# rom_plane_switch

rom_plane_switch/placement.png
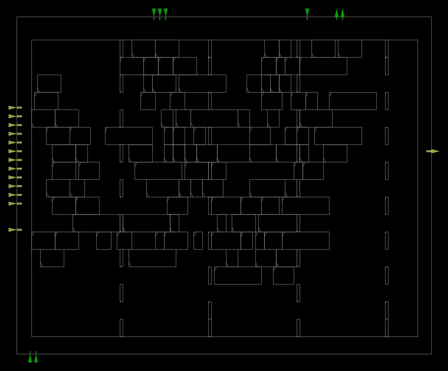
rom_plane_switch/wires.png
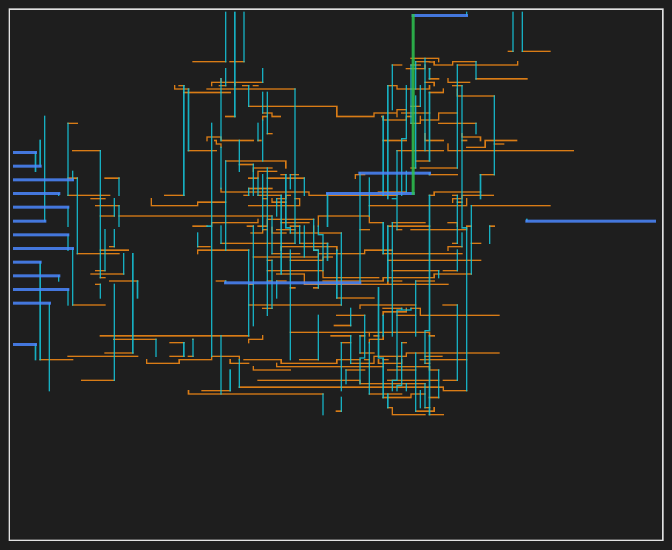
`config.mk`:
```
export PLATFORM = sky130hd
export DESIGN_NAME = rom_plane_switch
export DESIGN_NICKNAME = d
export VERILOG_FILES = /design/src/rtl/rom_plane_switch.sv
export SDC_FILE = /design/constraint.sdc
export NUM_CORES = 1
export LEC_CHECK = 0
export CAP_MARGIN = 5
export CORE_ASPECT_RATIO = 0.8
export CORE_MARGIN = 2
export CORE_UTILIZATION = 25
export DETAILED_ROUTE_END_ITERATION = 12
export GPL_TIMING_DRIVEN = 0
export MAX_ROUTING_LAYER = met4
export SETUP_SLACK_MARGIN = 0.2
export SLEW_MARGIN = 0
export SYNTH_ARGS = -nofsm -noshare
export SYNTH_HDL_FRONTEND = slang
export SYNTH_SLANG_ARGS = --single-unit
export TNS_END_PERCENT = 20
```
`constraint.sdc`:
```
create_clock -name fclk -period 2.55 [get_ports fclk]
set_input_delay 0.765 -clock fclk [delete_from_list [all_inputs] [get_ports fclk]]
set_output_delay 0.765 -clock fclk [all_outputs]
set_load 0.005 [all_outputs]
```
`src/rtl/rom_plane_switch.sv`:
```
// ROM plane switcher: synchronises the CPU oe_n strobe, qualifies reads inside a trigger window
// and steps the ROM plane when the strobe ends. Optional macro PROFI_TABLE_EN selects the legacy Profi table.
module rom_plane_switch #(
   parameter int          PLANE_BITS = 2,
   parameter logic [11:0] WIN_TAG    = 12'h810,
   parameter int          MIN_LOW    = 2
) (
   input  logic                  fclk,
   input  logic                  rst,
   input  logic                  oe_n,
   input  logic [15:0]           a,
   output logic [PLANE_BITS-1:0] plane,
   output logic                  switch_stb
);

   localparam logic [2:0] ST_IDLE   = 3'd0;
   localparam logic [2:0] ST_CNT    = 3'd1;
   localparam logic [2:0] ST_ARMED  = 3'd2;
   localparam logic [2:0] ST_COMMIT = 3'd3;
   localparam logic [2:0] ST_WAITHI = 3'd4;

   localparam logic [3:0] MIN_LOW_C = 4'(MIN_LOW);

   logic [2:0]            state;
   logic [3:0]            cnt;
   logic [1:0]            sel;
   logic                  oe_meta;
   logic                  oe_s;
   logic                  in_win;
   logic [PLANE_BITS-1:0] plane_next;
   logic                  unused_ok;

   assign in_win     = (a[15:4] == WIN_TAG);
   assign switch_stb = (state == ST_COMMIT);
   assign unused_ok  = &{1'b0, a[1:0]};

`ifdef PROFI_TABLE_EN
   // The legacy table is only defined for four planes.
   if (PLANE_BITS != 2) begin : g_profi_width_check
      $error("rom_plane_switch: PROFI_TABLE_EN requires PLANE_BITS == 2");
   end

   logic [1:0] profi_next;

   always_comb begin
      profi_next = plane[1:0];
      case ({sel, plane[1:0]})
         4'b01_00: profi_next = 2'd3;
         4'b01_01: profi_next = 2'd3;
         4'b01_10: profi_next = 2'd3;
         4'b01_11: profi_next = 2'd2;
         4'b10_00: profi_next = 2'd2;
         4'b10_01: profi_next = 2'd2;
         4'b10_10: profi_next = 2'd0;
         4'b10_11: profi_next = 2'd1;
         4'b11_00: profi_next = 2'd1;
         4'b11_01: profi_next = 2'd0;
         4'b11_10: profi_next = 2'd1;
         4'b11_11: profi_next = 2'd0;
         default:  profi_next = plane[1:0];
      endcase
      plane_next = PLANE_BITS'(profi_next);
   end
`else
   always_comb begin
      plane_next = plane;
      case (sel)
         2'b01:   plane_next = plane + PLANE_BITS'(1);
         2'b10:   plane_next = plane - PLANE_BITS'(1);
         2'b11:   plane_next = '0;
         default: plane_next = plane;
      endcase
   end
`endif

   // The plane is written on the ARMED->COMMIT transition, so it changes together with switch_stb.
   always_ff @(posedge fclk) begin
      if (rst) begin
         oe_meta <= 1'b1;
         oe_s    <= 1'b1;
         state   <= ST_IDLE;
         cnt     <= 4'd0;
         sel     <= 2'b00;
         plane   <= '0;
      end else begin
         oe_meta <= oe_n;
         oe_s    <= oe_meta;
         case (state)
            ST_IDLE: begin
               if (!oe_s) begin
                  state <= ST_CNT;
                  cnt   <= 4'd1;
               end
            end
            ST_CNT: begin
               if (cnt == MIN_LOW_C) begin
                  if (in_win) begin
                     state <= ST_ARMED;
                     sel   <= a[3:2];
                  end else begin
                     state <= ST_WAITHI;
                  end
               end else if (oe_s) begin
                  state <= ST_IDLE;
               end else begin
                  cnt <= cnt + 4'd1;
               end
            end
            ST_ARMED: begin
               if (oe_s) begin
                  state <= ST_COMMIT;
                  plane <= plane_next;
               end else if (!in_win) begin
                  state <= ST_WAITHI;
               end
            end
            ST_COMMIT: state <= ST_IDLE;
            ST_WAITHI: begin
               if (oe_s) begin
                  state <= ST_IDLE;
               end
            end
            default: state <= ST_IDLE;
         endcase
      end
   end

endmodule

```
==> ci_impl_report.md <==
## Synthesis and layout report

| Metric | Value |
|---|---|
| Status | complete, no violations |
| DP HPWL | 1.17 mm |
| Yosys stat area | 737 um2 |
| Post-synth ARST share | 0 |
| Vias in the first global route | 587 |
| Bufs and invs on worst path | 2 |
| Antenna Cells | 0 |
| Min Tclk post-route | 2210 ps |
| Cell taking the most area after synthesis | dfxtp_1 |
| Synth warnings | 0 |
| Switching fraction of total power | 0.219 |
| Vias per inst | 4.62 |
| Slowest-stage cell, CP | clkdlybuf4s50_1 |
| Mean Syn Cell Area | 8.88 um2 |
| Top reg by flops | cnt |
| Hold EP | oe_s |
| Final setup vio count | 0 |
| CP cell instances | buf_2 > and3b_1 > clkdlybuf4s50_1 |
| Unrepaired setup endpoints after global routing | no |
| Adder-Cell Fraction of Synth Area | 0.0340 |
| Placed insts | 140 |
| Post-synth seq share | 0.353 |
| Fin crit share | 0.868 |
| Global-route met3 utilization | 0.0409 |
| Ports | 22 |
| Clock buffers | 3 |
| Logic share of the area | 0.438 |
| Register area | 260 um2 |
| H-tree depth | 1 |
| Hold Buf Count CTS | 0 |
| Setup TNS | 0 ps |
| CTS tree | built |
| P_int | 351 uW |
| Comb area leader | simple AND/OR/NAND/NOR gates |
| Violation tally from detailed-route iteration zero | 3 |
| Inverter count | 2 |
Notes on rom_plane_switch/placement.png above:
Fill cells: 282
Core Util, Final: 0.367
Final Non-Filler Cells: 144
well tap count: 38
Core ar.: 2790 um2

Notes on rom_plane_switch/wires.png above:
metal 4: shown in green, wire length 17.7 um. metal 3: shown in blue, wire length 98.4 um. metal 2: shown in cyan, wire length 668 um. metal 1: shown in orange, wire length 746 um.
routed vias: 665
GRT Resource Usage Total: 0.105
drt wl/cell: 10.6 um
final WL: 1.53 mm


# frame_draw_sequencer

### src/rtl/frame_draw_sequencer.sv
// frame_draw_sequencer
// Frame pacer and draw sequencer for NUM_CH sprite/layer channels. A free
// running counter produces a frame tick. On each enabled tick the channels
// are started one after another. The active channel's pixel stream is
// registered towards the VGA write port. A tick that arrives while a frame
// is still in progress sets a sticky overrun flag.
// Optional feature macro: TRANSPARENT_KEY_EN. When it is defined, pixels whose
// colour equals TRANSPARENT_KEY are not written. x/y/colour still update.
module frame_draw_sequencer #(
  parameter int NUM_CH          = 3,
  parameter int X_W             = 9,
  parameter int Y_W             = 8,
  parameter int C_W             = 6,
  parameter int CNT_W           = 28,
  parameter int FRAME_CYCLES    = 833333,
  parameter int TRANSPARENT_KEY = 0
) (
  input  logic                    clock,
  input  logic                    reset,
  input  logic                    enable,
  input  logic [NUM_CH*X_W-1:0]   ch_x,
  input  logic [NUM_CH*Y_W-1:0]   ch_y,
  input  logic [NUM_CH*C_W-1:0]   ch_colour,
  input  logic [NUM_CH-1:0]       ch_write,
  input  logic [NUM_CH-1:0]       ch_done,
  output logic [NUM_CH-1:0]       ch_start,
  output logic [X_W-1:0]          x_position,
  output logic [Y_W-1:0]          y_position,
  output logic [C_W-1:0]          colour,
  output logic                    VGA_enable,
  output logic                    frame_tick,
  output logic                    busy,
  output logic [3:0]              active_ch,
  output logic                    overrun
);

  typedef enum logic [1:0] {
    S_WAIT  = 2'd0,
    S_START = 2'd1,
    S_DRAW  = 2'd2
  } state_t;

  localparam logic [CNT_W-1:0] LAST_CNT = CNT_W'(FRAME_CYCLES - 1);
  localparam logic [3:0]       LAST_CH  = 4'(NUM_CH - 1);
  localparam logic [C_W-1:0]   KEY      = C_W'(TRANSPARENT_KEY);

  state_t           state_q, state_d;
  logic [CNT_W-1:0] cnt_q, cnt_d;
  logic [3:0]       k_q, k_d;
  logic [X_W-1:0]   x_q, x_d;
  logic [Y_W-1:0]   y_q, y_d;
  logic [C_W-1:0]   c_q, c_d;
  logic             vga_en_q, vga_en_d;
  logic             overrun_q, overrun_d;

  logic              tick_s;
  logic [X_W-1:0]    sel_x_s;
  logic [Y_W-1:0]    sel_y_s;
  logic [C_W-1:0]    sel_c_s;
  logic              sel_w_s;
  logic              sel_done_s;
  logic              pass_s;
  logic [NUM_CH-1:0] start_vec_s;

  assign tick_s = (cnt_q == LAST_CNT);

  // Frame counter: wraps after the last cycle of the frame period.
  always_comb begin
    if (tick_s) begin
      cnt_d = '0;
    end else begin
      cnt_d = cnt_q + CNT_W'(1);
    end
  end

  // Select the current channel's pixel stream and decode its start pulse.
  always_comb begin
    sel_x_s     = '0;
    sel_y_s     = '0;
    sel_c_s     = '0;
    sel_w_s     = 1'b0;
    sel_done_s  = 1'b0;
    start_vec_s = '0;
    for (int i = 0; i < NUM_CH; i++) begin
      if (k_q == 4'(i)) begin
        sel_x_s        = ch_x[i*X_W +: X_W];
        sel_y_s        = ch_y[i*Y_W +: Y_W];
        sel_c_s        = ch_colour[i*C_W +: C_W];
        sel_w_s        = ch_write[i];
        sel_done_s     = ch_done[i];
        start_vec_s[i] = (state_q == S_START);
      end else begin
        start_vec_s[i] = 1'b0;
      end
    end
  end

  // Write qualification: optionally suppress key-coloured pixels.
  always_comb begin
`ifdef TRANSPARENT_KEY_EN
    pass_s = (sel_c_s != KEY);
`else
    // The key only matters in keyed builds; every strobed pixel passes here.
    pass_s = 1'b1 | (sel_c_s == KEY);
`endif
  end

  // Sequencer next state: wait for an enabled tick, then start/draw each channel.
  always_comb begin
    state_d = state_q;
    k_d     = k_q;
    case (state_q)
      S_WAIT: begin
        if (tick_s && enable) begin
          state_d = S_START;
          k_d     = 4'd0;
        end else begin
          state_d = S_WAIT;
        end
      end
      S_START: begin
        state_d = S_DRAW;
      end
      S_DRAW: begin
        if (sel_done_s) begin
          if (k_q == LAST_CH) begin
            state_d = S_WAIT;
            k_d     = 4'd0;
          end else begin
            state_d = S_START;
            k_d     = k_q + 4'd1;
          end
        end else begin
          state_d = S_DRAW;
        end
      end
      default: begin
        state_d = S_WAIT;
        k_d     = 4'd0;
      end
    endcase
  end

  // Output stage next values: only the drawing channel reaches the VGA port.
  always_comb begin
    if (state_q == S_DRAW) begin
      vga_en_d = sel_w_s & ~sel_done_s & pass_s;
      x_d      = sel_x_s;
      y_d      = sel_y_s;
      c_d      = sel_c_s;
    end else begin
      vga_en_d = 1'b0;
      x_d      = '0;
      y_d      = '0;
      c_d      = '0;
    end
    overrun_d = overrun_q | (tick_s && (state_q != S_WAIT));
  end

  // State, counter and output registers with synchronous reset.
  always_ff @(posedge clock) begin
    if (reset) begin
      state_q   <= S_WAIT;
      cnt_q     <= '0;
      k_q       <= 4'd0;
      x_q       <= '0;
      y_q       <= '0;
      c_q       <= '0;
      vga_en_q  <= 1'b0;
      overrun_q <= 1'b0;
    end else begin
      state_q   <= state_d;
      cnt_q     <= cnt_d;
      k_q       <= k_d;
      x_q       <= x_d;
      y_q       <= y_d;
      c_q       <= c_d;
      vga_en_q  <= vga_en_d;
      overrun_q <= overrun_d;
    end
  end

  assign ch_start   = start_vec_s;
  assign x_position = x_q;
  assign y_position = y_q;
  assign colour     = c_q;
  assign VGA_enable = vga_en_q;
  assign frame_tick = tick_s;
  assign busy       = (state_q != S_WAIT);
  assign active_ch  = (state_q == S_WAIT) ? 4'd0 : k_q;
  assign overrun    = overrun_q;

endmodule

### config.mk
export PLATFORM = sky130hd
export DESIGN_NAME = frame_draw_sequencer
export DESIGN_NICKNAME = d
export VERILOG_FILES = /design/src/rtl/frame_draw_sequencer.sv
export SDC_FILE = /design/constraint.sdc
export NUM_CORES = 1
export LEC_CHECK = 0
export CORE_UTILIZATION = 43
export DETAILED_ROUTE_END_ITERATION = 8
export GPL_ROUTABILITY_DRIVEN = 0
export PLACE_DENSITY = 0.79
export SLEW_MARGIN = 0
export SYNTH_ARGS = -nofsm -noshare
export SYNTH_HDL_FRONTEND = slang
export SYNTH_SLANG_ARGS = --single-unit
### constraint.sdc
create_clock -name clock -period 2.1 [get_ports clock]
set_input_delay 0.42 -clock clock [delete_from_list [all_inputs] [get_ports clock]]
set_output_delay 0.42 -clock clock [all_outputs]
set_load 0.02 [all_outputs]
frame_draw_sequencer/sizes.png
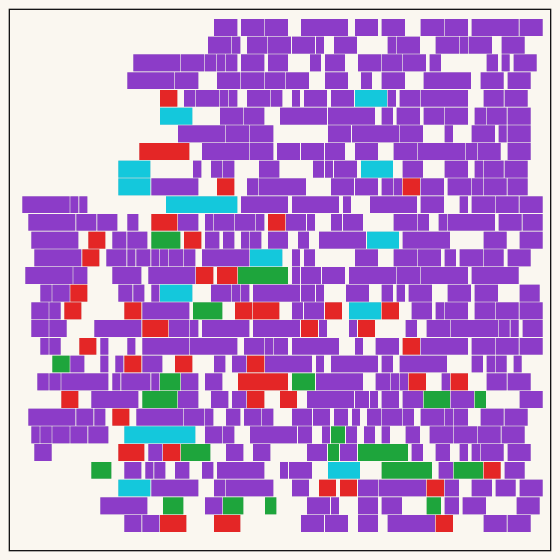
_3 and _4 cells: shown in red, cells 42. _0 and _1 cells: shown in purple, cells 383. _2 cells: shown in green, cells 20. _6 and larger: shown in cyan, cells 13.
final worst setup slack: 69.9 ps
Buffers excl. clock: 143

frame_draw_sequencer/placement.png
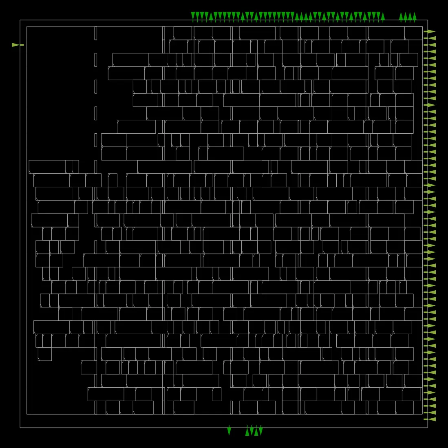
Core Util, Final: 0.693
flip-flops: 59

==> ci_impl_report.md <==
## Synthesis and layout report

| Metric | Value |
|---|---|
| Flip-flops with a built-in enable | 0 |
| Bufs and invs on worst path | 2 |
| Syn Nets | 402 |
| Hold path start | cnt_q[15] |
| Worst path arrival time | 1610 ps |
| Core Rows | 29 |
| Biggest consumer | clock |
| Worst rel slew slack | 0.696 |
| DP HPWL | 6.31 mm |
| Worst slack, placed | -0.342 ps |
| Crit-path max FO | 7 |
| Tool warnings | 28 |
| Peak Freq | 0.493 GHz |
| Unrepaired setup endpoints after global routing | no |
| CP cell instances | nor2_2 > inv_1 > clkdlybuf4s50_1 |
| Top cells excl fill/tap | 105 x clkdlybuf4s50_1, 56 x dfxtp_1, 36 x nand2_1 |
| Die Wd | 82.9 um |
| Violation tally from detailed-route iteration zero | 146 |
| Status | complete, no violations |
| Worst R2R Path Depth | 6 |
| Clock buf/inv share | 0.0517 |
| Hold Fails Final Rpt | 0 |
| Critical Path Start | state_q[1] |
| Met2 WL | 4.27 mm |
| Reg2Reg Launch Point | cnt_q[0] |
| Dominant class by area | combinational gates |
| Xor+xnor area frac | 0.0404 |
| Syn Std Cell Area | 2820 um2 |
| Startpoint Class | flop |
frame_draw_sequencer/wires.png
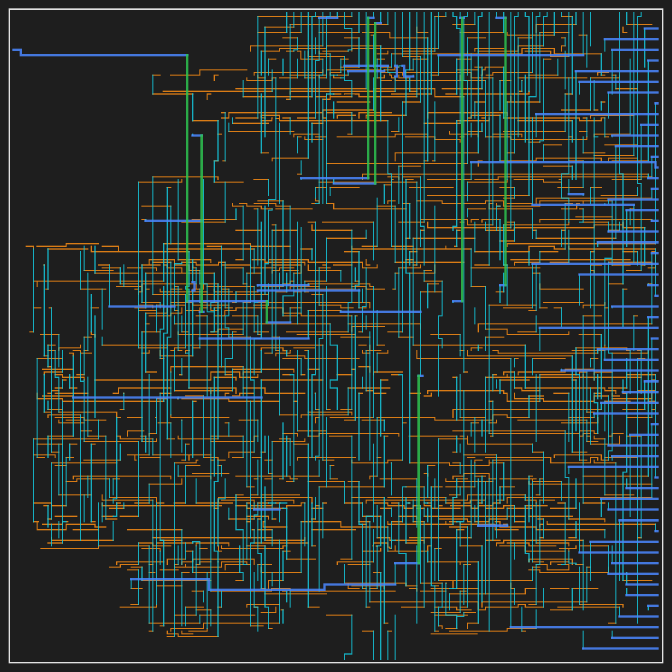
metal 3: shown in blue, wire length 583 um. metal 1: shown in orange, wire length 3780 um. metal 4: shown in green, wire length 191 um. metal 2: shown in cyan, wire length 4270 um.
GRT Resource Usage Total: 0.261
final WL: 8.82 mm
routed vias: 2988
drt wl/cell: 16.5 um


# imem_port_arbiter

imem_port_arbiter/sizes.png
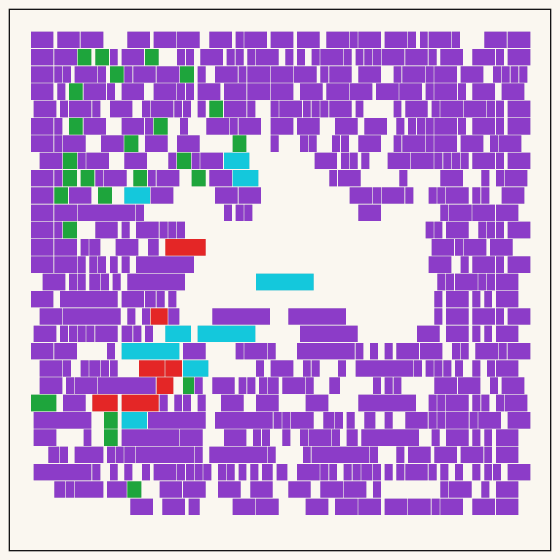
imem_port_arbiter/wires.png
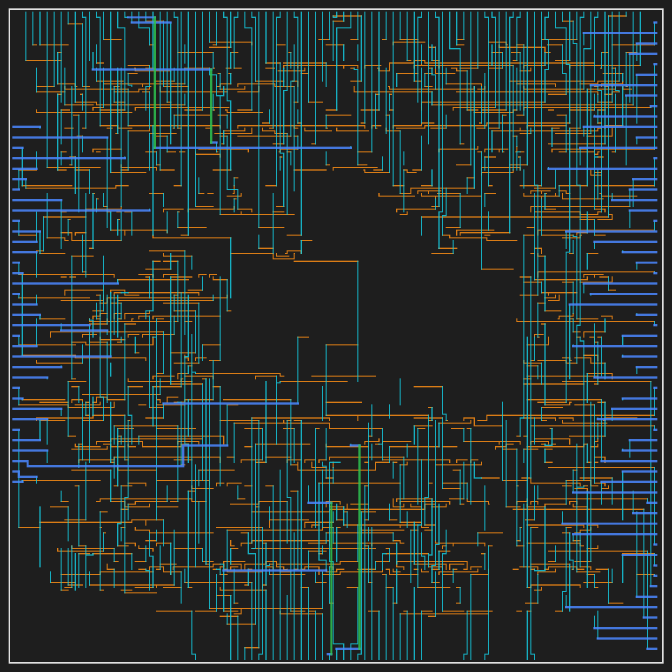
`src/rtl/imem_port_arbiter.sv`:
```
// imem_port_arbiter: shares the single instruction-memory port between the
// fetch stage (read-only) and the program loader/debug port (read/write).
// Ports: clk, rst (async, active-low, 0 = in reset);
//   if_req_i/if_addr_i in, if_stall_o/if_valid_o/if_inst_o out (fetch side);
//   ld_req_i/ld_we_i/ld_addr_i/ld_wdata_i in, ld_gnt_o/ld_rvalid_o/ld_rdata_o
//   out (loader side); mem_addr_o/mem_we_o/mem_d_o out, mem_q_i in (memory,
//   read data valid one cycle after the address).
module imem_port_arbiter #(
    parameter int AW           = 16,
    parameter int DW           = 32,
    parameter int STARVE_LIMIT = 4
) (
    input  logic          clk,
    input  logic          rst,

    input  logic          if_req_i,
    input  logic [AW-1:0] if_addr_i,
    output logic          if_stall_o,
    output logic          if_valid_o,
    output logic [DW-1:0] if_inst_o,

    input  logic          ld_req_i,
    input  logic          ld_we_i,
    input  logic [AW-1:0] ld_addr_i,
    input  logic [DW-1:0] ld_wdata_i,
    output logic          ld_gnt_o,
    output logic          ld_rvalid_o,
    output logic [DW-1:0] ld_rdata_o,

    output logic [AW-1:0] mem_addr_o,
    output logic          mem_we_o,
    output logic [DW-1:0] mem_d_o,
    input  logic [DW-1:0] mem_q_i
);

    // A limit of 0 still needs a 1-bit counter; it simply never leaves 0.
    localparam int CW =
        (STARVE_LIMIT > 0) ? $clog2(STARVE_LIMIT + 1) : 1;
    localparam logic [CW-1:0] LIMIT = CW'(STARVE_LIMIT);

    typedef enum logic [1:0] {
        OWN_NONE,
        OWN_IF,
        OWN_LD
    } owner_e;

    owner_e        owner_q, owner_d;
    logic [CW-1:0] starve_cnt_q, starve_cnt_d;
    logic [AW-1:0] mem_addr_q, mem_addr_d;
    logic          starved;
    logic          if_gnt;
    logic          ld_gnt;

    // Grants are masked while reset is held so nothing reaches memory.
    always_comb begin
        starved = (starve_cnt_q == LIMIT);
        if_gnt  = rst & if_req_i & (~ld_req_i | starved);
        ld_gnt  = rst & ld_req_i & ~if_gnt;
    end

    // Address holds its last value on idle cycles.
    always_comb begin
        mem_addr_d = mem_addr_q;
        mem_we_o   = 1'b0;
        mem_d_o    = '0;
        if (if_gnt) begin
            mem_addr_d = if_addr_i;
        end else if (ld_gnt) begin
            mem_addr_d = ld_addr_i;
            mem_we_o   = ld_we_i;
            mem_d_o    = ld_wdata_i;
        end
    end

    // Counts consecutive cycles fetch was refused; saturates at the limit.
    always_comb begin
        starve_cnt_d = starve_cnt_q;
        if (!if_req_i || if_gnt) begin
            starve_cnt_d = '0;
        end else if (ld_gnt && !starved) begin
            starve_cnt_d = starve_cnt_q + CW'(1);
        end
    end

    // Who owns the read data returning next cycle.
    always_comb begin
        owner_d = OWN_NONE;
        if (if_gnt) begin
            owner_d = OWN_IF;
        end else if (ld_gnt && !ld_we_i) begin
            owner_d = OWN_LD;
        end
    end

    always_ff @(posedge clk or negedge rst) begin
        if (!rst) begin
            owner_q      <= OWN_NONE;
            starve_cnt_q <= '0;
            mem_addr_q   <= '0;
        end else begin
            owner_q      <= owner_d;
            starve_cnt_q <= starve_cnt_d;
            mem_addr_q   <= mem_addr_d;
        end
    end

    assign mem_addr_o  = mem_addr_d;
    assign ld_gnt_o    = ld_gnt;
    assign if_stall_o  = rst & if_req_i & ~if_gnt;

    assign if_valid_o  = (owner_q == OWN_IF);
    assign if_inst_o   = if_valid_o ? mem_q_i : '0;
    assign ld_rvalid_o = (owner_q == OWN_LD);
    assign ld_rdata_o  = ld_rvalid_o ? mem_q_i : '0;

endmodule
```
`config.mk`:
```
export PLATFORM = sky130hd
export DESIGN_NAME = imem_port_arbiter
export DESIGN_NICKNAME = d
export VERILOG_FILES = /design/src/rtl/imem_port_arbiter.sv
export SDC_FILE = /design/constraint.sdc
export NUM_CORES = 1
export LEC_CHECK = 0
export ABC_AREA = 1
export CORE_MARGIN = 3
export CORE_UTILIZATION = 30
export CTS_BUF_LIST = sky130_fd_sc_hd__clkbuf_16
export CTS_CLUSTER_SIZE = 25
export DETAILED_ROUTE_END_ITERATION = 12
export GPL_TIMING_DRIVEN = 0
export PLACE_DENSITY = 0.89
export SLEW_MARGIN = 10
export SYNTH_ARGS = -nofsm -noshare
export SYNTH_HDL_FRONTEND = slang
export SYNTH_SLANG_ARGS = --single-unit
```
`constraint.sdc`:
```
create_clock -name clk -period 3 [get_ports clk]
set_clock_uncertainty 0.15 [all_clocks]
set_input_delay 0.3 -clock clk [delete_from_list [all_inputs] [get_ports clk]]
set_output_delay 0.3 -clock clk [all_outputs]
set_load 0.005 [all_outputs]
```
==> ci_impl_report.md <==
## Synthesis and layout report

| Metric | Value |
|---|---|
| Post_cts resized | 3 |
| Reg2Reg Launch Point | starve_cnt_q[0] |
| Hold Buf Count CTS | 0 |
| Core ar. | 5990 um2 |
| Setup Buffers After CTS | 0 |
| Largest register FFs | 16 |
| Global-route met3 utilization | 0.0515 |
| Setup TNS | 0 ps |
| Ports | 218 |
| Yosys stat area | 1870 um2 |
| Hold WS | -6.22 ps |
| Failing checks | hold timing |
| Bufs and invs on worst path | 4 |
| Hold Fails Final Rpt | 21 |
| Comb gates | 215 |
| Clock sinks | 21 |
| Status | finished, violations left |
| CP cell instances | clkdlybuf4s15_2 > nand2_2 > inv_1 > nand2_4 > buf_2 > nor2_1 > nor2_1 > clkdlybuf4s50_1 |
| Core Rows | 28 |
## Picture notes: imem_port_arbiter/sizes.png
_2 cells: shown in green, cells 25. _6 and larger: shown in cyan, cells 9. _0 and _1 cells: shown in purple, cells 505. _3 and _4 cells: shown in red, cells 7.

## Picture notes: imem_port_arbiter/wires.png
metal 1: shown in orange, wire length 2960 um. metal 3: shown in blue, wire length 583 um. metal 4: shown in green, wire length 72.8 um. metal 2: shown in cyan, wire length 4240 um.


# sram_port_arbiter_flat

sram_port_arbiter_flat/placement_by_type.png
Fill, decap, tap and diode cells in gray.
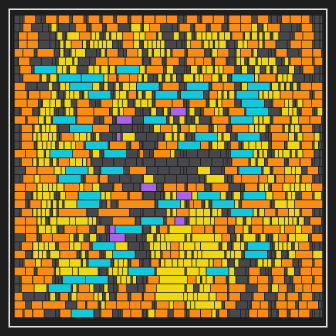
==> src/rtl/sram_port_arbiter_pkg.sv <==
// Shared constants and types for sram_port_arbiter (SRAM macro geometry, lock FSM).
// The lock types are only used when SRAM_ARB_LOCK_EN is defined.
package sram_arb_pkg;
  localparam int NUM_WORD    = 1024;
  localparam int NUM_BIT     = 32;
  localparam int ADDR_W      = $clog2(NUM_WORD);
  localparam int LOCK_WD_MAX = 15;

  typedef enum logic [0:0] {
    LK_IDLE   = 1'b0,
    LK_LOCKED = 1'b1
  } lock_state_e;
endpackage

==> src/rtl/sram_port_arbiter_if.sv <==
// Requester channels, SRAM macro pins and debug taps of sram_port_arbiter.
// SRAM_ARB_LOCK_EN adds req_lock and the lock-state debug tap.
interface sram_port_arbiter_if #(
  parameter int NUM_REQ = 3,
  parameter int NUM_BIT = sram_arb_pkg::NUM_BIT,
  parameter int ADDR_W  = sram_arb_pkg::ADDR_W,
  parameter int ID_W    = $clog2(NUM_REQ)
);
  import sram_arb_pkg::*;

  // Request i transfers on a cycle with req_valid[i] & req_ready[i]; the requester
  // holds valid/we/addr/wdata stable until then. rsp_valid[i] is a one-cycle strobe.
  logic [NUM_REQ-1:0]         req_valid;
  logic [NUM_REQ-1:0]         req_ready;
  logic [NUM_REQ-1:0]         req_we;
  logic [NUM_REQ*ADDR_W-1:0]  req_addr;
  logic [NUM_REQ*NUM_BIT-1:0] req_wdata;
  logic [NUM_REQ-1:0]         rsp_valid;
  logic [NUM_BIT-1:0]         rsp_rdata;
  logic                       sram_ceb;
  logic                       sram_web;
  logic [ADDR_W-1:0]          sram_a;
  logic [NUM_BIT-1:0]         sram_d;
  logic [NUM_BIT-1:0]         sram_q;
  logic [ID_W-1:0]            dbg_rr_ptr;
  logic [ID_W-1:0]            dbg_rsp_id;

`ifdef SRAM_ARB_LOCK_EN
  logic [NUM_REQ-1:0]         req_lock;
  lock_state_e                dbg_lock_state;

  modport master (
    output req_valid, req_we, req_addr, req_wdata, req_lock, sram_q,
    input  req_ready, rsp_valid, rsp_rdata, sram_ceb, sram_web, sram_a, sram_d,
           dbg_rr_ptr, dbg_rsp_id, dbg_lock_state
  );
  modport slave (
    input  req_valid, req_we, req_addr, req_wdata, req_lock, sram_q,
    output req_ready, rsp_valid, rsp_rdata, sram_ceb, sram_web, sram_a, sram_d,
           dbg_rr_ptr, dbg_rsp_id, dbg_lock_state
  );
`else
  modport master (
    output req_valid, req_we, req_addr, req_wdata, sram_q,
    input  req_ready, rsp_valid, rsp_rdata, sram_ceb, sram_web, sram_a, sram_d,
           dbg_rr_ptr, dbg_rsp_id
  );
  modport slave (
    input  req_valid, req_we, req_addr, req_wdata, sram_q,
    output req_ready, rsp_valid, rsp_rdata, sram_ceb, sram_web, sram_a, sram_d,
           dbg_rr_ptr, dbg_rsp_id
  );
`endif
endinterface

==> src/rtl/sram_port_arbiter_rr.sv <==
// Combinational round-robin pick: first requester at or after ptr, ascending with wrap.
module rr_arbiter #(
  parameter int NUM_REQ = 3,
  parameter int ID_W    = $clog2(NUM_REQ)
) (
  input  logic [NUM_REQ-1:0] req,
  input  logic [ID_W-1:0]    ptr,
  output logic [NUM_REQ-1:0] gnt,
  output logic [ID_W-1:0]    gnt_idx,
  output logic               gnt_any
);
  int              pos;
  logic [ID_W-1:0] pos_idx;

  always_comb begin
    gnt     = '0;
    gnt_idx = '0;
    gnt_any = 1'b0;
    pos     = 0;
    pos_idx = '0;
    for (int k = 0; k < NUM_REQ; k++) begin
      pos = int'(ptr) + k;
      if (pos >= NUM_REQ) pos = pos - NUM_REQ;
      pos_idx = ID_W'(pos);
      if (!gnt_any && req[pos_idx]) begin
        gnt[pos_idx] = 1'b1;
        gnt_idx      = pos_idx;
        gnt_any      = 1'b1;
      end
    end
  end
endmodule

==> src/rtl/sram_port_arbiter.sv <==
// Round-robin sharing of one single-port SRAM macro between NUM_REQ requesters.
// Define SRAM_ARB_LOCK_EN to add req_lock and the lock FSM with its watchdog.
module sram_port_arbiter #(
  parameter int NUM_REQ  = 3,
  parameter int NUM_WORD = sram_arb_pkg::NUM_WORD,
  parameter int NUM_BIT  = sram_arb_pkg::NUM_BIT,
  parameter int ADDR_W   = $clog2(NUM_WORD),
  parameter int ID_W     = $clog2(NUM_REQ)
) (
  input  logic               CLK,
  input  logic               RSTB,
  input  logic               scan_en_in,
  sram_port_arbiter_if.slave bus
);
  import sram_arb_pkg::*;

  logic [NUM_REQ-1:0] cand, gnt_oh;
  logic [ID_W-1:0]    gnt_idx;
  logic               gnt_any, allow, hs;
  logic               sel_we;
  logic [ADDR_W-1:0]  sel_addr;
  logic [NUM_BIT-1:0] sel_wdata;

  logic [ID_W-1:0]    rr_ptr_q, rr_ptr_d;
  logic [ID_W-1:0]    rsp_id_q, rsp_id_d;
  logic [NUM_REQ-1:0] rsp_valid_q, rsp_valid_d;
  logic [ADDR_W-1:0]  a_q, a_d;
  logic [NUM_BIT-1:0] d_q, d_d;
  logic               web_q, web_d;

  rr_arbiter #(.NUM_REQ(NUM_REQ), .ID_W(ID_W)) u_rr (
    .req     (cand),
    .ptr     (rr_ptr_q),
    .gnt     (gnt_oh),
    .gnt_idx (gnt_idx),
    .gnt_any (gnt_any)
  );

`ifdef SRAM_ARB_LOCK_EN
  lock_state_e     lock_state_q, lock_state_d;
  logic [ID_W-1:0] owner_q, owner_d;
  logic [3:0]      wd_q, wd_d;
  logic            sel_lock;

  // While locked only the owner is a candidate, even when it is idle.
  always_comb begin
    cand = bus.req_valid;
    if (lock_state_q == LK_LOCKED) cand = bus.req_valid & (NUM_REQ'(1) << owner_q);
  end

  always_comb begin
    lock_state_d = lock_state_q;
    owner_d      = owner_q;
    wd_d         = wd_q;
    case (lock_state_q)
      LK_IDLE: begin
        if (hs && sel_lock) begin
          lock_state_d = LK_LOCKED;
          owner_d      = gnt_idx;
          wd_d         = '0;
        end
      end
      LK_LOCKED: begin
        if (hs) begin
          wd_d = '0;
          if (!sel_lock) lock_state_d = LK_IDLE;
        end else if (!scan_en_in) begin
          if (wd_q == 4'(LOCK_WD_MAX - 1)) begin
            lock_state_d = LK_IDLE;
            wd_d         = '0;
          end else begin
            wd_d = wd_q + 4'd1;
          end
        end
      end
      default: lock_state_d = LK_IDLE;
    endcase
  end

  always_ff @(posedge CLK) begin
    if (!RSTB) begin
      lock_state_q <= LK_IDLE;
      owner_q      <= '0;
      wd_q         <= '0;
    end else begin
      lock_state_q <= lock_state_d;
      owner_q      <= owner_d;
      wd_q         <= wd_d;
    end
  end

  assign bus.dbg_lock_state = lock_state_q;
`else
  always_comb cand = bus.req_valid;
`endif

  always_comb begin
    sel_we    = 1'b0;
    sel_addr  = '0;
    sel_wdata = '0;
`ifdef SRAM_ARB_LOCK_EN
    sel_lock  = 1'b0;
`endif
    for (int i = 0; i < NUM_REQ; i++) begin
      if (gnt_oh[i]) begin
        sel_we    = bus.req_we[i];
        sel_addr  = bus.req_addr[i*ADDR_W +: ADDR_W];
        sel_wdata = bus.req_wdata[i*NUM_BIT +: NUM_BIT];
`ifdef SRAM_ARB_LOCK_EN
        sel_lock  = bus.req_lock[i];
`endif
      end
    end
  end

  // Address/data/WEB hold their last granted values so the macro pins stay quiet when idle.
  always_comb begin
    allow       = RSTB & ~scan_en_in;
    hs          = allow & gnt_any;
    a_d         = hs ? sel_addr : a_q;
    d_d         = hs ? sel_wdata : d_q;
    web_d       = hs ? ~sel_we : web_q;
    rr_ptr_d    = rr_ptr_q;
    if (hs) rr_ptr_d = (gnt_idx == ID_W'(NUM_REQ - 1)) ? '0 : gnt_idx + ID_W'(1);
    rsp_valid_d = (hs && !sel_we) ? gnt_oh : '0;
    rsp_id_d    = hs ? gnt_idx : rsp_id_q;
  end

  always_ff @(posedge CLK) begin
    if (!RSTB) begin
      rr_ptr_q    <= '0;
      rsp_id_q    <= '0;
      rsp_valid_q <= '0;
      a_q         <= '0;
      d_q         <= '0;
      web_q       <= 1'b1;
    end else begin
      rr_ptr_q    <= rr_ptr_d;
      rsp_id_q    <= rsp_id_d;
      rsp_valid_q <= rsp_valid_d;
      a_q         <= a_d;
      d_q         <= d_d;
      web_q       <= web_d;
    end
  end

  assign bus.req_ready  = hs ? gnt_oh : '0;
  assign bus.sram_ceb   = ~hs;
  assign bus.sram_web   = web_d;
  assign bus.sram_a     = a_d;
  assign bus.sram_d     = d_d;
  // Masked by RSTB so a read in flight when reset arrives is never presented.
  assign bus.rsp_valid  = RSTB ? rsp_valid_q : '0;
  assign bus.rsp_rdata  = bus.sram_q;
  assign bus.dbg_rr_ptr = rr_ptr_q;
  assign bus.dbg_rsp_id = rsp_id_q;
endmodule
==> src/flat_wrapper.sv <==
// flat-port wrapper written by rule: the top's interface ports become plain ports
module sram_port_arbiter_flat import sram_arb_pkg::*;
#(
  parameter int NUM_REQ  = 3,
  parameter int NUM_WORD = sram_arb_pkg::NUM_WORD,
  parameter int NUM_BIT  = sram_arb_pkg::NUM_BIT,
  parameter int ADDR_W   = $clog2(NUM_WORD),
  parameter int ID_W     = $clog2(NUM_REQ)
)
  (CLK, RSTB, scan_en_in, bus_req_valid, bus_req_we, bus_req_addr, bus_req_wdata, bus_sram_q, bus_req_ready, bus_rsp_valid, bus_rsp_rdata, bus_sram_ceb, bus_sram_web, bus_sram_a, bus_sram_d, bus_dbg_rr_ptr, bus_dbg_rsp_id);
  sram_port_arbiter_if #(.NUM_REQ(NUM_REQ), .NUM_BIT(NUM_BIT), .ADDR_W(ADDR_W), .ID_W(ID_W)) bus_i ();
  input  logic CLK;
  input  logic RSTB;
  input  logic scan_en_in;
  input wire logic [$bits(bus_i.req_valid)-1:0] bus_req_valid;
  input wire logic [$bits(bus_i.req_we)-1:0] bus_req_we;
  input wire logic [$bits(bus_i.req_addr)-1:0] bus_req_addr;
  input wire logic [$bits(bus_i.req_wdata)-1:0] bus_req_wdata;
  input wire logic [$bits(bus_i.sram_q)-1:0] bus_sram_q;
  output wire logic [$bits(bus_i.req_ready)-1:0] bus_req_ready;
  output wire logic [$bits(bus_i.rsp_valid)-1:0] bus_rsp_valid;
  output wire logic [$bits(bus_i.rsp_rdata)-1:0] bus_rsp_rdata;
  output wire logic [$bits(bus_i.sram_ceb)-1:0] bus_sram_ceb;
  output wire logic [$bits(bus_i.sram_web)-1:0] bus_sram_web;
  output wire logic [$bits(bus_i.sram_a)-1:0] bus_sram_a;
  output wire logic [$bits(bus_i.sram_d)-1:0] bus_sram_d;
  output wire logic [$bits(bus_i.dbg_rr_ptr)-1:0] bus_dbg_rr_ptr;
  output wire logic [$bits(bus_i.dbg_rsp_id)-1:0] bus_dbg_rsp_id;
  assign bus_i.req_valid = bus_req_valid;
  assign bus_i.req_we = bus_req_we;
  assign bus_i.req_addr = bus_req_addr;
  assign bus_i.req_wdata = bus_req_wdata;
  assign bus_i.sram_q = bus_sram_q;
  assign bus_req_ready = bus_i.req_ready;
  assign bus_rsp_valid = bus_i.rsp_valid;
  assign bus_rsp_rdata = bus_i.rsp_rdata;
  assign bus_sram_ceb = bus_i.sram_ceb;
  assign bus_sram_web = bus_i.sram_web;
  assign bus_sram_a = bus_i.sram_a;
  assign bus_sram_d = bus_i.sram_d;
  assign bus_dbg_rr_ptr = bus_i.dbg_rr_ptr;
  assign bus_dbg_rsp_id = bus_i.dbg_rsp_id;
  sram_port_arbiter #(.NUM_REQ(NUM_REQ), .NUM_WORD(NUM_WORD), .NUM_BIT(NUM_BIT), .ADDR_W(ADDR_W), .ID_W(ID_W)) u_core (.CLK(CLK), .RSTB(RSTB), .scan_en_in(scan_en_in), .bus(bus_i));
endmodule
==> config.mk <==
export PLATFORM = sky130hd
export DESIGN_NAME = sram_port_arbiter_flat
export DESIGN_NICKNAME = d
export VERILOG_FILES = /design/src/rtl/sram_port_arbiter_pkg.sv /design/src/rtl/sram_port_arbiter_if.sv /design/src/rtl/sram_port_arbiter_rr.sv /design/src/rtl/sram_port_arbiter.sv /design/src/flat_wrapper.sv
export SDC_FILE = /design/constraint.sdc
export NUM_CORES = 1
export LEC_CHECK = 0
export ABC_AREA = 1
export CORE_MARGIN = 1
export CORE_UTILIZATION = 35
export CTS_CLUSTER_DIAMETER = 80
export DETAILED_ROUTE_END_ITERATION = 7
export GPL_TIMING_DRIVEN = 0
export HOLD_SLACK_MARGIN = 0.06
export PLACE_DENSITY_LB_ADDON = 0.2
export SETUP_SLACK_MARGIN = 0.05
export SYNTH_ARGS = -nofsm -noshare
export SYNTH_HDL_FRONTEND = slang
export SYNTH_SLANG_ARGS = --single-unit
==> constraint.sdc <==
create_clock -name CLK -period 2.45 [get_ports CLK]
set_input_delay 0.245 -clock CLK [delete_from_list [all_inputs] [get_ports CLK]]
set_output_delay 0.245 -clock CLK [all_outputs]
set_load 0.05 [all_outputs]
==> ci_impl_report.md <==
## Synthesis and layout report

| Metric | Value |
|---|---|
| Status | finished, violations left |
| Failing checks | setup timing |
| CP endpoint kind | primary output |
| Hold EP | u_core.bus.dbg_rsp_id[1] |
| Num CTS Buffers | 5 |
| Largest register FFs | 32 |
| P_leak | 3.29 nW |
| P_clk | 491 uW |
| Post-synth seq share | 0.284 |
| Inverter count | 24 |
| Synth Instances | 585 |
| Skew final | 6.81 ps |
| Simple share | 0.401 |
| Min Tclk post-route | 2790 ps |
| Layout cells sized above 1 | 0.344 |
| Mean Syn Cell Area | 6.01 um2 |
| Cell taking the most area after synthesis | dfxtp_1 |
| Synth mux share | 0 |
| Final nets | 1034 |
| Tool warnings | 32 |
| Comb gate area | 2420 um2 |
| Least-Margin Pin Slew | 717 ps |
| CTS root buf | clkbuf_8 |
| Critical path depth in cells | 16 |
| Logic share of the area | 0.333 |
| Syn Nets | 756 |
| Most Crowded Layer GR | met2 |
| Post-synth ARST share | 0 |
| Syn Std Cell Area | 3520 um2 |
| Worst slack, placed | -866 ps |
| GRT Resource Usage Total | 0.246 |
| Slowest-stage cell, CP | dfxtp_4 |
| Well tap count | 133 |
| Hold WS | 486 ps |
| Yosys aoi share | 0.135 |
| ANT nets after route | 0 |
| Die Wd | 102 um |
| Violation tally from detailed-route iteration zero | 114 |
| Yosys stat area | 3520 um2 |
| Final worst setup slack | -340 ps |
| Power share of the clock group | 0.107 |
| Final setup vio count | 46 |
Notes on sram_port_arbiter_flat/placement_by_type.png above:
remaining buffers and delay cells: shown in orange, cells 334, share of their area 49%. combinational and other logic: shown in yellow, cells 472, share of their area 36%. sequential cells: shown in cyan, cells 50, share of their area 14%. clock drivers and dummy loads: shown in purple, cells 8, share of their area 1.2%.


# instr_sequencer

instr_sequencer/placement.png
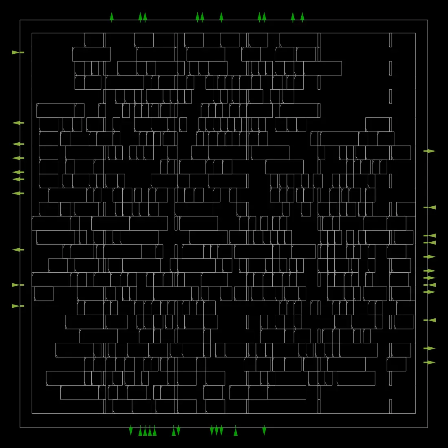
instr_sequencer/io_fan.png
The bar under the picture is 20 um long.
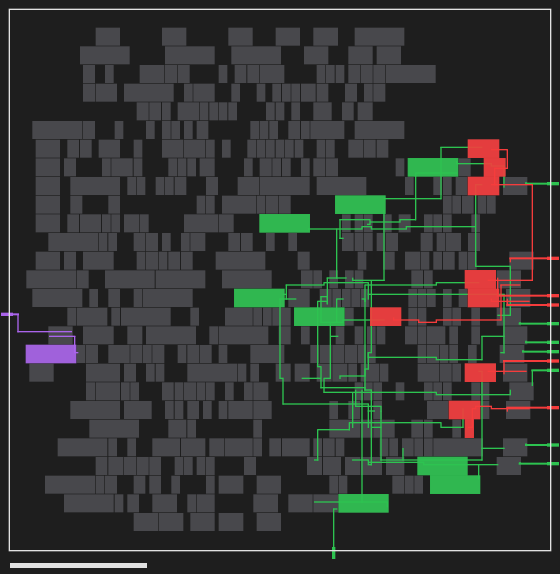
**src/rtl/instr_sequencer.sv**
```systemverilog
// Multi-cycle fetch/execute sequencer: owns the PC, the run/halt state and the retired count.
// Each instruction steps FETCH -> EXEC, with an added MEMWAIT stage for LW/SW.
module instr_sequencer #(
    parameter int         PC_W    = 8,
    parameter int         OFF_W   = 5,
    parameter int         MEM_TO  = 15,
    parameter int         CNT_W   = 16,
    parameter logic [3:0] HALT_OP = 4'b1110
) (
    input  logic             clk,
    input  logic             reset,
    input  logic             start,
    input  logic [3:0]       opcode,
    input  logic             branch,
    input  logic [OFF_W-1:0] branch_off,
    input  logic             mem_ready,
    output logic [PC_W-1:0]  pc,
    output logic             fetch_en,
    output logic             reg_we_en,
    output logic             mem_req,
    output logic             busy,
    output logic             done,
    output logic             err,
    output logic [CNT_W-1:0] retired
);
    localparam logic [3:0] OP_LW = 4'b1100;
    localparam logic [3:0] OP_SW = 4'b1011;
    localparam int         WC_W  = $clog2(MEM_TO + 1);

    typedef enum logic [2:0] {IDLE, FETCH, EXEC, MEMWAIT, DONE} state_t;

    state_t            state, state_nx;
    logic [3:0]        op_q;
    logic [WC_W-1:0]   wcnt;
    logic [PC_W-1:0]   off_ext;
    logic              is_mem;
    logic              retire, pc_inc, pc_br, set_err, clr_run;

    assign off_ext = {{(PC_W-OFF_W){branch_off[OFF_W-1]}}, branch_off};
    assign is_mem  = (opcode == OP_LW) || (opcode == OP_SW);

    always_comb begin
        state_nx  = state;
        fetch_en  = 1'b0;
        reg_we_en = 1'b0;
        mem_req   = 1'b0;
        busy      = 1'b0;
        done      = 1'b0;
        retire    = 1'b0;
        pc_inc    = 1'b0;
        pc_br     = 1'b0;
        set_err   = 1'b0;
        clr_run   = 1'b0;
        case (state)
            IDLE: begin
                if (start) begin
                    state_nx = FETCH;
                    clr_run  = 1'b1;
                end
            end
            FETCH: begin
                busy     = 1'b1;
                fetch_en = 1'b1;
                state_nx = EXEC;
            end
            EXEC: begin
                busy = 1'b1;
                if (opcode == HALT_OP) begin
                    state_nx = DONE;
                end else if (is_mem) begin
                    state_nx = MEMWAIT;
                end else begin
                    reg_we_en = 1'b1;
                    retire    = 1'b1;
                    pc_br     = branch;
                    pc_inc    = !branch;
                    state_nx  = FETCH;
                end
            end
            MEMWAIT: begin
                busy    = 1'b1;
                mem_req = 1'b1;
                // An ack in the last allowed cycle beats the timeout.
                if (mem_ready) begin
                    reg_we_en = (op_q == OP_LW);
                    retire    = 1'b1;
                    pc_inc    = 1'b1;
                    state_nx  = FETCH;
                end else if (wcnt == WC_W'(MEM_TO - 1)) begin
                    set_err  = 1'b1;
                    state_nx = DONE;
                end
            end
            DONE: begin
                done = 1'b1;
                if (start) begin
                    state_nx = FETCH;
                    clr_run  = 1'b1;
                end
            end
            default: state_nx = IDLE;
        endcase
    end

    always_ff @(posedge clk) begin
        if (reset) begin
            state   <= IDLE;
            pc      <= '0;
            retired <= '0;
            err     <= 1'b0;
            op_q    <= '0;
            wcnt    <= '0;
        end else begin
            state <= state_nx;
            if (clr_run) begin
                pc      <= '0;
                retired <= '0;
                err     <= 1'b0;
            end
            if (pc_inc) pc <= pc + PC_W'(1);
            if (pc_br)  pc <= pc + off_ext;
            // Saturating count: holds at all-ones.
            if (retire && (retired != '1)) retired <= retired + CNT_W'(1);
            if (set_err) err <= 1'b1;
            if (state == EXEC) op_q <= opcode;
            wcnt <= (state == MEMWAIT) ? wcnt + WC_W'(1) : '0;
        end
    end
endmodule

```
**config.mk**
```make
export PLATFORM = sky130hd
export DESIGN_NAME = instr_sequencer
export DESIGN_NICKNAME = d
export VERILOG_FILES = /design/src/rtl/instr_sequencer.sv
export SDC_FILE = /design/constraint.sdc
export NUM_CORES = 1
export LEC_CHECK = 0
export ABC_AREA = 1
export ABC_CLOCK_PERIOD_IN_PS = 4800
export CORE_MARGIN = 2
export CORE_UTILIZATION = 45
export CTS_CLUSTER_DIAMETER = 100
export DETAILED_ROUTE_END_ITERATION = 12
export HOLD_SLACK_MARGIN = 0.1
export PLACE_DENSITY = 0.7
export SLEW_MARGIN = 30
export SYNTH_ARGS = -nofsm -noshare
export SYNTH_HDL_FRONTEND = slang
export SYNTH_SLANG_ARGS = --single-unit
```
**constraint.sdc**
```tcl
create_clock -name clk -period 4.8 [get_ports clk]
set_clock_uncertainty 0.1 [all_clocks]
set_input_delay 0.48 -clock clk [delete_from_list [all_inputs] [get_ports clk]]
set_output_delay 0.48 -clock clk [all_outputs]
set_load 0.005 [all_outputs]
```
==> ci_impl_report.md <==
## Synthesis and layout report

| Metric | Value |
|---|---|
| CP endpoint kind | primary output |
| Drt wl/cell | 11.7 um |
| First-pass DRT Iterations | 5 |
| Cell Type Count | 31 |
| Synth Instances | 392 |
| Comb pwr share | 0.231 |
| Cell taking the most area after synthesis | dfxtp_1 |
| P_clk | 224 uW |
| Synthesized registers | 36 |
| GPL Wtd Cong | 0.823 |
| Biggest regs | retired x16, pc x8 |
| Setup TNS | 0 ps |
| Critical path depth in cells | 7 |
| Yosys aoi share | 0.0952 |
| Inverter count | 52 |
| Startpoint Class | input port |
| Comb gate area | 1530 um2 |
| Reg2Reg Launch Point | pc[0] |
| Status | complete, no violations |
| Core ar. | 5440 um2 |
| Worst R2R Path Depth | 10 |
| Vias per inst | 4.98 |
| Total power density per cell area | 234 nW/um2 |
| Adder-Cell Fraction of Synth Area | 0.0628 |
About instr_sequencer/placement.png:
Seq/total area: 0.235
well tap count: 72
Core Util, Final: 0.564

About instr_sequencer/io_fan.png:
branch_off: shown in red, bits 5, direction input, end cells 9, buffers 5, wire 121 um. err: shown in purple, bits 1, direction output, end cells 1, buffers 1, wire 17.6 um. pc: shown in green, bits 8, direction output, end cells 8, buffers 8, wire 562 um.
PortBufs: 43
Ports: 44


# seq_divider

seq_divider/sizes.png
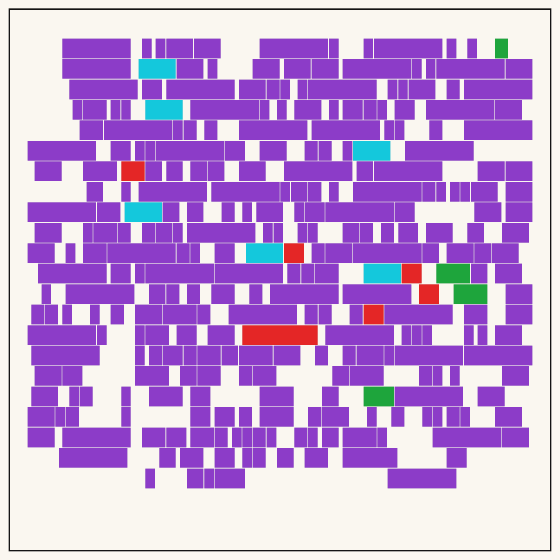
seq_divider/placement_by_type.png
Fill, decap, tap and diode cells in gray.
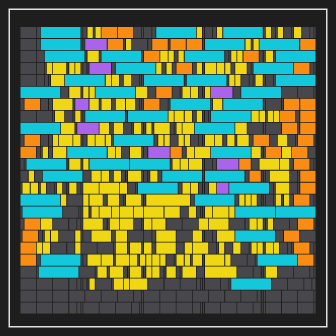
seq_divider/placement.png
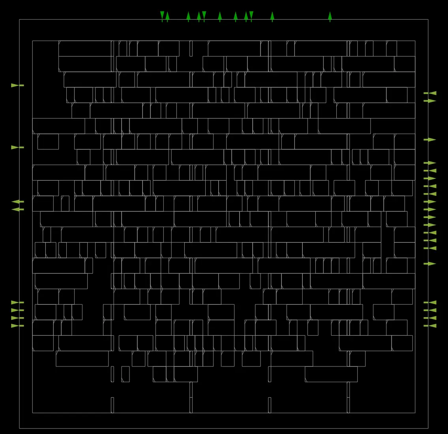
### config.mk
export PLATFORM = sky130hd
export DESIGN_NAME = seq_divider
export DESIGN_NICKNAME = d
export VERILOG_FILES = /design/src/rtl/seq_div_pkg.sv /design/src/rtl/seq_divider_div_step.sv /design/src/rtl/seq_divider.sv
export SDC_FILE = /design/constraint.sdc
export NUM_CORES = 1
export LEC_CHECK = 0
export CAP_MARGIN = 20
export CORE_MARGIN = 2
export CORE_UTILIZATION = 53
export DETAILED_ROUTE_END_ITERATION = 10
export PLACE_DENSITY = 0.86
export REMOVE_ABC_BUFFERS = 1
export SKIP_CTS_REPAIR_TIMING = 1
export SLEW_MARGIN = 20
export SYNTH_ARGS = -nofsm -noshare
export SYNTH_HDL_FRONTEND = slang
export SYNTH_SLANG_ARGS = --single-unit
### constraint.sdc
create_clock -name clk -period 3 [get_ports clk]
set_input_delay 0.3 -clock clk [delete_from_list [all_inputs] [get_ports clk]]
set_output_delay 0.3 -clock clk [all_outputs]
set_load 0.01 [all_outputs]
### src/rtl/seq_div_pkg.sv
// Shared definitions for the sequential divider and multiplier family:
// FSM state encodings and the default operand width.
package seq_div_pkg;

  localparam int DEFAULT_N = 8;

  typedef enum logic [1:0] {
    ST_IDLE = 2'd0,
    ST_RUN  = 2'd1,
    ST_DONE = 2'd2
  } state_t;

endpackage : seq_div_pkg

### src/rtl/seq_divider_div_step.sv
// One restoring-division step: shift the next dividend bit into the partial
// remainder, subtract the divisor when it fits and record the quotient bit.
module div_step
  import seq_div_pkg::*;
#(
  parameter int N = DEFAULT_N
) (
  input  logic [N:0]   i_r,
  input  logic [N-1:0] i_q,
  input  logic [N-1:0] i_d,
  output logic [N:0]   o_r,
  output logic [N-1:0] o_q
);

  logic [N:0] w_t;
  logic       w_unused_msb;

  // The partial remainder is always below the divisor, so its top bit is
  // shifted out and never contributes to the trial value.
  assign w_t          = {i_r[N-1:0], i_q[N-1]};
  assign w_unused_msb = i_r[N];

  // Trial subtraction: keep the difference only when the divisor fits.
  always_comb begin
    // NOTE: default every output first so no path leaves it unassigned (no latch).
    o_r = w_t;
    o_q = {i_q[N-2:0], 1'b0};
    if (w_t >= {1'b0, i_d}) begin
      o_r    = w_t - {1'b0, i_d};
      o_q[0] = 1'b1;
    end
  end

endmodule : div_step

### src/rtl/seq_divider.sv
// Sequential restoring divider: one quotient bit per clock, N clocks per
// division, results held in output registers until the next completion.
// A zero divisor skips the iteration and reports div_by_zero with done.
module seq_divider
  import seq_div_pkg::*;
#(
  parameter int N = DEFAULT_N
) (
  input  logic         clk,
  input  logic         rst,
  input  logic         start,
  input  logic         stop,
  input  logic [N-1:0] dividend,
  input  logic [N-1:0] divisor,
  output logic [N-1:0] quotient,
  output logic [N-1:0] remainder,
  output logic         busy,
  output logic         done,
  output logic         div_by_zero
);

  localparam int CW = $clog2(N + 1);

  state_t         r_state;
  state_t         w_state_nxt;

  logic [N:0]     r_r;
  logic [N-1:0]   r_q;
  logic [N-1:0]   r_d;
  logic [CW-1:0]  r_cnt;
  logic [N-1:0]   r_quotient;
  logic [N-1:0]   r_remainder;
  logic           r_dbz;

  logic [N:0]     w_r_nxt;
  logic [N-1:0]   w_q_nxt;
  logic           w_accept;
  logic           w_last;
  logic           w_div_zero;

  // A start is taken only outside RUN and only when no abort is requested.
  assign w_accept   = start && !stop && (r_state == ST_IDLE || r_state == ST_DONE);
  assign w_last     = (r_cnt == CW'(N - 1));
  assign w_div_zero = (divisor == '0);

  div_step #(.N(N)) u_step (
    .i_r (r_r),
    .i_q (r_q),
    .i_d (r_d),
    .o_r (w_r_nxt),
    .o_q (w_q_nxt)
  );

  // State register.
  always_ff @(posedge clk or posedge rst) begin
    // NOTE: sequential state uses non-blocking assignments so every register
    // samples pre-edge values regardless of block ordering.
    if (rst) r_state <= ST_IDLE;
    else     r_state <= w_state_nxt;
  end

  // Next-state logic; stop overrides everything, including a new start.
  always_comb begin
    w_state_nxt = r_state;
    if (stop) begin
      w_state_nxt = ST_IDLE;
    end else begin
      unique case (r_state)
        ST_IDLE, ST_DONE: begin
          if (w_accept) w_state_nxt = w_div_zero ? ST_DONE : ST_RUN;
          else          w_state_nxt = ST_IDLE;
        end
        ST_RUN:  if (w_last) w_state_nxt = ST_DONE;
        default: w_state_nxt = ST_IDLE;
      endcase
    end
  end

  // Status outputs decoded from the current state.
  always_comb begin
    busy = (r_state == ST_RUN);
    done = (r_state == ST_DONE);
  end

  // Datapath: operand capture on accept, one step per RUN cycle, result load
  // on the final step. An abort leaves everything as it is.
  always_ff @(posedge clk or posedge rst) begin
    // NOTE: every datapath register is reset so outputs are defined
    // immediately when rst rises, not just after the next edge.
    if (rst) begin
      r_r         <= '0;
      r_q         <= '0;
      r_d         <= '0;
      r_cnt       <= '0;
      r_quotient  <= '0;
      r_remainder <= '0;
      r_dbz       <= 1'b0;
    end else if (!stop) begin
      if (w_accept) begin
        r_q   <= dividend;
        r_r   <= '0;
        r_d   <= divisor;
        r_cnt <= '0;
        r_dbz <= w_div_zero;
        if (w_div_zero) begin
          r_quotient  <= '1;
          r_remainder <= dividend;
        end
      end else if (r_state == ST_RUN) begin
        r_q   <= w_q_nxt;
        r_r   <= w_r_nxt;
        r_cnt <= r_cnt + CW'(1);
        if (w_last) begin
          r_quotient  <= w_q_nxt;
          r_remainder <= w_r_nxt[N-1:0];
        end
      end
    end
  end

  assign quotient    = r_quotient;
  assign remainder   = r_remainder;
  assign div_by_zero = r_dbz;

endmodule : seq_divider

==> ci_impl_report.md <==
## Synthesis and layout report

| Metric | Value |
|---|---|
| Status | complete, no violations |
| Slowest-stage cell, CP | a2111oi_4 |
| Yosys aoi share | 0.193 |
| Antenna Cells | 0 |
| Clock buf/inv share | 0.0334 |
| Final setup vio count | 0 |
| Peak Freq | 0.381 GHz |
| Pre-Place Util | 0.555 |
| Pins Over Slew Limit | 0 |
| Main area contributors | dfrtp_1 48%, ha_1 4.6%, nand2_1 4.6% |
| Seq/total area | 0.398 |
| Syn Std Cell Area | 2430 um2 |
| Bufs and invs on worst path | 1 |
| Biggest consumer | combinational logic |
| P_leak | 1.36 nW |
| Synth Instances | 258 |
| Comb gates | 185 |
| Yosys stat area | 2430 um2 |
| Vias per inst | 5.95 |
| Slowest stage delay, CP | 520 ps |
| Clock sinks | 47 |
| Power share of the clock group | 0.172 |
| WL met3 | 326 um |
| Worst R2R Path Depth | 7 |
| Synth top area share | 0.484 |
| CTS Buffer Depth | 2 |
| Logic share of the area | 0.391 |
| Die Wd | 71.7 um |
| Violation tally from detailed-route iteration zero | 187 |
| Synthesized registers | 47 |
| PortBufs | 38 |
| Cell Type Count | 44 |
| Critical path depth in cells | 7 |
| GRT Resource Usage Total | 0.235 |
| Global-route met3 utilization | 0.0422 |
| Post-route DRC | 0 |
| Hold WS | 436 ps |
| Critical Path Start | r_r[4] |
| Layout cells sized above 1 | 0.0541 |
About seq_divider/sizes.png:
_6 and larger: shown in cyan, cells 6. _3 and _4 cells: shown in red, cells 6. _2 cells: shown in green, cells 4. _0 and _1 cells: shown in purple, cells 280.
Buffers excl. clock: 41
area grow syn2layout: 21.6%
final worst setup slack: 377 ps
finished layout cell area: 2960 um2

About seq_divider/placement_by_type.png:
clock drivers and dummy loads: shown in purple, cells 8, share of their area 3.4%. remaining buffers and delay cells: shown in orange, cells 41, share of their area 14%. combinational and other logic: shown in yellow, cells 200, share of their area 42%. sequential cells: shown in cyan, cells 47, share of their area 41%.
Core ar.: 4380 um2
Core Rows: 24

About seq_divider/placement.png:
Final Non-Filler Cells: 348
Core Util, Final: 0.675


# dcache_data_sram_ctrl

dcache_data_sram_ctrl/placement.png
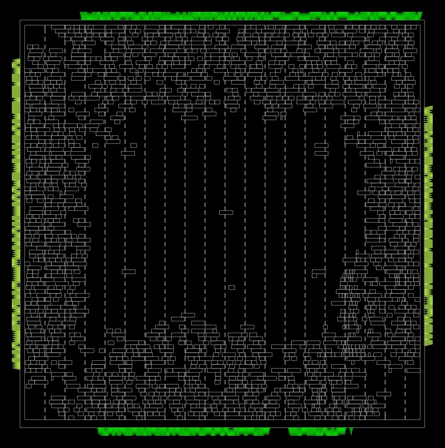
dcache_data_sram_ctrl/sizes.png
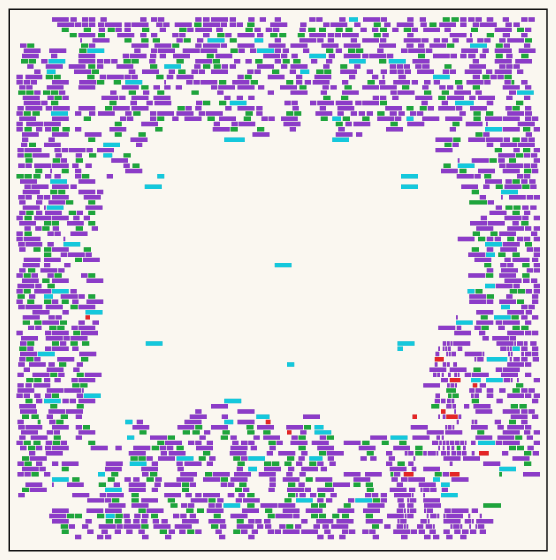
dcache_data_sram_ctrl/wires.png
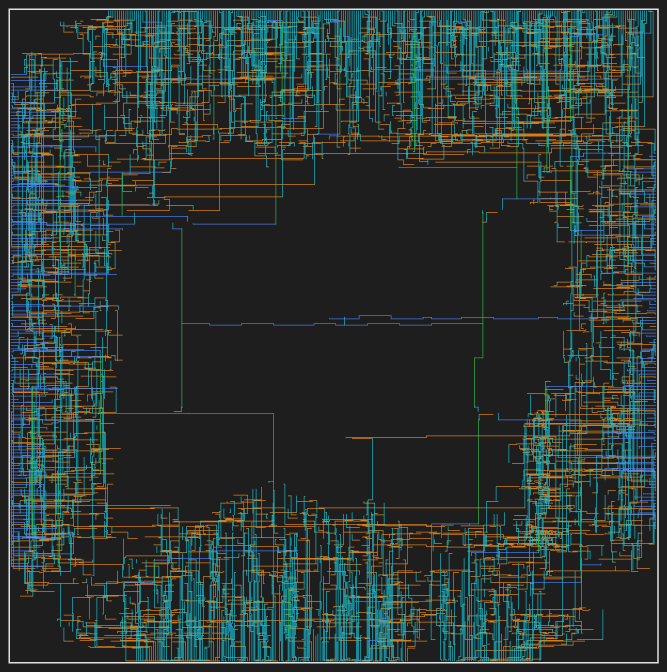
**src/rtl/dcache_data_sram_ctrl.sv**
```systemverilog
// rtl/dcache_data_sram_ctrl.sv - D-cache data array port controller with flush sweep
//
// Purpose: initiator for a 1RW SRAM data array. Accepts read and masked-write
// requests, returns read data on a response channel, and runs a full-array
// flush sweep that streams every row out in index order.
//
// Ports:
//   clk0, init                      clock, asynchronous active-high reset
//   req_valid/req_ready/req_*       request channel (we, addr, wmask, wdata)
//   rsp_valid/rsp_ready/rsp_data    read response channel
//   flush_start/busy/done           sweep control and status
//   wb_valid/wb_ready/wb_idx/wb_data  sweep row stream
//   sram_csb0/web0/wmask0/addr0/din0  registered SRAM command outputs
//   sram_dout0                      SRAM read data

module dcache_data_sram_ctrl #(
    parameter int ADDR_WIDTH = 6,
    parameter int DATA_WIDTH = 128,
    parameter int NUM_WMASKS = DATA_WIDTH / 8
) (
    input  logic                  clk0,
    input  logic                  init,
    input  logic                  req_valid,
    output logic                  req_ready,
    input  logic                  req_we,
    input  logic [ADDR_WIDTH-1:0] req_addr,
    input  logic [NUM_WMASKS-1:0] req_wmask,
    input  logic [DATA_WIDTH-1:0] req_wdata,
    output logic                  rsp_valid,
    input  logic                  rsp_ready,
    output logic [DATA_WIDTH-1:0] rsp_data,
    input  logic                  flush_start,
    output logic                  flush_busy,
    output logic                  flush_done,
    output logic                  wb_valid,
    input  logic                  wb_ready,
    output logic [ADDR_WIDTH-1:0] wb_idx,
    output logic [DATA_WIDTH-1:0] wb_data,
    output logic                  sram_csb0,
    output logic                  sram_web0,
    output logic [NUM_WMASKS-1:0] sram_wmask0,
    output logic [ADDR_WIDTH-1:0] sram_addr0,
    output logic [DATA_WIDTH-1:0] sram_din0,
    input  logic [DATA_WIDTH-1:0] sram_dout0
);

    typedef enum logic [2:0] {
        S_IDLE,
        S_RD_WAIT,
        S_RSP,
        S_FL_ISSUE,
        S_FL_WAIT,
        S_FL_HOLD
    } state_t;

    localparam logic [ADDR_WIDTH-1:0] LAST_ROW = '1;

    state_t                  state_q, state_d;
    logic                    rd_phase_q, rd_phase_d;
    logic [ADDR_WIDTH-1:0]   row_q, row_d;
    logic                    rsp_valid_q, rsp_valid_d;
    logic [DATA_WIDTH-1:0]   rsp_data_q, rsp_data_d;
    logic                    wb_valid_q, wb_valid_d;
    logic [ADDR_WIDTH-1:0]   wb_idx_q, wb_idx_d;
    logic [DATA_WIDTH-1:0]   wb_data_q, wb_data_d;
    logic                    flush_busy_q, flush_busy_d;
    logic                    flush_done_q, flush_done_d;
    logic                    sram_csb_q, sram_csb_d;
    logic                    sram_web_q, sram_web_d;
    logic [NUM_WMASKS-1:0]   sram_wmask_q, sram_wmask_d;
    logic [ADDR_WIDTH-1:0]   sram_addr_q, sram_addr_d;
    logic [DATA_WIDTH-1:0]   sram_din_q, sram_din_d;
    logic [ADDR_WIDTH-1:0]   row_next;

    // Flush request takes priority over a simultaneous LSU/MSHR request.
    assign req_ready = (state_q == S_IDLE) && !flush_start && !init;
    assign row_next  = row_q + ADDR_WIDTH'(1);

    always_comb begin
        state_d      = state_q;
        rd_phase_d   = rd_phase_q;
        row_d        = row_q;
        rsp_valid_d  = rsp_valid_q;
        rsp_data_d   = rsp_data_q;
        wb_valid_d   = wb_valid_q;
        wb_idx_d     = wb_idx_q;
        wb_data_d    = wb_data_q;
        flush_busy_d = flush_busy_q;
        flush_done_d = 1'b0;
        // SRAM command is a one-cycle strobe; idle unless a branch issues one.
        sram_csb_d   = 1'b1;
        sram_web_d   = 1'b1;
        sram_wmask_d = sram_wmask_q;
        sram_addr_d  = sram_addr_q;
        sram_din_d   = sram_din_q;

        case (state_q)
            S_IDLE: begin
                if (flush_start) begin
                    // Row 0 read is issued on the way into FL_ISSUE so that
                    // FL_ISSUE is the SRAM latch cycle and a row costs 3 cycles.
                    row_d        = '0;
                    flush_busy_d = 1'b1;
                    sram_csb_d   = 1'b0;
                    sram_addr_d  = '0;
                    sram_wmask_d = '0;
                    state_d      = S_FL_ISSUE;
                end else if (req_valid && req_ready) begin
                    sram_csb_d  = 1'b0;
                    sram_addr_d = req_addr;
                    if (req_we) begin
                        sram_web_d   = 1'b0;
                        sram_wmask_d = req_wmask;
                        sram_din_d   = req_wdata;
                    end else begin
                        sram_wmask_d = '0;
                        rd_phase_d   = 1'b0;
                        state_d      = S_RD_WAIT;
                    end
                end
            end
            S_RD_WAIT: begin
                // First cycle: SRAM latches the command; second: dout is valid.
                if (!rd_phase_q) begin
                    rd_phase_d = 1'b1;
                end else begin
                    rsp_data_d  = sram_dout0;
                    rsp_valid_d = 1'b1;
                    state_d     = S_RSP;
                end
            end
            S_RSP: begin
                if (rsp_ready) begin
                    rsp_valid_d = 1'b0;
                    state_d     = S_IDLE;
                end
            end
            S_FL_ISSUE: begin
                state_d = S_FL_WAIT;
            end
            S_FL_WAIT: begin
                wb_data_d  = sram_dout0;
                wb_idx_d   = row_q;
                wb_valid_d = 1'b1;
                state_d    = S_FL_HOLD;
            end
            S_FL_HOLD: begin
                if (wb_ready) begin
                    wb_valid_d = 1'b0;
                    if (row_q == LAST_ROW) begin
                        flush_busy_d = 1'b0;
                        flush_done_d = 1'b1;
                        state_d      = S_IDLE;
                    end else begin
                        row_d        = row_next;
                        sram_csb_d   = 1'b0;
                        sram_addr_d  = row_next;
                        sram_wmask_d = '0;
                        state_d      = S_FL_ISSUE;
                    end
                end
            end
            default: begin
                state_d = S_IDLE;
            end
        endcase
    end

    always_ff @(posedge clk0 or posedge init) begin
        if (init) begin
            state_q      <= S_IDLE;
            rd_phase_q   <= 1'b0;
            row_q        <= '0;
            rsp_valid_q  <= 1'b0;
            rsp_data_q   <= '0;
            wb_valid_q   <= 1'b0;
            wb_idx_q     <= '0;
            wb_data_q    <= '0;
            flush_busy_q <= 1'b0;
            flush_done_q <= 1'b0;
            sram_csb_q   <= 1'b1;
            sram_web_q   <= 1'b1;
            sram_wmask_q <= '0;
            sram_addr_q  <= '0;
            sram_din_q   <= '0;
        end else begin
            state_q      <= state_d;
            rd_phase_q   <= rd_phase_d;
            row_q        <= row_d;
            rsp_valid_q  <= rsp_valid_d;
            rsp_data_q   <= rsp_data_d;
            wb_valid_q   <= wb_valid_d;
            wb_idx_q     <= wb_idx_d;
            wb_data_q    <= wb_data_d;
            flush_busy_q <= flush_busy_d;
            flush_done_q <= flush_done_d;
            sram_csb_q   <= sram_csb_d;
            sram_web_q   <= sram_web_d;
            sram_wmask_q <= sram_wmask_d;
            sram_addr_q  <= sram_addr_d;
            sram_din_q   <= sram_din_d;
        end
    end

    assign rsp_valid   = rsp_valid_q;
    assign rsp_data    = rsp_data_q;
    assign wb_valid    = wb_valid_q;
    assign wb_idx      = wb_idx_q;
    assign wb_data     = wb_data_q;
    assign flush_busy  = flush_busy_q;
    assign flush_done  = flush_done_q;
    assign sram_csb0   = sram_csb_q;
    assign sram_web0   = sram_web_q;
    assign sram_wmask0 = sram_wmask_q;
    assign sram_addr0  = sram_addr_q;
    assign sram_din0   = sram_din_q;

endmodule
```
**config.mk**
```make
export PLATFORM = sky130hd
export DESIGN_NAME = dcache_data_sram_ctrl
export DESIGN_NICKNAME = d
export VERILOG_FILES = /design/src/rtl/dcache_data_sram_ctrl.sv
export SDC_FILE = /design/constraint.sdc
export NUM_CORES = 1
export LEC_CHECK = 0
export CORE_AREA = 3 3 276 278
export DETAILED_ROUTE_END_ITERATION = 8
export DIE_AREA = 0 0 279 281
export PLACE_DENSITY = 0.55
export SLEW_MARGIN = 40
export SYNTH_ARGS = -nofsm -noshare
export SYNTH_HDL_FRONTEND = slang
export SYNTH_SLANG_ARGS = --single-unit
```
**constraint.sdc**
```tcl
create_clock -name clk0 -period 41 [get_ports clk0]
set_input_delay 8.2 -clock clk0 [delete_from_list [all_inputs] [get_ports clk0]]
set_output_delay 8.2 -clock clk0 [all_outputs]
set_load 0.03 [all_outputs]
```
==> ci_impl_report.md <==
## Synthesis and layout report

| Metric | Value |
|---|---|
| Status | complete, no violations |
| CTS root buf | clkbuf_16 |
| Final nets | 2024 |
| Violation tally from detailed-route iteration zero | 310 |
| Reg2Reg Launch Point | state_q[2] |
| Cell taking the most area after synthesis | dfrtp_1 |
| Hold Buf Count CTS | 0 |
| Hold WC Path Type | flop to flop |
| First-pass DRT Iterations | 4 |
| Synth warnings | 0 |
| Critical R2R Capture | rsp_data[43] |
| Setup TNS | 0 ps |
| Yosys Instances | 1020 |
| Setup Buffers After CTS | 0 |
| CP cell instances | clkdlybuf4s50_1 > nor3_1 > clkdlybuf4s50_1 |
| Antenna Cells | 3 |
| First-pass GRT wire length | 78.5 mm |
| Peak Freq | 0.0554 GHz |
| ANT nets after route | 0 |
| Simple share | 0.0233 |
| Register area | 10700 um2 |
| Global-route met3 utilization | 0.0471 |
| Met2 WL | 28.0 mm |
| Synthesized registers | 428 |
| Fin crit share | 0.440 |
| Crit-path max FO | 12 |
## Picture notes: dcache_data_sram_ctrl/placement.png
Core Util, Final: 0.353
Core ar.: 74200 um2
well tap count: 969
Seq/total area: 0.409

## Picture notes: dcache_data_sram_ctrl/sizes.png
_2 cells: shown in green, cells 395. _6 and larger: shown in cyan, cells 82. _3 and _4 cells: shown in red, cells 12. _0 and _1 cells: shown in purple, cells 1284.
Buffers excl. clock: 721
finished layout cell area: 26200 um2
area grow syn2layout: 60.0%
final worst setup slack: 22950 ps

## Picture notes: dcache_data_sram_ctrl/wires.png
metal 3: shown in blue, wire length 4350 um. metal 1: shown in orange, wire length 19100 um. metal 2: shown in cyan, wire length 28.0 mm. metal 4: shown in green, wire length 1640 um.
drt wl/cell: 19.4 um
GRT Resource Usage Total: 0.130
routed vias: 11200


# rr_arbiter8_flat

`src/rtl/rr_arbiter8_if.sv`:
```
// Request/grant bundle shared by the round-robin arbiter and its requesters.
// The master side raises requests and freeze; the slave side (the arbiter)
// returns the registered one-hot grant, its binary index and a valid flag.
interface rr_arbiter8_if;
  logic       freeze;
  logic [7:0] req;
  logic [7:0] gnt;
  logic [2:0] gnt_idx;
  logic       gnt_vld;

  modport master (
    output freeze,
    output req,
    input  gnt,
    input  gnt_idx,
    input  gnt_vld
  );

  modport slave (
    input  freeze,
    input  req,
    output gnt,
    output gnt_idx,
    output gnt_vld
  );
endinterface

```
`src/rtl/rr_arbiter8.sv`:
```
// Eight-way round-robin arbiter with registered one-hot grant and binary
// index. The search starts at a rotating pointer that moves past each owner
// as it releases or is pre-empted. An owner that has held the grant for
// MAX_HOLD cycles while others wait is pre-empted (MAX_HOLD=0 disables it).
// freeze blocks new grants, handoffs and pre-emption but not releases.
module rr_arbiter8 #(
  parameter int unsigned MAX_HOLD = 16
) (
  input  logic         clk,
  input  logic         rst_n,
  rr_arbiter8_if.slave bus
);

  typedef enum logic {
    S_IDLE,
    S_GRANT
  } state_t;

  localparam bit         PREEMPT_EN = (MAX_HOLD != 0);
  localparam logic [7:0] HOLD_LIM   = 8'(MAX_HOLD);
  // With pre-emption disabled the counter has no meaningful limit, so it
  // simply saturates at its full range.
  localparam logic [7:0] HOLD_SAT   = PREEMPT_EN ? 8'(MAX_HOLD) : 8'hFF;

  // Returns {found, index} of the first set bit of r visited in the order
  // start, start+1, ..., start+7 (mod 8). Walking downwards lets the lowest
  // offset overwrite the result last, so no early exit is needed.
  function automatic logic [3:0] find_first(input logic [7:0] r,
                                            input logic [2:0] start);
    logic [3:0] res;
    logic [2:0] idx;
    res = 4'b0000;
    for (int k = 7; k >= 0; k--) begin
      idx = start + 3'(k);
      if (r[idx]) res = {1'b1, idx};
    end
    return res;
  endfunction

  // Registered state
  state_t     r_state;
  logic [2:0] r_ptr;
  logic [7:0] r_hold_cnt;
  logic [7:0] r_gnt;
  logic [2:0] r_gnt_idx;
  logic       r_gnt_vld;

  // Next-state values
  state_t     w_state_n;
  logic [2:0] w_ptr_n;
  logic [7:0] w_hold_n;
  logic [7:0] w_gnt_n;
  logic [2:0] w_gnt_idx_n;
  logic       w_gnt_vld_n;

  // Owner-relative decode
  logic [7:0] w_owner_bit;
  logic       w_owner_req;
  logic [7:0] w_others;
  logic [2:0] w_ptr_after;
  logic [3:0] w_cand_idle;
  logic [3:0] w_cand_next;
  logic       w_preempt;

  assign w_owner_bit = 8'(1) << r_gnt_idx;
  assign w_owner_req = |(bus.req & w_owner_bit);
  assign w_others    = bus.req & ~w_owner_bit;
  assign w_ptr_after = r_gnt_idx + 3'd1;

  // From IDLE the search runs over all requests from the stored pointer.
  assign w_cand_idle = find_first(bus.req, r_ptr);
  // On release or pre-emption the owner is excluded and the search restarts
  // just past it; on release req[owner] is already 0, so one search serves both.
  assign w_cand_next = find_first(w_others, w_ptr_after);

  assign w_preempt = PREEMPT_EN && (r_hold_cnt == HOLD_LIM) &&
                     (|w_others) && !bus.freeze;

  // Next-state, pointer, hold counter and grant decode
  always_comb begin
    // NOTE: every target gets a default first so no path leaves one unassigned
    // and no latch is inferred.
    w_state_n   = r_state;
    w_ptr_n     = r_ptr;
    w_hold_n    = r_hold_cnt;
    w_gnt_n     = r_gnt;
    w_gnt_idx_n = r_gnt_idx;
    w_gnt_vld_n = r_gnt_vld;

    unique case (r_state)
      S_IDLE: begin
        if (w_cand_idle[3] && !bus.freeze) begin
          w_gnt_n     = 8'(1) << w_cand_idle[2:0];
          w_gnt_idx_n = w_cand_idle[2:0];
          w_gnt_vld_n = 1'b1;
          w_hold_n    = 8'd1;
          w_state_n   = S_GRANT;
        end
      end

      S_GRANT: begin
        if (!w_owner_req) begin
          // Release: the pointer always moves past the departing owner.
          w_ptr_n = w_ptr_after;
          if (w_cand_next[3] && !bus.freeze) begin
            // Same-edge handoff keeps gnt_vld high with no idle cycle.
            w_gnt_n     = 8'(1) << w_cand_next[2:0];
            w_gnt_idx_n = w_cand_next[2:0];
            w_hold_n    = 8'd1;
          end else begin
            w_gnt_n     = 8'h00;
            w_gnt_idx_n = 3'd0;
            w_gnt_vld_n = 1'b0;
            w_hold_n    = 8'd0;
            w_state_n   = S_IDLE;
          end
        end else if (w_preempt) begin
          w_ptr_n     = w_ptr_after;
          w_gnt_n     = 8'(1) << w_cand_next[2:0];
          w_gnt_idx_n = w_cand_next[2:0];
          w_hold_n    = 8'd1;
        end else if (r_hold_cnt != HOLD_SAT) begin
          // Counts under freeze too, so a stalled pre-emption fires on the
          // first unfrozen edge.
          w_hold_n = r_hold_cnt + 8'd1;
        end
      end

      default: begin
        w_state_n   = S_IDLE;
        w_gnt_n     = 8'h00;
        w_gnt_idx_n = 3'd0;
        w_gnt_vld_n = 1'b0;
        w_hold_n    = 8'd0;
      end
    endcase
  end

  // State and output registers with asynchronous clear
  always_ff @(posedge clk or negedge rst_n) begin
    // NOTE: every register here is a small control flop, so all are cleared by
    // the asynchronous reset; outputs drop immediately when rst_n falls.
    if (!rst_n) begin
      r_state    <= S_IDLE;
      r_ptr      <= 3'd0;
      r_hold_cnt <= 8'd0;
      r_gnt      <= 8'h00;
      r_gnt_idx  <= 3'd0;
      r_gnt_vld  <= 1'b0;
    end else begin
      // NOTE: non-blocking assignments so every register samples the
      // pre-edge values computed above.
      r_state    <= w_state_n;
      r_ptr      <= w_ptr_n;
      r_hold_cnt <= w_hold_n;
      r_gnt      <= w_gnt_n;
      r_gnt_idx  <= w_gnt_idx_n;
      r_gnt_vld  <= w_gnt_vld_n;
    end
  end

  assign bus.gnt     = r_gnt;
  assign bus.gnt_idx = r_gnt_idx;
  assign bus.gnt_vld = r_gnt_vld;

endmodule

```
`src/flat_wrapper.sv`:
```
// flat-port wrapper written by rule: the top's interface ports become plain ports
module rr_arbiter8_flat 
#(
  parameter int unsigned MAX_HOLD = 16
)
  (clk, rst_n, bus_freeze, bus_req, bus_gnt, bus_gnt_idx, bus_gnt_vld);
  rr_arbiter8_if bus_i ();
  input  logic clk;
  input  logic rst_n;
  input wire logic [$bits(bus_i.freeze)-1:0] bus_freeze;
  input wire logic [$bits(bus_i.req)-1:0] bus_req;
  output wire logic [$bits(bus_i.gnt)-1:0] bus_gnt;
  output wire logic [$bits(bus_i.gnt_idx)-1:0] bus_gnt_idx;
  output wire logic [$bits(bus_i.gnt_vld)-1:0] bus_gnt_vld;
  assign bus_i.freeze = bus_freeze;
  assign bus_i.req = bus_req;
  assign bus_gnt = bus_i.gnt;
  assign bus_gnt_idx = bus_i.gnt_idx;
  assign bus_gnt_vld = bus_i.gnt_vld;
  rr_arbiter8 #(.MAX_HOLD(MAX_HOLD)) u_core (.clk(clk), .rst_n(rst_n), .bus(bus_i));
endmodule
```
`config.mk`:
```
export PLATFORM = sky130hd
export DESIGN_NAME = rr_arbiter8_flat
export DESIGN_NICKNAME = d
export VERILOG_FILES = /design/src/rtl/rr_arbiter8_if.sv /design/src/rtl/rr_arbiter8.sv /design/src/flat_wrapper.sv
export SDC_FILE = /design/constraint.sdc
export NUM_CORES = 1
export LEC_CHECK = 0
export CAP_MARGIN = 20
export CORE_UTILIZATION = 25
export DETAILED_ROUTE_END_ITERATION = 10
export GPL_TIMING_DRIVEN = 0
export SETUP_SLACK_MARGIN = 0.3
export SYNTH_ARGS = -nofsm -noshare
export SYNTH_HDL_FRONTEND = slang
export SYNTH_SLANG_ARGS = --single-unit
```
`constraint.sdc`:
```
create_clock -name clk -period 3.7 [get_ports clk]
set_input_delay 0.74 -clock clk [delete_from_list [all_inputs] [get_ports clk]]
set_output_delay 0.74 -clock clk [all_outputs]
set_load 0.005 [all_outputs]
```
rr_arbiter8_flat/placement_by_type.png
Fill, decap, tap and diode cells in gray.
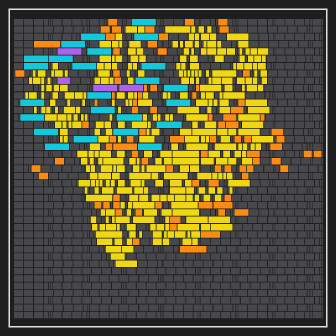
sequential cells: shown in cyan, cells 24, share of their area 13%. clock drivers and dummy loads: shown in purple, cells 4, share of their area 2.0%. remaining buffers and delay cells: shown in orange, cells 84, share of their area 18%. combinational and other logic: shown in yellow, cells 333, share of their area 67%.

rr_arbiter8_flat/sizes.png
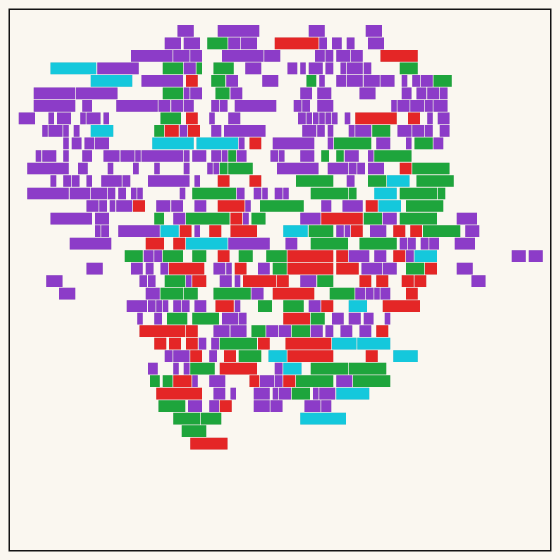
_3 and _4 cells: shown in red, cells 66. _6 and larger: shown in cyan, cells 20. _2 cells: shown in green, cells 75. _0 and _1 cells: shown in purple, cells 284.

rr_arbiter8_flat/placement.png
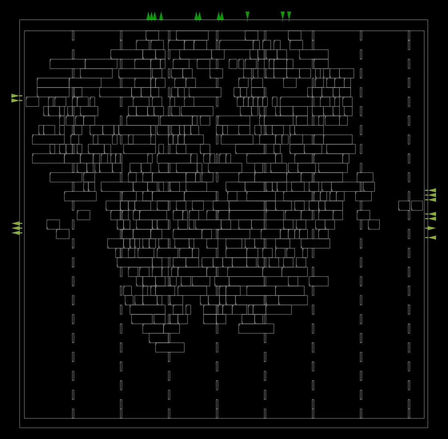
well tap count: 172
Core Util, Final: 0.366
Final Non-Filler Cells: 617

==> ci_impl_report.md <==
## Synthesis and layout report

| Metric | Value |
|---|---|
| Status | complete, no violations |
| Most common cell in the synthesized netlist | nor2_1 |
| Comb area leader | AND-OR/OR-AND gates |
| First-pass DRT Iterations | 5 |
| ANT nets after route | 0 |
| Flip-flops | 24 |
| Syn Nets | 407 |
| Worst slack, placed | -234 ps |
| Crit-path max FO | 5 |
| Synth warnings | 0 |
| Finished layout cell area | 4700 um2 |
| Topmost layer with routed signal wires | met4 |
| Clock buffers | 4 |
| Min Tclk post-route | 3400 ps |
| GR Util met1 | 0.214 |
| Pins Over Slew Limit | 0 |
| Clk latency of the worst-skew pair | 260 ps |
| Comb gate area | 2910 um2 |
| Unrepaired setup endpoints after global routing | yes |
| Layout cells sized above 1 | 0.362 |
| Yosys aoi share | 0.265 |
| Flip-flops with a built-in enable | 0 |
| GRT Resource Usage Total | 0.152 |
| GR Util met2 | 0.250 |
| Top_reg_cell synth | dfrtp_1 |
| GR Overflow Total | 0 |
| Worst R2R Path Depth | 15 |
| Seq/total area | 0.129 |
| Post_cts resized | 76 |
| Vias per inst | 5.69 |

# fetch_unit

fetch_unit/placement_by_type.png
Fill, decap, tap and diode cells in gray.
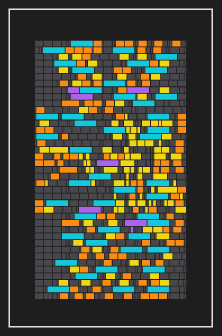
fetch_unit/wires.png
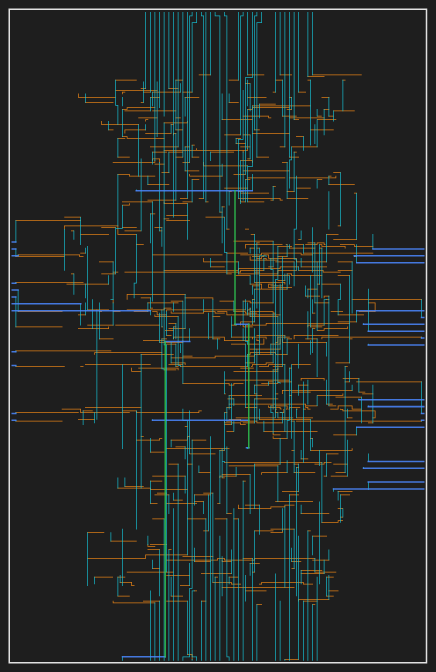
===== config.mk =====
export PLATFORM = sky130hd
export DESIGN_NAME = fetch_unit
export DESIGN_NICKNAME = d
export VERILOG_FILES = /design/src/rtl/fetch_unit.sv
export SDC_FILE = /design/constraint.sdc
export NUM_CORES = 1
export LEC_CHECK = 0
export CAP_MARGIN = 10
export CORE_ASPECT_RATIO = 1.75
export CORE_MARGIN = 10
export CORE_UTILIZATION = 30
export DETAILED_ROUTE_END_ITERATION = 10
export HOLD_SLACK_MARGIN = 0.06
export MAX_ROUTING_LAYER = met4
export SLEW_MARGIN = 20
export SYNTH_ARGS = -nofsm -noshare
export SYNTH_HDL_FRONTEND = slang
export SYNTH_SLANG_ARGS = --single-unit

===== constraint.sdc =====
create_clock -name clk -period 1.7 [get_ports clk]
set_input_delay 0.34 -clock clk [delete_from_list [all_inputs] [get_ports clk]]
set_output_delay 0.34 -clock clk [all_outputs]
set_load 0.01 [all_outputs]

===== src/rtl/fetch_unit.sv =====
// PC generator and IF/ID register in front of instruction memory; redirects flush, stalls freeze.
// Latency: one edge from pc to ifid_instr. Backpressure: stall holds pc and IF/ID, redirect overrides it.
// The all-zero word is an ordinary instruction.
module fetch_unit #(
  parameter int PC_W    = 5,
  parameter int INSTR_W = 32,
  parameter int LAST_PC = 10
) (
  input  logic               clk,
  input  logic               rst,
  input  logic               stall,
  input  logic               branch_taken,
  input  logic [PC_W-1:0]    branch_offset,
  input  logic               jump,
  input  logic [PC_W-1:0]    jump_target,
  input  logic [INSTR_W-1:0] instruction_in,
  output logic [PC_W-1:0]    pc,
  output logic [INSTR_W-1:0] ifid_instr,
  output logic [PC_W-1:0]    ifid_pc,
  output logic               ifid_valid,
  output logic               halted
);

  typedef enum logic {
    RUN  = 1'b0,
    HALT = 1'b1
  } state_t;

  localparam logic [PC_W-1:0] LAST_PC_V = PC_W'(LAST_PC);
  localparam logic [PC_W-1:0] PC_ONE    = PC_W'(1);

  state_t          state;
  logic            redirect;
  logic [PC_W-1:0] redirect_pc;

  assign redirect    = jump | branch_taken;
  // Two's-complement add wraps mod 2^PC_W, so negative offsets need no sign handling.
  assign redirect_pc = jump ? jump_target : (ifid_pc + branch_offset);

  always_ff @(posedge clk or posedge rst) begin
    if (rst) begin
      state      <= RUN;
      pc         <= '0;
      ifid_instr <= '0;
      ifid_pc    <= '0;
      ifid_valid <= 1'b0;
      halted     <= 1'b0;
    end else if (redirect) begin
      pc         <= redirect_pc;
      ifid_valid <= 1'b0;
      state      <= RUN;
      halted     <= 1'b0;
    end else if (!stall) begin
      case (state)
        RUN: begin
          ifid_instr <= instruction_in;
          ifid_pc    <= pc;
          ifid_valid <= 1'b1;
          if (pc == LAST_PC_V) begin
            state  <= HALT;
            halted <= 1'b1;
          end else begin
            pc <= pc + PC_ONE;
          end
        end
        HALT: begin
          // Present the final word once, then go idle.
          ifid_valid <= 1'b0;
        end
        default: begin
          state  <= RUN;
          halted <= 1'b0;
        end
      endcase
    end
  end

endmodule


==> ci_impl_report.md <==
## Synthesis and layout report

| Metric | Value |
|---|---|
| Min Tclk post-route | 1660 ps |
| Hold WC Path Type | input port to async pin |
| Cell Area, Placed | 3160 um2 |
| Synth warnings | 0 |
| Core Rows | 39 |
| Most common cell in the synthesized netlist | dfrtp_1 |
| M1 WL | 2.11 mm |
| Synthesized registers | 45 |
| Critical path depth in cells | 1 |
| Met2 WL | 3.27 mm |
| Antenna Cells | 0 |
| Num CTS Buffers | 5 |
| Seq/total area | 0.337 |
| Initial antenna violation count | 0 |
| Final worst setup slack | 35.7 ps |
| Critical path's top delay family | buffers and inverters |
| Fill cells | 597 |
| Peak VDD IR | 0.621 mV |
| PortBufs | 90 |
| Area grow syn2layout | 63.1% |
| Setup Buffers After CTS | 2 |
| Status | complete, no violations |
## Picture notes: fetch_unit/placement_by_type.png
combinational and other logic: shown in yellow, cells 98, share of their area 28%. clock drivers and dummy loads: shown in purple, cells 7, share of their area 4.4%. sequential cells: shown in cyan, cells 45, share of their area 35%. remaining buffers and delay cells: shown in orange, cells 107, share of their area 33%.

## Picture notes: fetch_unit/wires.png
metal 4: shown in green, wire length 114 um. metal 3: shown in blue, wire length 282 um. metal 2: shown in cyan, wire length 3270 um. metal 1: shown in orange, wire length 2110 um.


# rgb_to_ycbcr_pipe

rgb_to_ycbcr_pipe/sizes.png
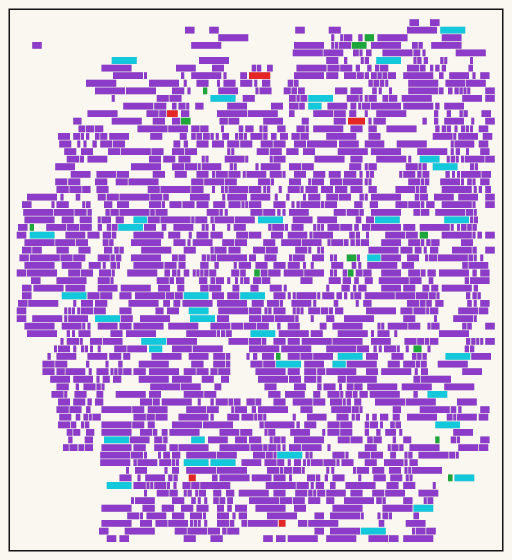
rgb_to_ycbcr_pipe/wires.png
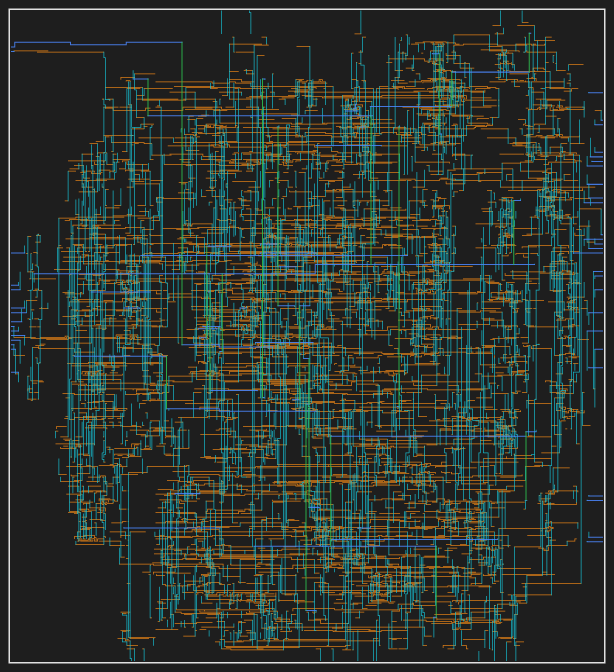
`config.mk`:
```
export PLATFORM = sky130hd
export DESIGN_NAME = rgb_to_ycbcr_pipe
export DESIGN_NICKNAME = d
export VERILOG_FILES = /design/src/rtl/rgb_to_ycbcr_pipe.sv
export SDC_FILE = /design/constraint.sdc
export NUM_CORES = 1
export LEC_CHECK = 0
export CAP_MARGIN = 40
export CORE_ASPECT_RATIO = 1.1
export CORE_MARGIN = 2
export CORE_UTILIZATION = 50
export CTS_CLUSTER_SIZE = 28
export DETAILED_ROUTE_END_ITERATION = 12
export GPL_TIMING_DRIVEN = 0
export PLACE_DENSITY = 0.67
export SYNTH_ARGS = -nofsm -noshare
export SYNTH_HDL_FRONTEND = slang
export SYNTH_SLANG_ARGS = --single-unit
export TNS_END_PERCENT = 100
```
`constraint.sdc`:
```
create_clock -name clk -period 19.5 [get_ports clk]
set_clock_uncertainty 0.05 [all_clocks]
set_input_delay 5.85 -clock clk [delete_from_list [all_inputs] [get_ports clk]]
set_output_delay 5.85 -clock clk [all_outputs]
set_load 0.02 [all_outputs]
```
`src/rtl/rgb_to_ycbcr_pipe.sv`:
```
// Fully pipelined BT.601 full-range RGB -> YCbCr converter with valid/ready flow control.
// Input capture, multiply, sum+round and offset+clip stages all advance together; an output stall freezes every stage.
module rgb_to_ycbcr_pipe #(
   parameter int WIDTH  = 8,
   parameter int USER_W = 2
) (
   input  logic              clk,
   input  logic              rst,
   input  logic              in_valid,
   output logic              in_ready,
   input  logic [WIDTH-1:0]  red_ch,
   input  logic [WIDTH-1:0]  green_ch,
   input  logic [WIDTH-1:0]  blue_ch,
   input  logic [USER_W-1:0] in_user,
   output logic              out_valid,
   input  logic              out_ready,
   output logic [WIDTH-1:0]  luma_ch,
   output logic [WIDTH-1:0]  cb_ch,
   output logic [WIDTH-1:0]  cr_ch,
   output logic [USER_W-1:0] out_user
);

   localparam int PW = WIDTH + 9;
   localparam int SW = WIDTH + 11;

   localparam logic signed [PW-1:0] C_YR  = PW'(77);
   localparam logic signed [PW-1:0] C_YG  = PW'(150);
   localparam logic signed [PW-1:0] C_YB  = PW'(29);
   localparam logic signed [PW-1:0] C_CBR = PW'(-43);
   localparam logic signed [PW-1:0] C_CBG = PW'(-85);
   localparam logic signed [PW-1:0] C_CBB = PW'(128);
   localparam logic signed [PW-1:0] C_CRR = PW'(128);
   localparam logic signed [PW-1:0] C_CRG = PW'(-107);
   localparam logic signed [PW-1:0] C_CRB = PW'(-21);

   localparam logic signed [SW-1:0] HALF  = SW'(1 << (WIDTH-1));
   localparam logic signed [SW-1:0] MAXV  = SW'((1 << WIDTH) - 1);
   localparam logic signed [SW-1:0] RND   = SW'(128);

   function automatic logic signed [PW-1:0] mul(input logic [WIDTH-1:0] chan,
                                                 input logic signed [PW-1:0] coef);
      logic signed [PW-1:0] ext;
      ext = signed'({9'b0, chan});
      return ext * coef;
   endfunction

   function automatic logic signed [SW-1:0] round_sum(input logic signed [PW-1:0] a,
                                                       input logic signed [PW-1:0] b,
                                                       input logic signed [PW-1:0] c);
      logic signed [SW-1:0] s;
      s = SW'(a) + SW'(b) + SW'(c) + RND;
      return s >>> 8;
   endfunction

   function automatic logic [WIDTH-1:0] clip(input logic signed [SW-1:0] v);
      logic [WIDTH-1:0] r;
      if (v < 0)
         r = '0;
      else if (v > MAXV)
         r = '1;
      else
         r = v[WIDTH-1:0];
      return r;
   endfunction

   logic stall;
   logic vld_p0, vld_p1, vld_p2, vld_p3;

   logic [WIDTH-1:0]  r_p0, g_p0, b_p0;
   logic [USER_W-1:0] user_p0, user_p1, user_p2;

   logic signed [PW-1:0] yr_p1, yg_p1, yb_p1;
   logic signed [PW-1:0] cbr_p1, cbg_p1, cbb_p1;
   logic signed [PW-1:0] crr_p1, crg_p1, crb_p1;

   logic signed [SW-1:0] y_p2, cb_p2, cr_p2;

   assign stall     = vld_p3 && !out_ready;
   assign in_ready  = !stall;
   assign out_valid = vld_p3;

   always_ff @(posedge clk) begin
      if (rst) begin
         vld_p0 <= 1'b0;
         vld_p1 <= 1'b0;
         vld_p2 <= 1'b0;
         vld_p3 <= 1'b0;
      end else if (!stall) begin
         vld_p0 <= in_valid;
         vld_p1 <= vld_p0;
         vld_p2 <= vld_p1;
         vld_p3 <= vld_p2;
      end
   end

   always_ff @(posedge clk) begin
      if (!stall) begin
         // p0: capture the pixel and its sideband
         r_p0    <= red_ch;
         g_p0    <= green_ch;
         b_p0    <= blue_ch;
         user_p0 <= in_user;
         // p1: nine coefficient products
         yr_p1   <= mul(r_p0, C_YR);
         yg_p1   <= mul(g_p0, C_YG);
         yb_p1   <= mul(b_p0, C_YB);
         cbr_p1  <= mul(r_p0, C_CBR);
         cbg_p1  <= mul(g_p0, C_CBG);
         cbb_p1  <= mul(b_p0, C_CBB);
         crr_p1  <= mul(r_p0, C_CRR);
         crg_p1  <= mul(g_p0, C_CRG);
         crb_p1  <= mul(b_p0, C_CRB);
         user_p1 <= user_p0;
         // p2: sum, round and floor-shift back to channel scale
         y_p2    <= round_sum(yr_p1, yg_p1, yb_p1);
         cb_p2   <= round_sum(cbr_p1, cbg_p1, cbb_p1);
         cr_p2   <= round_sum(crr_p1, crg_p1, crb_p1);
         user_p2 <= user_p1;
      end
   end

   // p3: chroma offset, clip to the code range, present on the outputs
   always_ff @(posedge clk) begin
      if (rst) begin
         luma_ch  <= '0;
         cb_ch    <= '0;
         cr_ch    <= '0;
         out_user <= '0;
      end else if (!stall) begin
         luma_ch  <= clip(y_p2);
         cb_ch    <= clip(cb_p2 + HALF);
         cr_ch    <= clip(cr_p2 + HALF);
         out_user <= user_p2;
      end
   end

endmodule

```
==> ci_impl_report.md <==
## Synthesis and layout report

| Metric | Value |
|---|---|
| Yosys stat area | 16300 um2 |
| Synth Instances | 1392 |
| Ports | 58 |
| Cell taking the most area after synthesis | edfxtp_1 |
| Logic share of the area | 0.531 |
| Final Non-Filler Cells | 1924 |
| Yosys aoi share | 0.0902 |
| Antenna Cells | 0 |
| P_clk | 458 uW |
| Slowest-stage cell, CP | clkdlybuf4s50_1 |
| Worst R2R Path Depth | 14 |
| Synth warnings | 0 |
| Hold EP | user_p2[1] |
| Status | complete, no violations |
| Topmost layer with routed signal wires | met4 |
| Die Size | 34100 um2 |
| H-tree depth | 1 |
| Most Crowded Layer GR | met2 |
| Top_reg_cell synth | edfxtp_1 |
| NonClk Buf Share | 0.0377 |
| P_int | 1.80 mW |
| Largest net degree at the start of global routing | 43 |
| Tot Pwr | 3.02 mW |
| Min Tclk post-route | 14080 ps |
| Placed insts | 1879 |
| Comb area leader | adder cells |
| Biggest regs | cbg_p1 x17, crg_p1 x16, yr_p1 x15 |
| Sequential group power | 824 uW |
| Global-route met3 utilization | 0.0242 |
| Fill cells | 2678 |
| Final worst setup slack | 5420 ps |
| Clock buffers | 39 |
| Core Util, Final | 0.570 |
## Picture notes: rgb_to_ycbcr_pipe/sizes.png
_6 and larger: shown in cyan, cells 39. _3 and _4 cells: shown in red, cells 5. _2 cells: shown in green, cells 13. _0 and _1 cells: shown in purple, cells 1441.
area grow syn2layout: 12.4%
Buffers excl. clock: 69

## Picture notes: rgb_to_ycbcr_pipe/wires.png
metal 3: shown in blue, wire length 989 um. metal 2: shown in cyan, wire length 15300 um. metal 4: shown in green, wire length 743 um. metal 1: shown in orange, wire length 13800 um.
GRT Resource Usage Total: 0.189
routed vias: 10300
final WL: 30.9 mm
drt wl/cell: 16.0 um



## Gallery

Placed standard cells.
picture 1
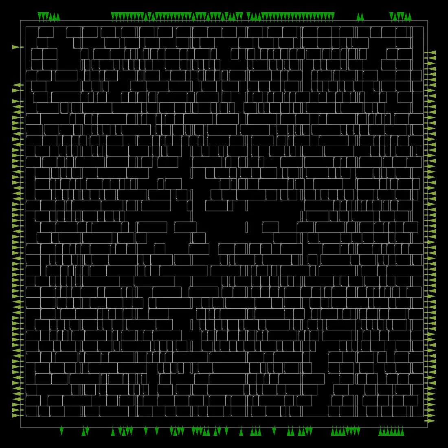
picture 2
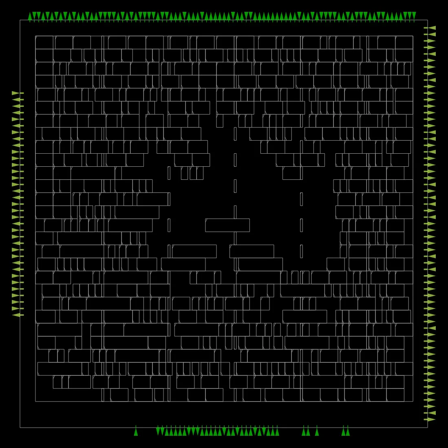
picture 3
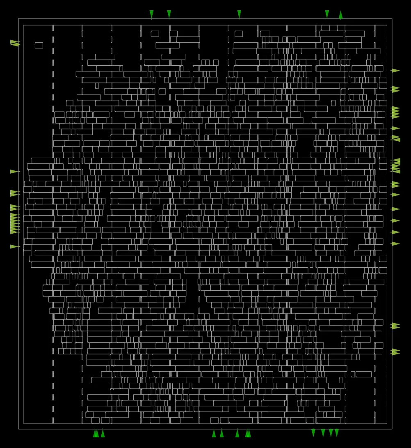
picture 4
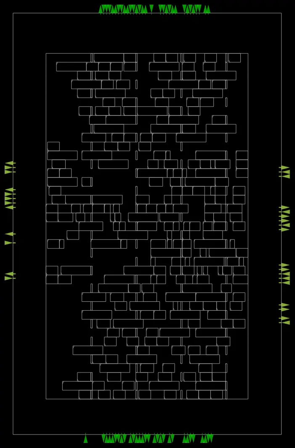
sram_port_arbiter_flat -> picture 1
imem_port_arbiter -> picture 2
rgb_to_ycbcr_pipe -> picture 3
fetch_unit -> picture 4
The one with the most sequential cells is picture 3.
The one with the most cells is picture 3.


## Gallery

Metal layers overlaid.
Plate I
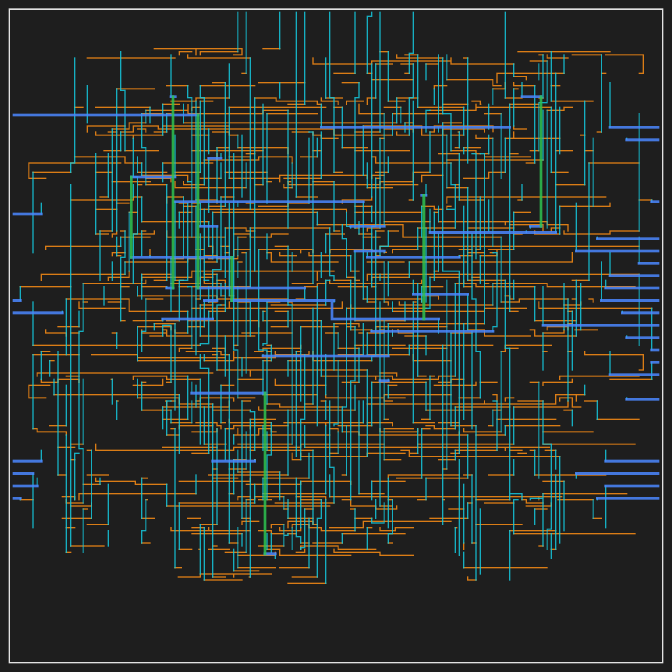
Plate II
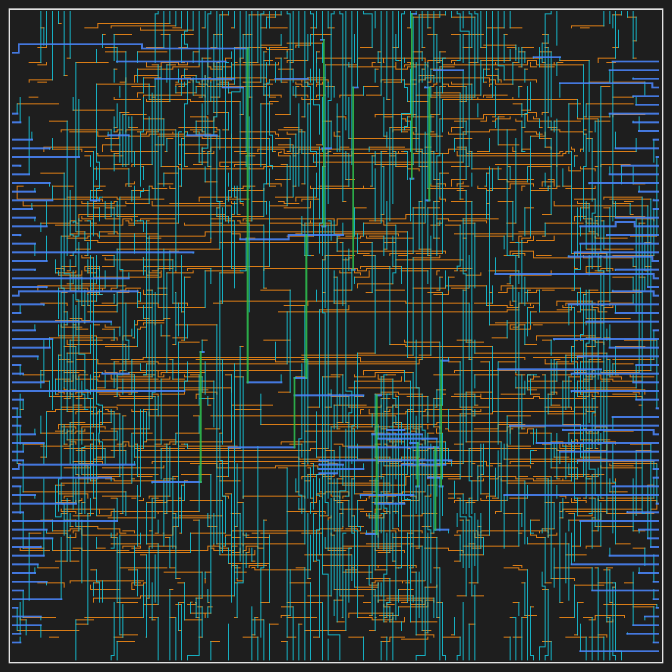
Plate III
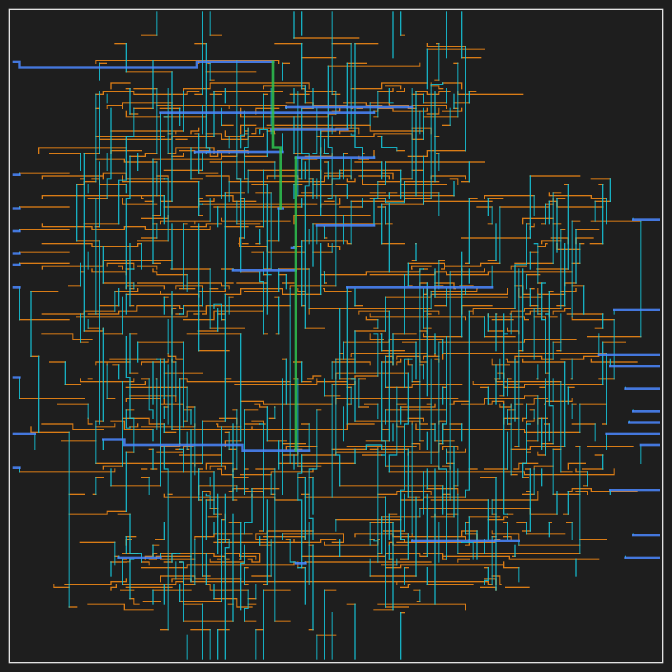
Plate IV
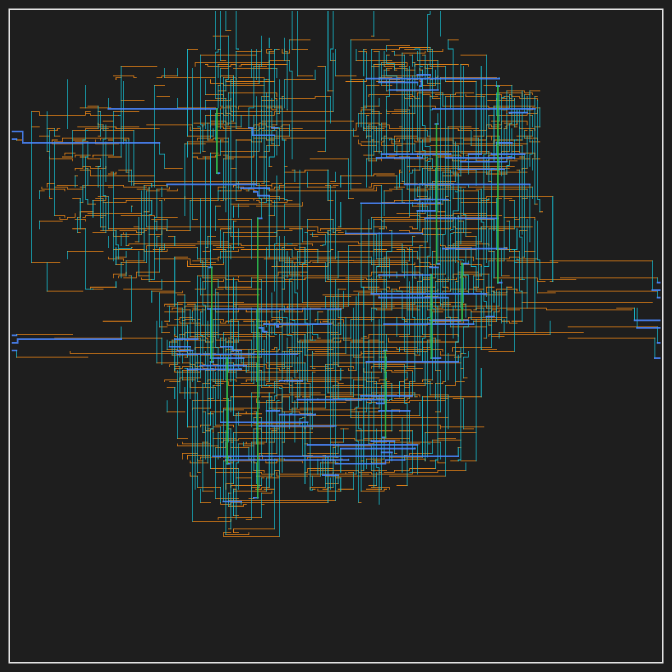
sram_port_arbiter_flat: Plate II
seq_divider: Plate I
instr_sequencer: Plate III
rr_arbiter8_flat: Plate IV
- most wire: Plate II

Power and IR drop assume default switching activity.
